=== design 1 ===
==> design_1/m2.png <==
Scale bar: 50 um.
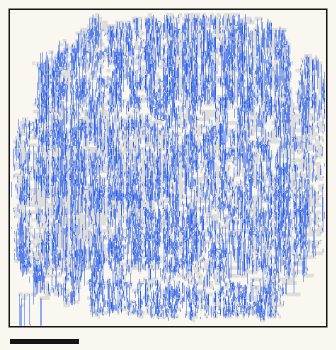

`src/rtl/hsi2rgb_pipe.sv`:
```
// rtl/hsi2rgb_pipe.sv - three-stage HSI to RGB converter with valid/ready flow control
// Hue in degrees, saturation/intensity unsigned; out-of-range channels saturate and are counted.
module hsi2rgb_pipe #(
    parameter int DW = 8,
    parameter int HW = 9,
    parameter int UW = 2
) (
    input  logic          iCLK,
    input  logic          iRST,
    input  logic          iValid,
    output logic          oReady,
    input  logic [HW-1:0] iH,
    input  logic [DW-1:0] iS,
    input  logic [DW-1:0] iI,
    input  logic [UW-1:0] iUser,
    output logic          oValid,
    input  logic          iReady,
    output logic [DW-1:0] oRed,
    output logic [DW-1:0] oGreen,
    output logic [DW-1:0] oBlue,
    output logic [UW-1:0] oUser,
    output logic [15:0]   oClipCnt
);
    localparam int PW = 2*DW + HW;
    localparam int SW = PW + 2;
    localparam logic [PW-1:0]        MAXP = PW'(2**DW - 1);
    localparam logic signed [SW-1:0] MAXS = SW'(2**DW - 1);

    logic en;
    assign en     = !oValid || iReady;
    assign oReady = en;

    // stage 1: hue wrap (single subtraction) and I*S product
    logic [HW:0]   h_ext;
    logic [HW-1:0] h_norm;
    logic [2*DW-1:0] is_n;
    assign h_ext  = {1'b0, iH};
    assign h_norm = (h_ext >= (HW+1)'(360)) ? HW'(h_ext - (HW+1)'(360)) : iH;
    assign is_n   = {{DW{1'b0}}, iI} * {{DW{1'b0}}, iS};

    logic            v1;
    logic [HW-1:0]   h1;
    logic [2*DW-1:0] is1;
    logic [DW-1:0]   i1;
    logic [UW-1:0]   u1;

    always_ff @(posedge iCLK) begin
        if (iRST) begin
            v1 <= 1'b0;
        end else if (en) begin
            v1 <= iValid;
            if (iValid) begin
                h1  <= h_norm;
                is1 <= is_n;
                i1  <= iI;
                u1  <= iUser;
            end
        end
    end

    // stage 2: scaled terms, minimum component and sector
    logic [PW-1:0] is_p, prod, is2_n, hs_n;
    logic [DW-1:0] mn_n;
    logic [1:0]    sec_n;
    assign is_p  = PW'(is1);
    assign prod  = is_p * PW'(h1);
    assign is2_n = (is_p * PW'(3)) / MAXP;
    assign hs_n  = prod / (MAXP * PW'(40));
    assign mn_n  = i1 - DW'(is_p / MAXP);
    assign sec_n = (h1 < HW'(120)) ? 2'd0 : (h1 < HW'(240)) ? 2'd1 : 2'd2;

    logic          v2;
    logic [PW-1:0] is2, hs;
    logic [DW-1:0] mn;
    logic [1:0]    sec;
    logic [UW-1:0] u2;

    always_ff @(posedge iCLK) begin
        if (iRST) begin
            v2 <= 1'b0;
        end else if (en) begin
            v2 <= v1;
            if (v1) begin
                is2 <= is2_n;
                hs  <= hs_n;
                mn  <= mn_n;
                sec <= sec_n;
                u2  <= u1;
            end
        end
    end

    // stage 3: signed channel arithmetic, then clamp
    logic signed [SW-1:0] smn, sis2, shs, r_s, g_s, b_s;
    assign smn  = $signed({{(SW-DW){1'b0}}, mn});
    assign sis2 = $signed({2'b00, is2});
    assign shs  = $signed({2'b00, hs});

    always_comb begin
        r_s = smn;
        g_s = smn;
        b_s = smn;
        case (sec)
            2'd0: begin
                r_s = smn + sis2 - shs;
                g_s = smn + shs;
            end
            2'd1: begin
                g_s = smn + sis2 + sis2 - shs;
                b_s = smn + shs - sis2;
            end
            default: begin
                r_s = smn + shs - sis2 - sis2;
                b_s = smn + sis2 + sis2 + sis2 - shs;
            end
        endcase
    end

    function automatic logic [DW-1:0] clamp(input logic signed [SW-1:0] x);
        if (x < 0)
            return '0;
        else if (x > MAXS)
            return '1;
        else
            return x[DW-1:0];
    endfunction

    function automatic logic out_of_range(input logic signed [SW-1:0] x);
        return (x < 0) || (x > MAXS);
    endfunction

    logic clip_n, clip_q;
    assign clip_n = out_of_range(r_s) || out_of_range(g_s) || out_of_range(b_s);

    always_ff @(posedge iCLK) begin
        if (iRST) begin
            oValid   <= 1'b0;
            oRed     <= '0;
            oGreen   <= '0;
            oBlue    <= '0;
            oUser    <= '0;
            clip_q   <= 1'b0;
            oClipCnt <= '0;
        end else begin
            // count on the transfer of the pixel currently presented
            if (oValid && iReady && clip_q && (oClipCnt != 16'hFFFF))
                oClipCnt <= oClipCnt + 16'd1;
            if (en) begin
                oValid <= v2;
                if (v2) begin
                    oRed   <= clamp(r_s);
                    oGreen <= clamp(g_s);
                    oBlue  <= clamp(b_s);
                    oUser  <= u2;
                    clip_q <= clip_n;
                end
            end
        end
    end
endmodule

```
`config.mk`:
```
export PLATFORM = sky130hd
export DESIGN_NAME = hsi2rgb_pipe
export DESIGN_NICKNAME = d
export VERILOG_FILES = /design/src/rtl/hsi2rgb_pipe.sv
export SDC_FILE = /design/constraint.sdc
export NUM_CORES = 1
export LEC_CHECK = 0
export ABC_CLOCK_PERIOD_IN_PS = 13700
export CAP_MARGIN = 30
export CORE_MARGIN = 2
export CORE_UTILIZATION = 50
export CTS_CLUSTER_DIAMETER = 100
export DETAILED_ROUTE_END_ITERATION = 12
export PLACE_DENSITY = 0.69
export SETUP_SLACK_MARGIN = 0.15
export SYNTH_ARGS = -nofsm -noshare
export SYNTH_HDL_FRONTEND = slang
export SYNTH_SLANG_ARGS = --single-unit
```
`constraint.sdc`:
```
create_clock -name iCLK -period 13.7 [get_ports iCLK]
set_input_delay 3.425 -clock iCLK [delete_from_list [all_inputs] [get_ports iCLK]]
set_output_delay 3.425 -clock iCLK [all_outputs]
set_load 0.005 [all_outputs]
```
=== design 2 ===
[src/rtl/booth_r4_defs.sv]
// rtl/booth_r4_defs.sv - shared encodings and helpers for the radix-4 Booth multiplier
package booth_r4_defs;

  typedef enum logic [2:0] {
    ZERO     = 3'd0,
    PLUS_M   = 3'd1,
    PLUS_2M  = 3'd2,
    MINUS_M  = 3'd3,
    MINUS_2M = 3'd4
  } booth_op_e;

  typedef enum logic [1:0] {
    IDLE = 2'd0,
    CALC = 2'd1,
    DONE = 2'd2
  } state_e;

  // Radix-4 recoding consumes two multiplier bits per step, so N must be even.
  function automatic bit n_is_valid(input int n);
    return (n >= 4) && ((n % 2) == 0);
  endfunction

  function automatic booth_op_e booth_decode(input logic [2:0] w);
    booth_op_e op;
    case (w)
      3'b001, 3'b010: op = PLUS_M;
      3'b011:         op = PLUS_2M;
      3'b100:         op = MINUS_2M;
      3'b101, 3'b110: op = MINUS_M;
      default:        op = ZERO;
    endcase
    return op;
  endfunction

endpackage

[src/rtl/booth_r4_encoder.sv]
// rtl/booth_r4_encoder.sv - radix-4 Booth window to neg/two/zero select lines
module booth_r4_encoder
  import booth_r4_defs::*;
(
  input  logic [2:0] window,
  output logic       neg,
  output logic       two,
  output logic       zero
);

  booth_op_e op;

  assign op   = booth_decode(window);
  assign neg  = (op == MINUS_M) || (op == MINUS_2M);
  assign two  = (op == PLUS_2M) || (op == MINUS_2M);
  assign zero = (op == ZERO);

endmodule

[src/rtl/booth_r4_seq_mul.sv]
// rtl/booth_r4_seq_mul.sv - sequential signed radix-4 Booth multiplier, one step per clock
module booth_r4_seq_mul
  import booth_r4_defs::*;
#(
  parameter int N = 8
) (
  input  logic             clk,
  input  logic             rst_n,
  input  logic             start,
  input  logic [N-1:0]     a,
  input  logic [N-1:0]     b,
  output logic             busy,
  output logic             done,
  output logic [2*N-1:0]   product
);

  localparam int W     = N + 2;
  localparam int STEPS = N / 2;
  localparam int CNT_W = (STEPS > 1) ? $clog2(STEPS) : 1;
  localparam logic [CNT_W-1:0] LAST_CNT = CNT_W'(STEPS - 1);

  if (!n_is_valid(N)) begin : g_bad_n
    $error("booth_r4_seq_mul: N must be even and at least 4");
  end

  state_e               state_q, state_d;
  logic [W-1:0]         m_q, m_d;
  logic [W-1:0]         p_q, p_d;
  logic [N:0]           q_q, q_d;
  logic [CNT_W-1:0]     cnt_q, cnt_d;
  logic [2*N-1:0]       product_q, product_d;

  logic                 neg, two, zero;
  logic [W-1:0]         sel_mag, sel, addend, s;
  logic [W-1:0]         p_shift;
  logic [N:0]           q_shift;

  booth_r4_encoder u_enc (
    .window (q_q[2:0]),
    .neg    (neg),
    .two    (two),
    .zero   (zero)
  );

  // M is already sign-extended by two bits, so 2M is a plain left shift.
  always_comb begin
    sel_mag = two ? {m_q[W-2:0], 1'b0} : m_q;
    sel     = zero ? '0 : sel_mag;
    addend  = neg ? ~sel : sel;
    s       = p_q + addend + {{(W-1){1'b0}}, neg};
    p_shift = {{2{s[W-1]}}, s[W-1:2]};
    q_shift = {s[1:0], q_q[N:2]};
  end

  always_comb begin
    state_d   = state_q;
    m_d       = m_q;
    p_d       = p_q;
    q_d       = q_q;
    cnt_d     = cnt_q;
    product_d = product_q;
    case (state_q)
      IDLE, DONE: begin
        if (start) begin
          m_d     = {{2{a[N-1]}}, a};
          q_d     = {b, 1'b0};
          p_d     = '0;
          cnt_d   = '0;
          state_d = CALC;
        end else begin
          state_d = IDLE;
        end
      end
      CALC: begin
        p_d   = p_shift;
        q_d   = q_shift;
        cnt_d = cnt_q + 1'b1;
        if (cnt_q == LAST_CNT) begin
          product_d = {p_shift[N-1:0], q_shift[N:1]};
          state_d   = DONE;
        end
      end
      default: state_d = IDLE;
    endcase
  end

  always_ff @(posedge clk or negedge rst_n) begin
    if (!rst_n) begin
      state_q   <= IDLE;
      m_q       <= '0;
      p_q       <= '0;
      q_q       <= '0;
      cnt_q     <= '0;
      product_q <= '0;
    end else begin
      state_q   <= state_d;
      m_q       <= m_d;
      p_q       <= p_d;
      q_q       <= q_d;
      cnt_q     <= cnt_d;
      product_q <= product_d;
    end
  end

  assign busy    = (state_q == CALC);
  assign done    = (state_q == DONE);
  assign product = product_q;

endmodule
[config.mk]
export PLATFORM = sky130hd
export DESIGN_NAME = booth_r4_seq_mul
export DESIGN_NICKNAME = d
export VERILOG_FILES = /design/src/rtl/booth_r4_defs.sv /design/src/rtl/booth_r4_encoder.sv /design/src/rtl/booth_r4_seq_mul.sv
export SDC_FILE = /design/constraint.sdc
export NUM_CORES = 1
export LEC_CHECK = 0
export ABC_AREA = 1
export CORE_UTILIZATION = 58
export CTS_CLUSTER_DIAMETER = 40
export DETAILED_ROUTE_END_ITERATION = 8
export PLACE_DENSITY = 0.85
export SYNTH_ARGS = -nofsm -noshare
export SYNTH_HDL_FRONTEND = slang
export SYNTH_SLANG_ARGS = --single-unit
export TNS_END_PERCENT = 5
[constraint.sdc]
create_clock -name clk -period 3.4 [get_ports clk]
set_input_delay 0.34 -clock clk [delete_from_list [all_inputs] [get_ports clk]]
set_output_delay 0.34 -clock clk [all_outputs]
set_load 0.05 [all_outputs]
=== design 3 ===
### src/rtl/regbank_pkg.sv
// Shared constants for the register-bank writeback path: register geometry and
// the round-robin grant/pointer encoding.
package regbank_pkg;

  localparam int unsigned REG_ADDR_W = 5;
  localparam int unsigned REG_DATA_W = 32;
  localparam logic [REG_ADDR_W-1:0] REG_ZERO = 5'd0;

  localparam logic GNT_A = 1'b0;
  localparam logic GNT_L = 1'b1;

endpackage

### src/rtl/rr_arb2.sv
// Two-way round-robin arbiter: req[0]=ALU, req[1]=load. Grants are combinational;
// the pointer register prefers the side that lost the most recent grant.
module rr_arb2
  import regbank_pkg::*;
(
  input  logic       clk_i,
  input  logic       rst_i,
  input  logic [1:0] req_i,
  output logic [1:0] gnt_o
);

  logic ptr_q, ptr_d;

  always_comb begin
    gnt_o = 2'b00;
    ptr_d = ptr_q;
    if (!rst_i) begin
      if (req_i == 2'b11) begin
        gnt_o = (ptr_q == GNT_A) ? 2'b01 : 2'b10;
      end else begin
        gnt_o = req_i;
      end
    end
    // Hand preference to the side that was not just served.
    if (gnt_o[0]) begin
      ptr_d = GNT_L;
    end else if (gnt_o[1]) begin
      ptr_d = GNT_A;
    end
  end

  always_ff @(posedge clk_i) begin
    if (rst_i) begin
      ptr_q <= GNT_A;
    end else begin
      ptr_q <= ptr_d;
    end
  end

endmodule

### src/rtl/regbank_wb_arbiter.sv
// Writeback arbiter sharing the register-bank write port between ALU and load results.
// Optional WBA_FORWARD_EN adds a combinational write-to-read bypass on two read ports.
module regbank_wb_arbiter
  import regbank_pkg::*;
#(
  parameter int unsigned DATA_W = REG_DATA_W,
  parameter int unsigned ADDR_W = REG_ADDR_W,
  parameter int unsigned CNT_W  = 16
) (
  input  logic              wba_clk,
  input  logic              wba_rst,
  input  logic              wba_a_valid,
  output logic              wba_a_ready,
  input  logic [ADDR_W-1:0] wba_a_addr,
  input  logic [DATA_W-1:0] wba_a_data,
  input  logic              wba_l_valid,
  output logic              wba_l_ready,
  input  logic [ADDR_W-1:0] wba_l_addr,
  input  logic [DATA_W-1:0] wba_l_data,
  output logic              wba_wr_en,
  output logic [ADDR_W-1:0] wba_wr_addr,
  output logic [DATA_W-1:0] wba_wr_data,
  output logic [CNT_W-1:0]  wba_conflicts,
`ifdef WBA_FORWARD_EN
  input  logic [ADDR_W-1:0] wba_rd_addr_1,
  input  logic [ADDR_W-1:0] wba_rd_addr_2,
  input  logic [DATA_W-1:0] wba_rf_out_1,
  input  logic [DATA_W-1:0] wba_rf_out_2,
  output logic [DATA_W-1:0] wba_fwd_out_1,
  output logic [DATA_W-1:0] wba_fwd_out_2,
`endif
  output logic              wba_busy
);

  localparam logic [ADDR_W-1:0] ZeroAddr = ADDR_W'(REG_ZERO);

  logic [1:0]        gnt;
  logic              wr_en_q, wr_en_d;
  logic [ADDR_W-1:0] wr_addr_q, wr_addr_d;
  logic [DATA_W-1:0] wr_data_q, wr_data_d;
  logic [CNT_W-1:0]  cnt_q, cnt_d;

  rr_arb2 u_arb (
    .clk_i (wba_clk),
    .rst_i (wba_rst),
    .req_i ({wba_l_valid, wba_a_valid}),
    .gnt_o (gnt)
  );

  assign wba_a_ready = gnt[0];
  assign wba_l_ready = gnt[1];

  always_comb begin
    wr_en_d   = 1'b0;
    wr_addr_d = wr_addr_q;
    wr_data_d = wr_data_q;
    cnt_d     = cnt_q;
    // Writes to x0 still consume the grant but never reach the bank.
    if (gnt[0]) begin
      wr_en_d   = (wba_a_addr != ZeroAddr);
      wr_addr_d = wba_a_addr;
      wr_data_d = wba_a_data;
    end else if (gnt[1]) begin
      wr_en_d   = (wba_l_addr != ZeroAddr);
      wr_addr_d = wba_l_addr;
      wr_data_d = wba_l_data;
    end
    if (wba_a_valid && wba_l_valid && !(&cnt_q)) begin
      cnt_d = cnt_q + CNT_W'(1);
    end
  end

  always_ff @(posedge wba_clk) begin
    if (wba_rst) begin
      wr_en_q   <= 1'b0;
      wr_addr_q <= '0;
      wr_data_q <= '0;
      cnt_q     <= '0;
    end else begin
      wr_en_q   <= wr_en_d;
      wr_addr_q <= wr_addr_d;
      wr_data_q <= wr_data_d;
      cnt_q     <= cnt_d;
    end
  end

  assign wba_wr_en     = wr_en_q;
  assign wba_wr_addr   = wr_addr_q;
  assign wba_wr_data   = wr_data_q;
  assign wba_conflicts = cnt_q;
  assign wba_busy      = wr_en_q;

`ifdef WBA_FORWARD_EN
  assign wba_fwd_out_1 = (wr_en_q && (wr_addr_q == wba_rd_addr_1) && (wba_rd_addr_1 != ZeroAddr))
                         ? wr_data_q : wba_rf_out_1;
  assign wba_fwd_out_2 = (wr_en_q && (wr_addr_q == wba_rd_addr_2) && (wba_rd_addr_2 != ZeroAddr))
                         ? wr_data_q : wba_rf_out_2;
`endif

endmodule

### config.mk
export PLATFORM = sky130hd
export DESIGN_NAME = regbank_wb_arbiter
export DESIGN_NICKNAME = d
export VERILOG_FILES = /design/src/rtl/regbank_pkg.sv /design/src/rtl/rr_arb2.sv /design/src/rtl/regbank_wb_arbiter.sv
export SDC_FILE = /design/constraint.sdc
export NUM_CORES = 1
export LEC_CHECK = 0
export ABC_AREA = 1
export CAP_MARGIN = 20
export CORE_MARGIN = 3
export CORE_UTILIZATION = 35
export DETAILED_ROUTE_END_ITERATION = 10
export PLACE_DENSITY = 0.81
export SYNTH_ARGS = -nofsm -noshare
export SYNTH_HDL_FRONTEND = slang
export SYNTH_SLANG_ARGS = --single-unit
### constraint.sdc
create_clock -name wba_clk -period 1.7 [get_ports wba_clk]
set_clock_uncertainty 0.2 [all_clocks]
set_input_delay 0.255 -clock wba_clk [delete_from_list [all_inputs] [get_ports wba_clk]]
set_output_delay 0.255 -clock wba_clk [all_outputs]
set_load 0.02 [all_outputs]
=== design 4 ===
==> src/rtl/core_sched_pkg.sv <==
// rtl/core_sched_pkg.sv - shared state encoding for the per-core instruction sequencer
package core_sched_pkg;

    localparam int STATE_W = 3;

    typedef enum logic [STATE_W-1:0] {
        ST_IDLE    = 3'd0,
        ST_FETCH   = 3'd1,
        ST_DECODE  = 3'd2,
        ST_REQUEST = 3'd3,
        ST_WAIT    = 3'd4,
        ST_EXECUTE = 3'd5,
        ST_UPDATE  = 3'd6,
        ST_DONE    = 3'd7
    } core_state_t;

endpackage

==> src/rtl/core_scheduler.sv <==
// rtl/core_scheduler.sv - per-core FETCH..UPDATE sequencer owning the core PC and retire counter
module core_scheduler
    import core_sched_pkg::*;
#(
    parameter int THREADS = 4,
    parameter int PC_W    = 8,
    parameter int CNT_W   = 16
) (
    input  logic               CLK,
    input  logic               RST,
    input  logic               start,
    output logic               done,
    output logic               fetcher_req,
    input  logic               fetcher_done,
    input  logic               dec_mem_rd,
    input  logic               dec_mem_wr,
    input  logic               dec_nzp_we,
    input  logic               dec_reg_we,
    input  logic               dec_ret,
    output logic               lsu_req,
    input  logic [THREADS-1:0] lsu_busy,
    output logic               nzp_we,
    output logic               reg_we,
    input  logic [PC_W-1:0]    next_pc,
    output logic [PC_W-1:0]    pc_current,
    output logic [STATE_W-1:0] core_state,
    output logic [CNT_W-1:0]   instr_retired
);

    core_state_t state_q, state_d;

    always_ff @(posedge CLK or posedge RST) begin
        if (RST) begin
            state_q       <= ST_IDLE;
            pc_current    <= '0;
            instr_retired <= '0;
        end else begin
            state_q <= state_d;
            if (state_q == ST_UPDATE) begin
                if (instr_retired != {CNT_W{1'b1}})
                    instr_retired <= instr_retired + CNT_W'(1);
                // RET leaves the PC pointing at itself
                if (!dec_ret)
                    pc_current <= next_pc;
            end
        end
    end

    always_comb begin
        state_d = state_q;
        case (state_q)
            ST_IDLE:    if (start) state_d = ST_FETCH;
            ST_FETCH:   if (fetcher_done) state_d = ST_DECODE;
            ST_DECODE:  state_d = ST_REQUEST;
            ST_REQUEST: state_d = ST_WAIT;
            ST_WAIT:    if (~|lsu_busy) state_d = ST_EXECUTE;
            ST_EXECUTE: state_d = ST_UPDATE;
            ST_UPDATE:  state_d = dec_ret ? ST_DONE : ST_FETCH;
            ST_DONE:    state_d = ST_DONE;
            default:    state_d = ST_IDLE;
        endcase
    end

    // Strobes depend only on the registered state and the held decode fields
    always_comb begin
        done        = 1'b0;
        fetcher_req = 1'b0;
        lsu_req     = 1'b0;
        nzp_we      = 1'b0;
        reg_we      = 1'b0;
        case (state_q)
            ST_FETCH:   fetcher_req = 1'b1;
            ST_REQUEST: lsu_req     = dec_mem_rd | dec_mem_wr;
            ST_UPDATE: begin
                nzp_we = dec_nzp_we;
                reg_we = dec_reg_we;
            end
            ST_DONE:    done        = 1'b1;
            default: ;
        endcase
    end

    assign core_state = state_q;

endmodule
==> config.mk <==
export PLATFORM = sky130hd
export DESIGN_NAME = core_scheduler
export DESIGN_NICKNAME = d
export VERILOG_FILES = /design/src/rtl/core_sched_pkg.sv /design/src/rtl/core_scheduler.sv
export SDC_FILE = /design/constraint.sdc
export NUM_CORES = 1
export LEC_CHECK = 0
export ABC_AREA = 1
export CORE_MARGIN = 3
export CORE_UTILIZATION = 34
export CTS_CLUSTER_DIAMETER = 120
export CTS_CLUSTER_SIZE = 24
export DETAILED_ROUTE_END_ITERATION = 16
export PLACE_DENSITY = 0.65
export SETUP_SLACK_MARGIN = 0.02
export SLEW_MARGIN = 20
export SYNTH_ARGS = -nofsm -noshare
export SYNTH_HDL_FRONTEND = slang
export SYNTH_SLANG_ARGS = --single-unit
==> constraint.sdc <==
create_clock -name CLK -period 1.5 [get_ports CLK]
set_clock_uncertainty 0.15 [all_clocks]
set_input_delay 0.15 -clock CLK [delete_from_list [all_inputs] [get_ports CLK]]
set_output_delay 0.15 -clock CLK [all_outputs]
set_load 0.005 [all_outputs]
==> design_3/congestion_map.png <==
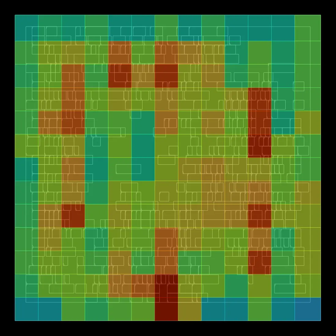
GR Util met1: 19.42%
met2 usage: 33.66%

==> design_3/m3.png <==
Scale bar: 20 um.
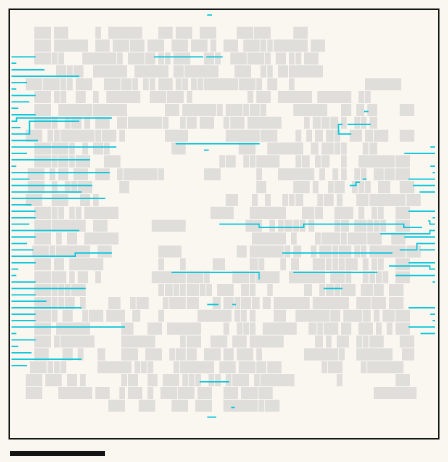
The wires run mostly horizontal. 86 nets have wire on it. The layer holds 8.2% of the routed length. The longest straight run is 23.7 um. The layer carries 645 um of wire.

==> impl_metrics.ini, design 3 <==
; generated from flow reports
[outcome]
status = completed

[floorplanning]
chip_area_um2 = 8188

[hold_path]
hold_path.startpoint = wba_rst

[worst_setup_path]
cp-end-kind = flip-flop
critical_path_class = reg2reg
timing.rr.end = wba_conflicts[0]
regToRegStartpoint = wba_conflicts[0]

[sta]
setup_ws_ps = 76.51
rsz0062_at_grt = true
period_used_pct = 95.50
setup_viol = 0

[cells_and_area]
lay_top_count = nand2_1
drive_gt1_share_pct = 12.82
nNonClkInverters = 16

[route]
wl_met3_um = 645
wl_per_cell_um = 13.03

[yosys]
compound_area_share_pct = 12.77
ys_area_um2 = 2499
logic_family = simple AND/OR/NAND/NOR gates
most_common_cell = nand2_1

[job]
maxCapViolations = 0

[placement]
place_congestion = 0.9031

[clocking]
cts-resized-gates = 62
cts_setup_buffers = 0

[power_and_ir_drop]
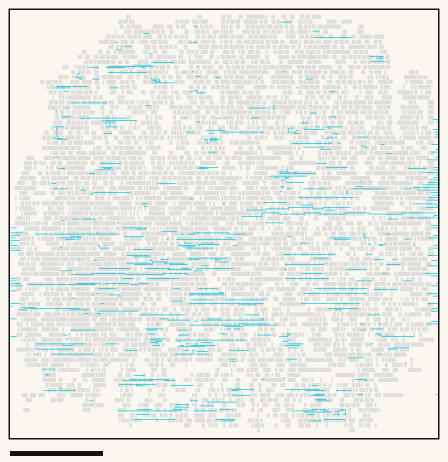
(design_1/m3.png)
Scale bar: 50 um.
The layer holds 4.4% of the routed length. 372 nets have wire on it. The longest straight run is 39.6 um. The layer carries 3460 um of wire.

About design_1/m2.png:
3827 nets have wire on it. The layer holds 49% of the routed length.

==> impl_metrics.ini, design 1 <==
; generated from flow reports
[outcome]
status = finished with violations
violations = negative setup slack

[worst_setup_path]
crit_path_start = h1[8]
cp_slowest_cell = fa_1
ff2ff_path_depth = 54

[route]
wl_um = 78110
drt-initial-drc-count = 1845
wl_met2_um = 38520
wl_met3_um = 3458

[cells_and_area]
n_clock_buffer = 21
logic_gate_count = 2822
fin_area_um2 = 33230

[sta]
setup_ws_ps = -506.0
setup_viol = 1
max-slew-margin-rel_pct = 29.12
fmax_ghz = 0.07039

[clocking]
clockBufferDepth = 2
hold_buffers = 0

[yosys]
yosysWarnings = 0
synth_top_cell_by_area = fa_1
synth_cell_types = 124

[global_routing]
grt_pass1_vias = 27110
grtUsageTotal_pct = 29.01

[placement]
dp_cells = 4487
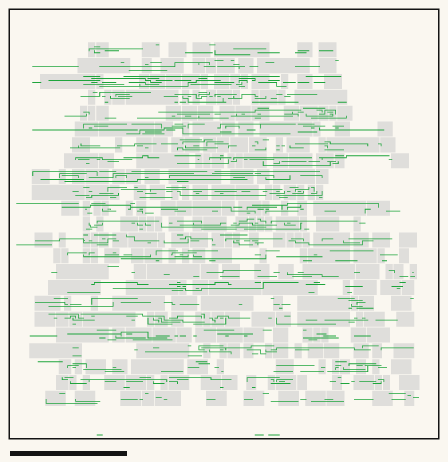
(design_4/m1.png)
Scale bar: 20 um.
The wires run mostly horizontal. The longest straight run is 27.6 um. 304 nets have wire on it.

==> impl_metrics.ini, design 4 <==
; generated from flow reports
[placement]
place_hpwl_um = 3152

[sta]
setup_ws_ps = -124.4
fin_tns_setup_ps = -1202
holdWs_ps = 85.78
setup_viol = 12

[yosys]
fp_nets = 230
synth.cell_area_um2 = 1548
simple_gate_area_share_pct = 35.49

[job]
maxCapViolations = 0

[worst_setup_path]
cpPeakStageDelay_ps = 430

[outcome]
violations = negative setup slack
status = finished with violations

[cells_and_area]
nonClkBufAreaFrac_pct = 36.29
lay_top_count = nand2_1
num_antenna_cells = 0

[floorplanning]
chip_area_um2 = 5398

[global_routing]
grt_pass1_wl_um = 7189
grt_use_met2_pct = 30.12
==> design_2/m2.png <==
Scale bar: 20 um.
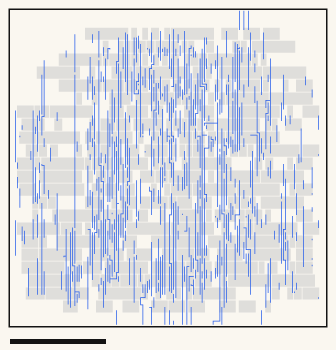
The longest straight run is 36.4 um. 290 nets have wire on it.

==> impl_metrics.ini, design 2 <==
; generated from flow reports
[sta]
period_used_pct = 74.27
skew_ps = 5.636
hold_viol = 0
setup_ws_ps = 874.7

[cells_and_area]
regArea_um2 = 1126
fillers = 282
signal_buffers = 37

[global_routing]
grt_use_met2_pct = 43.49
grt_pass1_wl_um = 8514
antenna_found_initial = 0

[yosys]
ys_area_um2 = 2389
async_reset_ff_share_pct = 100.0
yosysWarnings = 0
synth_top_cell_by_area = dfrtp_1

[route]
wl_met2_um = 2350
drt-initial-drc-count = 144

[placement]
dp_cells = 352

[outcome]
status = completed

[clocking]
path_clk_slew_ps = 80

=== design 5 ===
==> design_5/m3.png <==
Scale bar: 20 um.
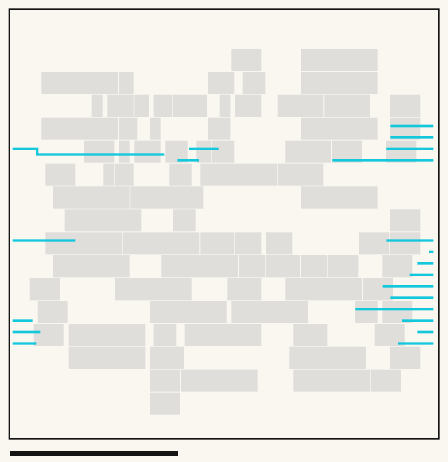

[config.mk]
export PLATFORM = sky130hd
export DESIGN_NAME = latch_load_ctrl_flat
export DESIGN_NICKNAME = d
export VERILOG_FILES = /design/src/rtl/latch_load_ctrl_if.sv /design/src/rtl/latch_load_ctrl.sv /design/src/flat_wrapper.sv
export SDC_FILE = /design/constraint.sdc
export NUM_CORES = 1
export LEC_CHECK = 0
export CAP_MARGIN = 30
export CELL_PAD_IN_SITES_DETAIL_PLACEMENT = 0
export CELL_PAD_IN_SITES_GLOBAL_PLACEMENT = 1
export CORE_MARGIN = 2
export CORE_UTILIZATION = 40
export DETAILED_ROUTE_END_ITERATION = 16
export GPL_ROUTABILITY_DRIVEN = 0
export PLACE_DENSITY_LB_ADDON = 0.05
export SYNTH_ARGS = -nofsm -noshare
export SYNTH_HDL_FRONTEND = slang
export SYNTH_SLANG_ARGS = --single-unit
[constraint.sdc]
create_clock -name clk -period 2.4 [get_ports clk]
set_input_delay 0.48 -clock clk [delete_from_list [all_inputs] [get_ports clk]]
set_output_delay 0.48 -clock clk [all_outputs]
set_load 0.05 [all_outputs]
[src/rtl/latch_load_ctrl_if.sv]
// Handshake and latch-bank signal bundle for latch_load_ctrl.
// The controller uses the slave view; the word source and latch bank use the master view.
interface latch_load_ctrl_if #(
    parameter int WIDTH = 4
);
    logic             in_valid;
    logic             in_ready;
    logic [WIDTH-1:0] in_data;
    logic [WIDTH-1:0] d;
    logic             en;
    logic [WIDTH-1:0] q;
    logic             busy;
    logic             done;
    logic             err;
    logic [WIDTH-1:0] last_q;

    modport master (
        output in_valid, in_data, q,
        input  in_ready, d, en, busy, done, err, last_q
    );

    modport slave (
        input  in_valid, in_data, q,
        output in_ready, d, en, busy, done, err, last_q
    );
endinterface

[src/rtl/latch_load_ctrl.sv]
// Drives a gated-D latch bank through setup/enable/hold windows,
// then verifies the bank contents through a 2-flop synchronizer.
module latch_load_ctrl #(
    parameter int WIDTH     = 4,
    parameter int SETUP_CYC = 1,
    parameter int EN_CYC    = 2,
    parameter int HOLD_CYC  = 1
) (
    input  logic             clk,
    input  logic             rst_n,
    latch_load_ctrl_if.slave bus
);
    localparam int S_CYC   = (SETUP_CYC < 1) ? 1 : SETUP_CYC;
    localparam int E_CYC   = (EN_CYC    < 1) ? 1 : EN_CYC;
    localparam int H_CYC   = (HOLD_CYC  < 1) ? 1 : HOLD_CYC;
    localparam int CHK_CYC = 2;
    localparam int MAX_SE  = (S_CYC > E_CYC) ? S_CYC : E_CYC;
    localparam int MAX_SEH = (MAX_SE > H_CYC) ? MAX_SE : H_CYC;
    localparam int MAX_CYC = (MAX_SEH > CHK_CYC) ? MAX_SEH : CHK_CYC;
    localparam int CNT_W   = $clog2(MAX_CYC);

    typedef enum logic [2:0] {
        ST_IDLE,
        ST_SETUP,
        ST_ENABLE,
        ST_HOLD,
        ST_CHECK
    } state_t;

    state_t           state_q, state_d;
    logic [CNT_W-1:0] cnt_q, cnt_d;
    logic [WIDTH-1:0] d_q, d_d;
    logic             en_q, en_d;
    logic             done_q, done_d;
    logic             err_q, err_d;
    logic [WIDTH-1:0] last_q_q, last_q_d;
    logic [WIDTH-1:0] sync1_q, sync2_q;

    // Q is asynchronous to clk; it is only ever consumed after two flops.
    always_ff @(posedge clk or negedge rst_n) begin
        if (!rst_n) begin
            sync1_q <= '0;
            sync2_q <= '0;
        end else begin
            // NOTE: non-blocking so both flops sample pre-edge values and form a real 2-stage chain.
            sync1_q <= bus.q;
            sync2_q <= sync1_q;
        end
    end

    always_ff @(posedge clk or negedge rst_n) begin
        if (!rst_n) begin
            state_q  <= ST_IDLE;
            cnt_q    <= '0;
            d_q      <= '0;
            en_q     <= 1'b0;
            done_q   <= 1'b0;
            err_q    <= 1'b0;
            last_q_q <= '0;
        end else begin
            state_q  <= state_d;
            cnt_q    <= cnt_d;
            d_q      <= d_d;
            en_q     <= en_d;
            done_q   <= done_d;
            err_q    <= err_d;
            last_q_q <= last_q_d;
        end
    end

    always_comb begin
        // NOTE: every output of this block gets a default first, so no path can infer a latch.
        state_d  = state_q;
        cnt_d    = cnt_q;
        d_d      = d_q;
        done_d   = 1'b0;
        err_d    = 1'b0;
        last_q_d = last_q_q;

        case (state_q)
            ST_IDLE: begin
                if (bus.in_valid) begin
                    state_d = ST_SETUP;
                    cnt_d   = CNT_W'(S_CYC - 1);
                    d_d     = bus.in_data;
                end
            end
            ST_SETUP: begin
                if (cnt_q == '0) begin
                    state_d = ST_ENABLE;
                    cnt_d   = CNT_W'(E_CYC - 1);
                end else begin
                    cnt_d = cnt_q - 1'b1;
                end
            end
            ST_ENABLE: begin
                if (cnt_q == '0) begin
                    state_d = ST_HOLD;
                    cnt_d   = CNT_W'(H_CYC - 1);
                end else begin
                    cnt_d = cnt_q - 1'b1;
                end
            end
            ST_HOLD: begin
                if (cnt_q == '0) begin
                    state_d = ST_CHECK;
                    cnt_d   = CNT_W'(CHK_CYC - 1);
                end else begin
                    cnt_d = cnt_q - 1'b1;
                end
            end
            ST_CHECK: begin
                if (cnt_q == '0) begin
                    state_d  = ST_IDLE;
                    done_d   = 1'b1;
                    err_d    = (sync2_q != d_q);
                    last_q_d = sync2_q;
                end else begin
                    cnt_d = cnt_q - 1'b1;
                end
            end
            default: begin
                state_d = ST_IDLE;
                cnt_d   = '0;
            end
        endcase
    end

    // En is registered from the next state so it rises and falls exactly on state edges.
    assign en_d = (state_d == ST_ENABLE);

    assign bus.in_ready = (state_q == ST_IDLE);
    assign bus.busy     = (state_q != ST_IDLE);
    assign bus.d        = d_q;
    assign bus.en       = en_q;
    assign bus.done     = done_q;
    assign bus.err      = err_q;
    assign bus.last_q   = last_q_q;
endmodule

[src/flat_wrapper.sv]
// flat-port wrapper written by rule: the top's interface ports become plain ports
module latch_load_ctrl_flat 
#(
    parameter int WIDTH     = 4,
    parameter int SETUP_CYC = 1,
    parameter int EN_CYC    = 2,
    parameter int HOLD_CYC  = 1
)
  (clk, rst_n, bus_in_valid, bus_in_data, bus_q, bus_in_ready, bus_d, bus_en, bus_busy, bus_done, bus_err, bus_last_q);
  latch_load_ctrl_if #(.WIDTH(WIDTH)) bus_i ();
  input  logic clk;
  input  logic rst_n;
  input wire logic [$bits(bus_i.in_valid)-1:0] bus_in_valid;
  input wire logic [$bits(bus_i.in_data)-1:0] bus_in_data;
  input wire logic [$bits(bus_i.q)-1:0] bus_q;
  output wire logic [$bits(bus_i.in_ready)-1:0] bus_in_ready;
  output wire logic [$bits(bus_i.d)-1:0] bus_d;
  output wire logic [$bits(bus_i.en)-1:0] bus_en;
  output wire logic [$bits(bus_i.busy)-1:0] bus_busy;
  output wire logic [$bits(bus_i.done)-1:0] bus_done;
  output wire logic [$bits(bus_i.err)-1:0] bus_err;
  output wire logic [$bits(bus_i.last_q)-1:0] bus_last_q;
  assign bus_i.in_valid = bus_in_valid;
  assign bus_i.in_data = bus_in_data;
  assign bus_i.q = bus_q;
  assign bus_in_ready = bus_i.in_ready;
  assign bus_d = bus_i.d;
  assign bus_en = bus_i.en;
  assign bus_busy = bus_i.busy;
  assign bus_done = bus_i.done;
  assign bus_err = bus_i.err;
  assign bus_last_q = bus_i.last_q;
  latch_load_ctrl #(.WIDTH(WIDTH), .SETUP_CYC(SETUP_CYC), .EN_CYC(EN_CYC), .HOLD_CYC(HOLD_CYC)) u_core (.clk(clk), .rst_n(rst_n), .bus(bus_i));
endmodule
=== design 6 ===
`src/rtl/fetch_redirect_ctrl_pkg.sv`:
```
// Shared types for the front-end redirect controller: request sources, FSM states,
// the PC-write request shape and the per-stage flush vector.
package fetch_redirect_ctrl_pkg;

  localparam int unsigned REDIR_VADDR_W = 32;

  // Encoded so that a numerically larger source has higher priority.
  typedef enum logic [1:0] {
    F2 = 2'd0,
    EX = 2'd1,
    CM = 2'd2
  } redir_src_e;

  typedef enum logic [1:0] {
    RUN  = 2'd0,
    PEND = 2'd1,
    HALT = 2'd2
  } redir_state_e;

  typedef struct packed {
    logic                     valid;
    logic [REDIR_VADDR_W-1:0] pc;
    logic                     is_predict;
  } redir_req_t;

  typedef struct packed {
    logic f1;
    logic f2;
    logic be;
  } redir_flush_t;

  function automatic redir_flush_t flush_for(input redir_src_e src);
    redir_flush_t f;
    f = '0;
    case (src)
      CM:      f = '{f1: 1'b1, f2: 1'b1, be: 1'b1};
      EX:      f = '{f1: 1'b1, f2: 1'b1, be: 1'b0};
      default: f = '{f1: 1'b1, f2: 1'b0, be: 1'b0};
    endcase
    return f;
  endfunction

endpackage

```
`src/rtl/fetch_redirect_ctrl_if.sv`:
```
// Redirect request/response bundle between the pipeline stages and the redirect controller.
interface fetch_redirect_ctrl_if
  import fetch_redirect_ctrl_pkg::*;
#(
  parameter int unsigned VADDR_W = REDIR_VADDR_W
);

  logic               f2_req_valid;
  logic [VADDR_W-1:0] f2_req_pc;
  logic               f2_req_is_predict;
  logic               ex_req_valid;
  logic [VADDR_W-1:0] ex_req_pc;
  logic               cm_req_valid;
  logic [VADDR_W-1:0] cm_req_pc;
  logic               cm_idle;
  logic [VADDR_W-1:0] cm_idle_pc;
  logic               wake;
  logic               f1_ready;

  logic               pc_req_valid;
  logic [VADDR_W-1:0] pc_req_pc;
  logic               pc_req_is_predict;
  logic               flush_f1;
  logic               flush_f2;
  logic               flush_be;
  logic               fetch_halt;
  logic               busy;

  modport master (
    output f2_req_valid, f2_req_pc, f2_req_is_predict,
    output ex_req_valid, ex_req_pc,
    output cm_req_valid, cm_req_pc, cm_idle, cm_idle_pc,
    output wake, f1_ready,
    input  pc_req_valid, pc_req_pc, pc_req_is_predict,
    input  flush_f1, flush_f2, flush_be, fetch_halt, busy
  );

  modport slave (
    input  f2_req_valid, f2_req_pc, f2_req_is_predict,
    input  ex_req_valid, ex_req_pc,
    input  cm_req_valid, cm_req_pc, cm_idle, cm_idle_pc,
    input  wake, f1_ready,
    output pc_req_valid, pc_req_pc, pc_req_is_predict,
    output flush_f1, flush_f2, flush_be, fetch_halt, busy
  );

endinterface

```
`src/rtl/fetch_redirect_ctrl_prio_sel.sv`:
```
// Combinational priority select among idle/commit/execute/fetch2 redirects.
// Produces the single winner, its source and the flush lines it implies.
module redir_prio_sel
  import fetch_redirect_ctrl_pkg::*;
(
  input  logic                     f2_req_valid,
  input  logic [REDIR_VADDR_W-1:0] f2_req_pc,
  input  logic                     f2_req_is_predict,
  input  logic                     ex_req_valid,
  input  logic [REDIR_VADDR_W-1:0] ex_req_pc,
  input  logic                     cm_req_valid,
  input  logic [REDIR_VADDR_W-1:0] cm_req_pc,
  input  logic                     cm_idle,
  input  logic [REDIR_VADDR_W-1:0] cm_idle_pc,
  output redir_req_t               win,
  output redir_src_e               win_src,
  output logic                     win_idle,
  output redir_flush_t             flush
);

  always_comb begin
    win      = '0;
    win_src  = F2;
    win_idle = 1'b0;
    if (cm_idle) begin
      win.valid = 1'b1;
      win.pc    = cm_idle_pc;
      win_src   = CM;
      win_idle  = 1'b1;
    end else if (cm_req_valid) begin
      win.valid = 1'b1;
      win.pc    = cm_req_pc;
      win_src   = CM;
    end else if (ex_req_valid) begin
      win.valid = 1'b1;
      win.pc    = ex_req_pc;
      win_src   = EX;
    end else if (f2_req_valid) begin
      win.valid      = 1'b1;
      win.pc         = f2_req_pc;
      win.is_predict = f2_req_is_predict;
      win_src        = F2;
    end
  end

  always_comb begin
    flush = '0;
    if (win.valid) flush = flush_for(win_src);
  end

endmodule

```
`src/rtl/fetch_redirect_ctrl.sv`:
```
// Front-end PC redirect arbiter: priority select, per-stage flushes, a one-entry
// pending register held until fetch1 accepts, and an idle/wake halt state.
module fetch_redirect_ctrl
  import fetch_redirect_ctrl_pkg::*;
#(
  parameter int unsigned        VADDR_W = REDIR_VADDR_W,
  parameter logic [VADDR_W-1:0] RST_PC  = 32'h1c00_0000
)(
  input  logic                  clk,
  input  logic                  rst,
  fetch_redirect_ctrl_if.slave  bus
);

  redir_state_e       state_q, state_d;
  logic [VADDR_W-1:0] pend_pc_q, pend_pc_d;
  logic               pend_pred_q, pend_pred_d;
  redir_src_e         pend_src_q, pend_src_d;

  redir_req_t         win;
  redir_src_e         win_src;
  logic               win_idle;
  redir_flush_t       sel_flush;

  logic               pc_valid;
  logic [VADDR_W-1:0] pc_out;
  logic               pc_pred;
  redir_flush_t       flush;
  logic               halt;
  logic               overwrite;

  redir_prio_sel u_prio_sel (
    .f2_req_valid      (bus.f2_req_valid),
    .f2_req_pc         (bus.f2_req_pc),
    .f2_req_is_predict (bus.f2_req_is_predict),
    .ex_req_valid      (bus.ex_req_valid),
    .ex_req_pc         (bus.ex_req_pc),
    .cm_req_valid      (bus.cm_req_valid),
    .cm_req_pc         (bus.cm_req_pc),
    .cm_idle           (bus.cm_idle),
    .cm_idle_pc        (bus.cm_idle_pc),
    .win               (win),
    .win_src           (win_src),
    .win_idle          (win_idle),
    .flush             (sel_flush)
  );

  always_ff @(posedge clk) begin
    if (rst) begin
      state_q     <= PEND;
      pend_pc_q   <= RST_PC;
      pend_pred_q <= 1'b0;
      pend_src_q  <= CM;
    end else begin
      state_q     <= state_d;
      pend_pc_q   <= pend_pc_d;
      pend_pred_q <= pend_pred_d;
      pend_src_q  <= pend_src_d;
    end
  end

  assign overwrite = win.valid && (win_src >= pend_src_q);

  always_comb begin
    state_d     = state_q;
    pend_pc_d   = pend_pc_q;
    pend_pred_d = pend_pred_q;
    pend_src_d  = pend_src_q;
    pc_valid    = 1'b0;
    pc_out      = pend_pc_q;
    pc_pred     = pend_pred_q;
    flush       = '0;
    halt        = 1'b0;

    case (state_q)
      RUN: begin
        if (win.valid) begin
          flush       = sel_flush;
          pend_pc_d   = win.pc;
          pend_pred_d = win.is_predict;
          pend_src_d  = win_src;
          if (win_idle) begin
            state_d = HALT;
          end else begin
            pc_valid = 1'b1;
            pc_out   = win.pc;
            pc_pred  = win.is_predict;
            if (!bus.f1_ready) state_d = PEND;
          end
        end
      end

      PEND: begin
        if (overwrite) begin
          flush       = sel_flush;
          pend_pc_d   = win.pc;
          pend_pred_d = win.is_predict;
          pend_src_d  = win_src;
          // An idle overtaking a pending redirect parks immediately; the stale PC is not issued.
          if (win_idle) begin
            state_d = HALT;
          end else begin
            pc_valid = 1'b1;
            pc_out   = win.pc;
            pc_pred  = win.is_predict;
            if (bus.f1_ready) state_d = RUN;
          end
        end else begin
          pc_valid = 1'b1;
          if (bus.f1_ready) state_d = RUN;
        end
      end

      HALT: begin
        halt = 1'b1;
        if (bus.cm_req_valid) begin
          flush       = flush_for(CM);
          pend_pc_d   = bus.cm_req_pc;
          pend_pred_d = 1'b0;
          pend_src_d  = CM;
          state_d     = PEND;
        end else if (bus.wake) begin
          state_d = PEND;
        end
      end

      default: state_d = PEND;
    endcase
  end

  assign bus.pc_req_valid      = pc_valid;
  assign bus.pc_req_pc         = pc_out;
  assign bus.pc_req_is_predict = pc_pred;
  assign bus.flush_f1          = flush.f1;
  assign bus.flush_f2          = flush.f2;
  assign bus.flush_be          = flush.be;
  assign bus.fetch_halt        = halt;
  assign bus.busy              = (state_q != RUN);

endmodule

```
`src/flat_wrapper.sv`:
```
// flat-port wrapper written by rule: the top's interface ports become plain ports
module fetch_redirect_ctrl_flat import fetch_redirect_ctrl_pkg::*;
#(
  parameter int unsigned        VADDR_W = REDIR_VADDR_W,
  parameter logic [VADDR_W-1:0] RST_PC  = 32'h1c00_0000
)
  (clk, rst, bus_f2_req_valid, bus_f2_req_pc, bus_f2_req_is_predict, bus_ex_req_valid, bus_ex_req_pc, bus_cm_req_valid, bus_cm_req_pc, bus_cm_idle, bus_cm_idle_pc, bus_wake, bus_f1_ready, bus_pc_req_valid, bus_pc_req_pc, bus_pc_req_is_predict, bus_flush_f1, bus_flush_f2, bus_flush_be, bus_fetch_halt, bus_busy);
  fetch_redirect_ctrl_if #(.VADDR_W(VADDR_W)) bus_i ();
  input  logic clk;
  input  logic rst;
  input wire logic [$bits(bus_i.f2_req_valid)-1:0] bus_f2_req_valid;
  input wire logic [$bits(bus_i.f2_req_pc)-1:0] bus_f2_req_pc;
  input wire logic [$bits(bus_i.f2_req_is_predict)-1:0] bus_f2_req_is_predict;
  input wire logic [$bits(bus_i.ex_req_valid)-1:0] bus_ex_req_valid;
  input wire logic [$bits(bus_i.ex_req_pc)-1:0] bus_ex_req_pc;
  input wire logic [$bits(bus_i.cm_req_valid)-1:0] bus_cm_req_valid;
  input wire logic [$bits(bus_i.cm_req_pc)-1:0] bus_cm_req_pc;
  input wire logic [$bits(bus_i.cm_idle)-1:0] bus_cm_idle;
  input wire logic [$bits(bus_i.cm_idle_pc)-1:0] bus_cm_idle_pc;
  input wire logic [$bits(bus_i.wake)-1:0] bus_wake;
  input wire logic [$bits(bus_i.f1_ready)-1:0] bus_f1_ready;
  output wire logic [$bits(bus_i.pc_req_valid)-1:0] bus_pc_req_valid;
  output wire logic [$bits(bus_i.pc_req_pc)-1:0] bus_pc_req_pc;
  output wire logic [$bits(bus_i.pc_req_is_predict)-1:0] bus_pc_req_is_predict;
  output wire logic [$bits(bus_i.flush_f1)-1:0] bus_flush_f1;
  output wire logic [$bits(bus_i.flush_f2)-1:0] bus_flush_f2;
  output wire logic [$bits(bus_i.flush_be)-1:0] bus_flush_be;
  output wire logic [$bits(bus_i.fetch_halt)-1:0] bus_fetch_halt;
  output wire logic [$bits(bus_i.busy)-1:0] bus_busy;
  assign bus_i.f2_req_valid = bus_f2_req_valid;
  assign bus_i.f2_req_pc = bus_f2_req_pc;
  assign bus_i.f2_req_is_predict = bus_f2_req_is_predict;
  assign bus_i.ex_req_valid = bus_ex_req_valid;
  assign bus_i.ex_req_pc = bus_ex_req_pc;
  assign bus_i.cm_req_valid = bus_cm_req_valid;
  assign bus_i.cm_req_pc = bus_cm_req_pc;
  assign bus_i.cm_idle = bus_cm_idle;
  assign bus_i.cm_idle_pc = bus_cm_idle_pc;
  assign bus_i.wake = bus_wake;
  assign bus_i.f1_ready = bus_f1_ready;
  assign bus_pc_req_valid = bus_i.pc_req_valid;
  assign bus_pc_req_pc = bus_i.pc_req_pc;
  assign bus_pc_req_is_predict = bus_i.pc_req_is_predict;
  assign bus_flush_f1 = bus_i.flush_f1;
  assign bus_flush_f2 = bus_i.flush_f2;
  assign bus_flush_be = bus_i.flush_be;
  assign bus_fetch_halt = bus_i.fetch_halt;
  assign bus_busy = bus_i.busy;
  fetch_redirect_ctrl #(.VADDR_W(VADDR_W), .RST_PC(RST_PC)) u_core (.clk(clk), .rst(rst), .bus(bus_i));
endmodule
```
`config.mk`:
```
export PLATFORM = sky130hd
export DESIGN_NAME = fetch_redirect_ctrl_flat
export DESIGN_NICKNAME = d
export VERILOG_FILES = /design/src/rtl/fetch_redirect_ctrl_pkg.sv /design/src/rtl/fetch_redirect_ctrl_if.sv /design/src/rtl/fetch_redirect_ctrl_prio_sel.sv /design/src/rtl/fetch_redirect_ctrl.sv /design/src/flat_wrapper.sv
export SDC_FILE = /design/constraint.sdc
export NUM_CORES = 1
export LEC_CHECK = 0
export ABC_AREA = 0
export CAP_MARGIN = 5
export CORE_ASPECT_RATIO = 0.6
export CORE_UTILIZATION = 39
export CTS_CLUSTER_SIZE = 24
export DETAILED_ROUTE_END_ITERATION = 8
export PLACE_DENSITY_LB_ADDON = 0.15
export SLEW_MARGIN = 20
export SYNTH_ARGS = -nofsm -noshare
export SYNTH_HDL_FRONTEND = slang
export SYNTH_SLANG_ARGS = --single-unit
```
`constraint.sdc`:
```
create_clock -name clk -period 4.7 [get_ports clk]
set_clock_uncertainty 0.1 [all_clocks]
set_input_delay 0.94 -clock clk [delete_from_list [all_inputs] [get_ports clk]]
set_output_delay 0.94 -clock clk [all_outputs]
set_load 0.01 [all_outputs]
```
=== design 7 ===
## src/rtl/ps2_kbd_rx.sv

```systemverilog
// PS/2 keyboard receiver.
// - Synchronises and glitch-filters the keyboard clock and data lines.
// - Deframes 11-bit frames: start, 8 data bits LSB first, odd parity, stop.
// - Decodes make codes and F0 break codes into the last-pressed scan code
//   plus a key-held flag.
// Output handshake: o_byte_valid is a single-cycle pulse with no ready
// (the sink must always accept). o_ps2_byte and o_ps2_state are valid on
// the same cycle as the pulse and hold until the next decoded frame.
// o_parity_err is a single-cycle pulse, and nothing else changes with it.
module ps2_kbd_rx #(
  parameter int FILT_LEN    = 8,
  parameter int TIMEOUT_CYC = 200000
) (
  input  logic       i_clk,
  input  logic       i_rst_n,
  input  logic       i_ps2_clk,
  input  logic       i_ps2_data,
  output logic [7:0] o_ps2_byte,
  output logic       o_ps2_state,
  output logic       o_byte_valid,
  output logic       o_parity_err,
  output logic [1:0] o_dbg_state,
  output logic [1:0] o_dbg_flags
);

  localparam int FW = $clog2(FILT_LEN + 1);
  localparam int WW = $clog2(TIMEOUT_CYC);

  typedef enum logic [1:0] {
    S_IDLE   = 2'd0,
    S_DATA   = 2'd1,
    S_PARITY = 2'd2,
    S_STOP   = 2'd3
  } state_t;

  state_t          r_state;
  state_t          w_next;
  logic            r_clk_s1;
  logic            r_clk_s2;
  logic            r_dat_s1;
  logic            r_dat_s2;
  logic            r_clk_filt;
  logic [FW-1:0]   r_filt_cnt;
  logic [WW-1:0]   r_wd_cnt;
  logic [7:0]      r_sh;
  logic            r_par;
  logic [2:0]      r_bit_cnt;
  logic            r_brk;
  logic            r_ext;
  logic [7:0]      r_byte;
  logic            r_key_held;
  logic            r_byte_valid;
  logic            r_parity_err;
  logic            w_filt_flip;
  logic            w_fall;
  logic            w_wd_exp;
  logic            w_good;
  logic            w_frame_ok;
  logic            w_frame_bad;

  // Two-flop synchronisers on both pad inputs; idle level is high.
  always_ff @(posedge i_clk) begin
    if (!i_rst_n) begin
      r_clk_s1 <= 1'b1;
      r_clk_s2 <= 1'b1;
      r_dat_s1 <= 1'b1;
      r_dat_s2 <= 1'b1;
    end else begin
      r_clk_s1 <= i_ps2_clk;
      r_clk_s2 <= r_clk_s1;
      r_dat_s1 <= i_ps2_data;
      r_dat_s2 <= r_dat_s1;
    end
  end

  // The filtered clock follows the synchronised clock only after FILT_LEN
  // consecutive samples disagree with it; any agreeing sample restarts the count.
  assign w_filt_flip = (r_clk_s2 != r_clk_filt) && (r_filt_cnt == FW'(FILT_LEN - 1));
  assign w_fall      = w_filt_flip && r_clk_filt;

  // Glitch filter counter and filtered clock level.
  always_ff @(posedge i_clk) begin
    if (!i_rst_n) begin
      r_clk_filt <= 1'b1;
      r_filt_cnt <= '0;
    end else if (r_clk_s2 == r_clk_filt) begin
      r_filt_cnt <= '0;
    end else if (w_filt_flip) begin
      r_clk_filt <= r_clk_s2;
      r_filt_cnt <= '0;
    end else begin
      r_filt_cnt <= r_filt_cnt + FW'(1);
    end
  end

  // A fall always wins over expiry, so a completing frame is never aborted.
  assign w_wd_exp = (r_state != S_IDLE) && !w_fall &&
                    (r_wd_cnt == WW'(TIMEOUT_CYC - 1));

  // Watchdog: counts idle system clocks while a frame is in progress.
  always_ff @(posedge i_clk) begin
    if (!i_rst_n) begin
      r_wd_cnt <= '0;
    end else if (w_fall || r_state == S_IDLE || w_wd_exp) begin
      r_wd_cnt <= '0;
    end else begin
      r_wd_cnt <= r_wd_cnt + WW'(1);
    end
  end

  // Odd parity over the data byte and the received parity bit, plus the stop bit.
  assign w_good      = r_dat_s2 && (^{r_sh, r_par});
  assign w_frame_ok  = w_fall && (r_state == S_STOP) && w_good;
  assign w_frame_bad = w_fall && (r_state == S_STOP) && !w_good;

  // FSM state register.
  always_ff @(posedge i_clk) begin
    if (!i_rst_n) begin
      r_state <= S_IDLE;
    end else begin
      r_state <= w_next;
    end
  end

  // FSM next state: advances on filtered falls; watchdog expiry forces IDLE.
  always_comb begin
    w_next = r_state;
    case (r_state)
      S_IDLE:   if (w_fall && !r_dat_s2) w_next = S_DATA;
      S_DATA:   if (w_fall && r_bit_cnt == 3'd7) w_next = S_PARITY;
      S_PARITY: if (w_fall) w_next = S_STOP;
      S_STOP:   if (w_fall) w_next = S_IDLE;
      default:  w_next = S_IDLE;
    endcase
    if (w_wd_exp) w_next = S_IDLE;
  end

  // Frame capture: shift data bits in LSB first and hold the parity bit.
  always_ff @(posedge i_clk) begin
    if (!i_rst_n) begin
      r_sh      <= '0;
      r_par     <= 1'b0;
      r_bit_cnt <= '0;
    end else if (w_fall) begin
      case (r_state)
        S_IDLE:   r_bit_cnt <= '0;
        S_DATA: begin
          r_sh      <= {r_dat_s2, r_sh[7:1]};
          r_bit_cnt <= r_bit_cnt + 3'd1;
        end
        S_PARITY: r_par <= r_dat_s2;
        default:  r_bit_cnt <= '0;
      endcase
    end
  end

  // Make/break decode of each good frame; pulses are cleared every cycle.
  always_ff @(posedge i_clk) begin
    if (!i_rst_n) begin
      r_brk        <= 1'b0;
      r_ext        <= 1'b0;
      r_byte       <= '0;
      r_key_held   <= 1'b0;
      r_byte_valid <= 1'b0;
      r_parity_err <= 1'b0;
    end else begin
      r_byte_valid <= 1'b0;
      r_parity_err <= w_frame_bad;
      if (w_frame_ok) begin
        if (r_sh == 8'hF0) begin
          r_brk <= 1'b1;
        end else if (r_sh == 8'hE0) begin
          r_ext <= 1'b1;
        end else if (r_brk) begin
          r_brk <= 1'b0;
          r_ext <= 1'b0;
          if (r_sh == r_byte) r_key_held <= 1'b0;
        end else begin
          r_byte       <= r_sh;
          r_key_held   <= 1'b1;
          r_byte_valid <= 1'b1;
          r_ext        <= 1'b0;
        end
      end
    end
  end

  assign o_ps2_byte   = r_byte;
  assign o_ps2_state  = r_key_held;
  assign o_byte_valid = r_byte_valid;
  assign o_parity_err = r_parity_err;
  assign o_dbg_state  = r_state;
  assign o_dbg_flags  = {r_brk, r_ext};

endmodule

```

## config.mk

```make
export PLATFORM = sky130hd
export DESIGN_NAME = ps2_kbd_rx
export DESIGN_NICKNAME = d
export VERILOG_FILES = /design/src/rtl/ps2_kbd_rx.sv
export SDC_FILE = /design/constraint.sdc
export NUM_CORES = 1
export LEC_CHECK = 0
export CAP_MARGIN = 0
export CORE_UTILIZATION = 58
export DETAILED_ROUTE_END_ITERATION = 8
export DONT_BUFFER_PORTS = 1
export GPL_TIMING_DRIVEN = 0
export PLACE_DENSITY = 0.74
export RECOVER_POWER = 50
export SYNTH_ARGS = -nofsm -noshare
export SYNTH_HDL_FRONTEND = slang
export SYNTH_SLANG_ARGS = --single-unit
```

## constraint.sdc

```tcl
create_clock -name i_clk -period 3.2 [get_ports i_clk]
set_clock_uncertainty 0.1 [all_clocks]
set_input_delay 0.64 -clock i_clk [delete_from_list [all_inputs] [get_ports i_clk]]
set_output_delay 0.64 -clock i_clk [all_outputs]
set_load 0.01 [all_outputs]
```


==> gallery <==
Metal 2.
Scale bar: 20 um.
picture 1
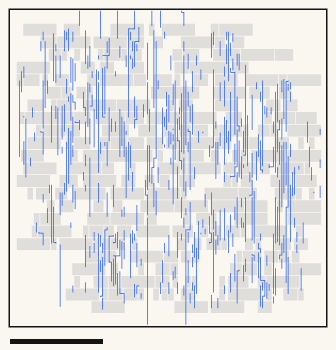
picture 2
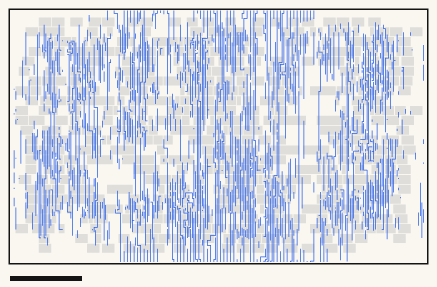
picture 3
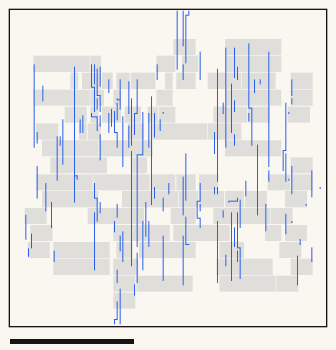
The one with the smallest die is picture 3.
The one with the largest die is picture 2.
| from | picture |
|---|---|
| design 7 | picture 1 |
| design 5 | picture 3 |
| design 6 | picture 2 |

Key to picture 1:
The longest straight run is 25.2 um. The layer carries 1910 um of wire. The wires run mostly vertical. 229 nets have wire on it.

==> design_5/m1.png <==
Scale bar: 20 um.
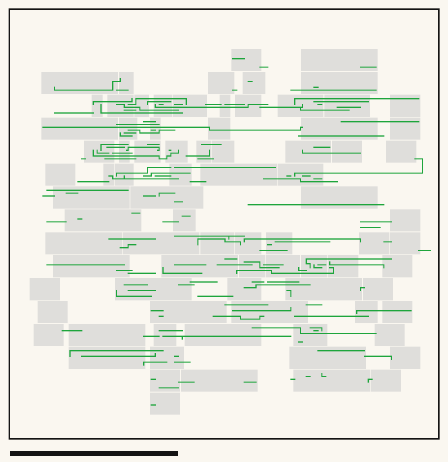
The layer carries 635 um of wire. 73 nets have wire on it. The layer holds 48% of the routed length. The wires run mostly horizontal.

==> design_5/congestion_map.png <==
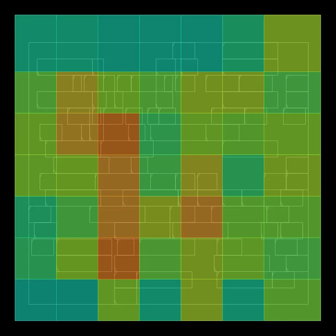
wire per inst: 12.05 um
gr usage total: 12.05%

## Picture notes: design_5/m3.png
21 nets have wire on it. The longest straight run is 14.9 um. The layer holds 7.8% of the routed length. The wires run mostly horizontal. The layer carries 104 um of wire.
routed vias: 521
M3 GR Usage: 3.509%

==> impl_metrics.ini, design 5 <==
; generated from flow reports
[yosys]
top_cell_area_share_pct = 65.62
ys_area_um2 = 877.1
compound_area_share_pct = 4.565
top_cells_by_count = 23 x dfrtp_1, 4 x mux2_2, 4 x mux2_4, 4 x xor2_1, 3 x nor2_1

[cells_and_area]
lay_top_count = dfrtp_1
comb_area_share_pct = 24.62
final_cell_mix = 23 x dfrtp_1, 21 x clkdlybuf4s50_1, 4 x xor2_1, 4 x mux2_4, 4 x mux2_2

[floorplanning]
initCoreUtil_pct = 43.38
std_cell_rows = 16
core_area_um2 = 2022

[global_routing]
grt_pass1_wl_um = 2256
overflow = 0

[sta]
setup_ws_ps = 276.5
max-slew-margin-rel_pct = 66.51
period_used_pct = 88.48
rsz0062_at_grt = false

[hold_path]
hold_end = u_core.sync2_q[3]

[clocking]
cts-root-buf = clkbuf_4

[worst_setup_path]
crit_chain = or3_4 -> dlygate4sd2_1
regToRegSetupSlack_ps = 860
critical_path_class = reg2out

[power_and_ir_drop]
p_seq_share_pct = 37.9
leakagePower_nw = 0.5016
top_power_group = combinational cells

[placement]
place_hpwl_um = 943.6

[outcome]
status = completed
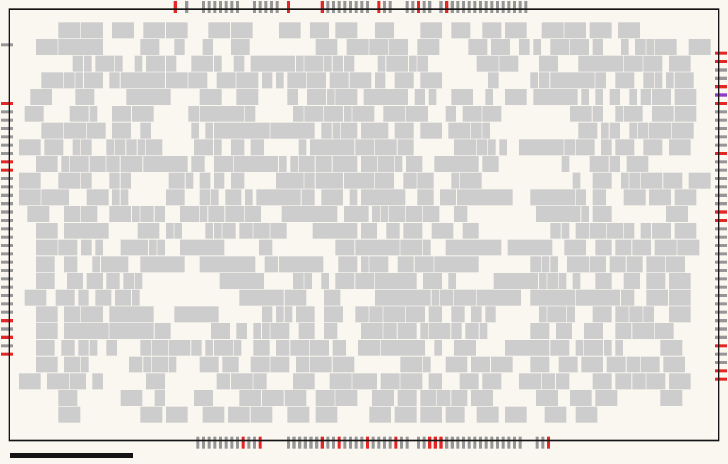
(design_6/pinout.png)
Scale bar: 20 um. Pins as bars across the die edge, other pins in grey.
Purple stands for `rst`, pins 1, direction input, edge right. Red stands for `bus_cm_idle_pc`, pins 32, direction input, edge 10 bottom, 10 right, 6 left, 6 top.
DIE WIDTH: 115.2 um
PortBufs: 175
Die Span Y: 69.94 um

==> impl_metrics.ini, design 6 <==
; generated from flow reports
[cells_and_area]
fillers = 634
reg.largest.list = u_core.pend_pc_q (32), u_core.pend_src_q (2), u_core.state_q (2)
seq_share_pct = 14.83
clkCellAreaFrac_pct = 2.606

[yosys]
ys_area_um2 = 3000
yosys_cells = 416
most_common_cell = a21oi_1
synth.cell_area_um2 = 3000
top_cell_area_share_pct = 24.69
flop_cell = dfxtp_1

[route]
wl_um = 12420
wl_met2_um = 5637
first_pass_iters = 5

[sta]
period_used_pct = 98.75

[clocking]
cts_setup_buffers = 2

[worst_setup_path]
critical_path_class = in2out
cpPeakStageDelay_ps = 480

[power_and_ir_drop]
p_sw_uw = 474.8
comb-power_uw = 664
top_power_group = combinational cells

[global_routing]
grtUsageTotal_pct = 29.68
antenna_found_initial = 0
overflow = 0

[outcome]
status = completed

[floorplanning]
ios = 176
==> design_7/m1.png <==
Scale bar: 20 um.
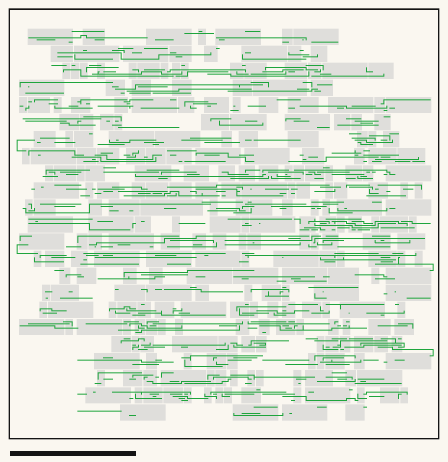
The longest straight run is 27.1 um. The layer holds 52% of the routed length.
routed vias: 1761
GR Util met1: 27.39%
WL final: 4365 um

==> impl_metrics.ini, design 7 <==
; generated from flow reports
[clocking]
cts_inserted_buffers = 5
cts-root-buf = clkbuf_8
hold_buffers = 0

[worst_setup_path]
crit_required_ps = 3300
worstPathArrival_ps = 2470
cpPeakStageDelay_ps = 560

[yosys]
synth_top_cell_by_area = dfxtp_1
synthCells = 270
ys.flops = 54
async_reset_ff_share_pct = 0
yosys_cells = 270

[global_routing]
grt-busiest-layer = met2
use_met3_pct = 5.333

[power_and_ir_drop]
p_sw_share_pct = 20.12
pwr-share-clk_pct = 34.7
comb-power_uw = 17.1
top_power_group = registers

[sta]
worst_pin_slew_ps = 554.0

[route]
wl_met3_um = 131

[outcome]
status = completed

[cells_and_area]
area_delta_synth_final_pct = 5.419
n_clock_buffer = 6
regArea_um2 = 1081
num_antenna_cells = 0


==> layout pictures side by side <==
Pin placement.
Scale bar: 20 um. Pins as bars across the die edge, other pins in grey.
panel A
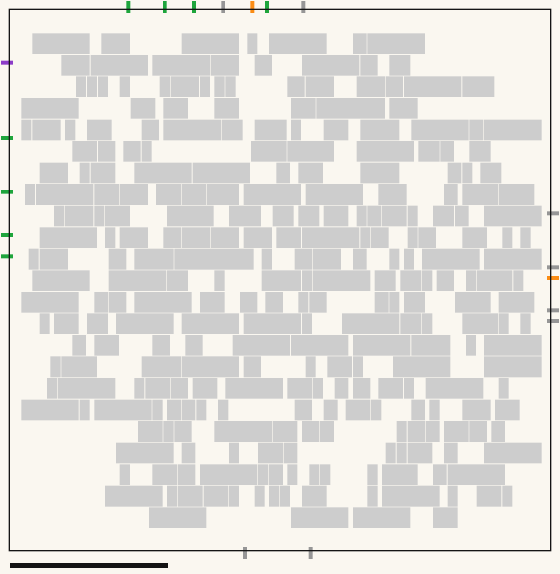
panel B
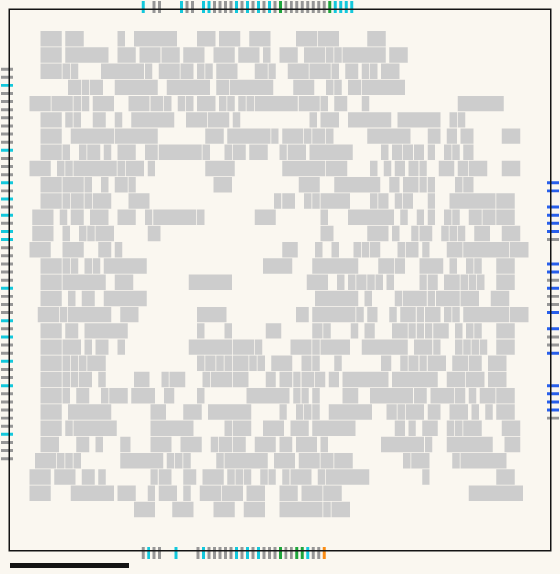
panel C
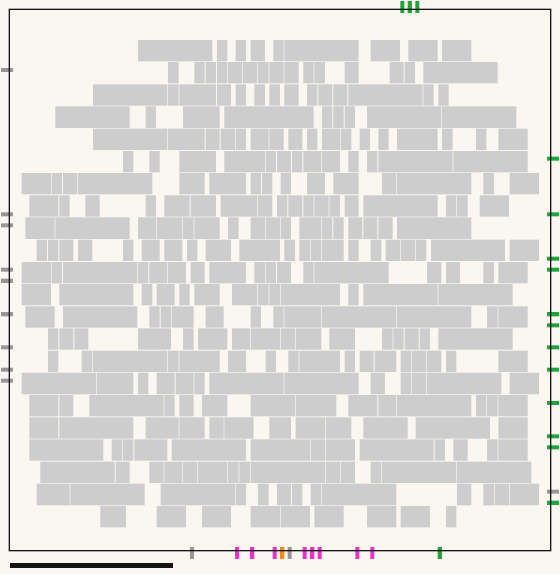
panel D
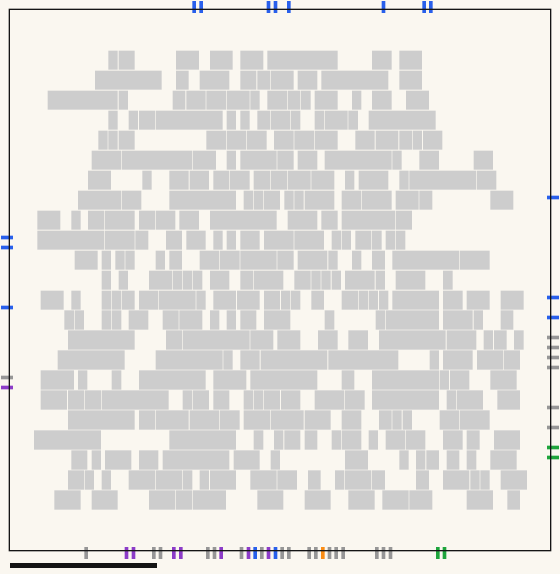
panel E
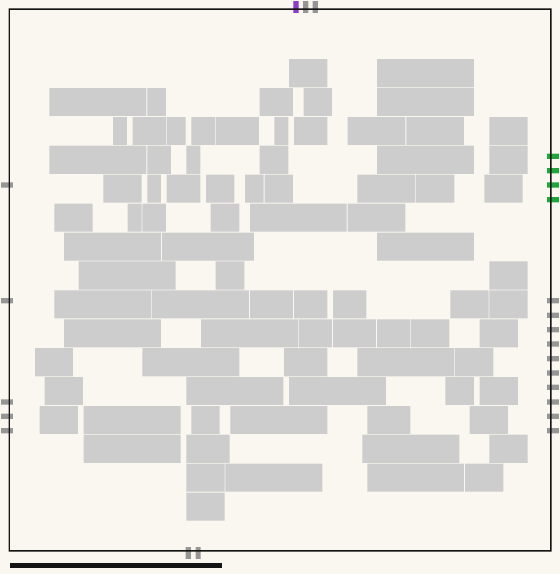
The one with the most pins is panel B.
The one with the smallest die is panel E.
| picture | from |
|---|---|
| panel C | design 2 |
| panel A | design 7 |
| panel D | design 4 |
| panel B | design 3 |
| panel E | design 5 |


==> layout pictures side by side <==
M1 wires.
shot_01.png
Scale bar: 20 um.
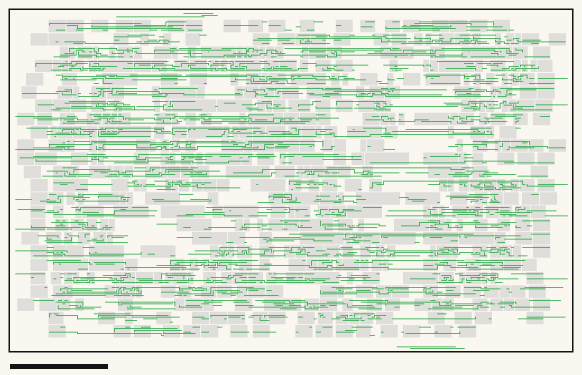
shot_02.png
Scale bar: 20 um.
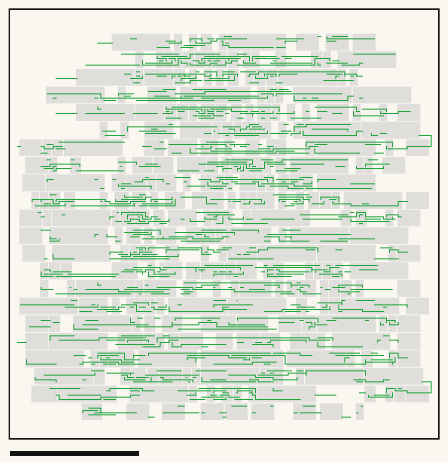
shot_03.png
Scale bar: 50 um.
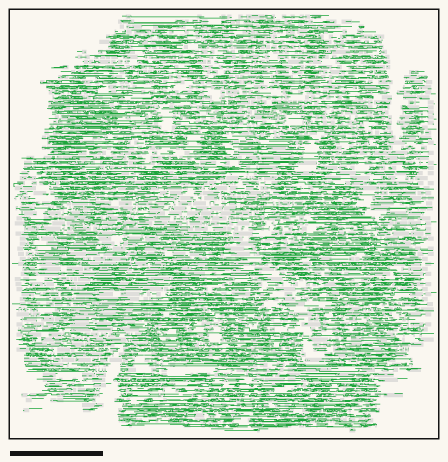
shot_04.png
Scale bar: 20 um.
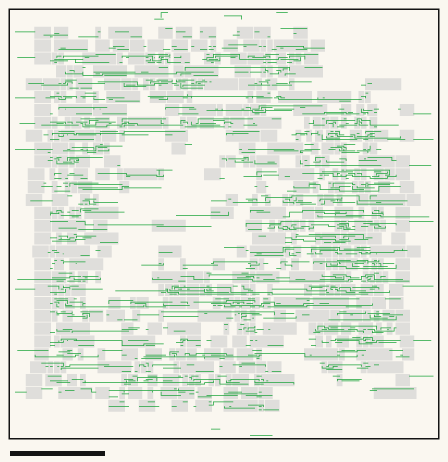
design 2 -> shot_02.png
design 1 -> shot_03.png
design 6 -> shot_01.png
design 3 -> shot_04.png

Key to shot_03.png:
The layer holds 43% of the routed length. The layer carries 34.0 mm of wire. The wires run mostly horizontal. 4047 nets have wire on it. The longest straight run is 46.5 um.

Power figures rest on the tool's default switching activity, not on a simulated workload.
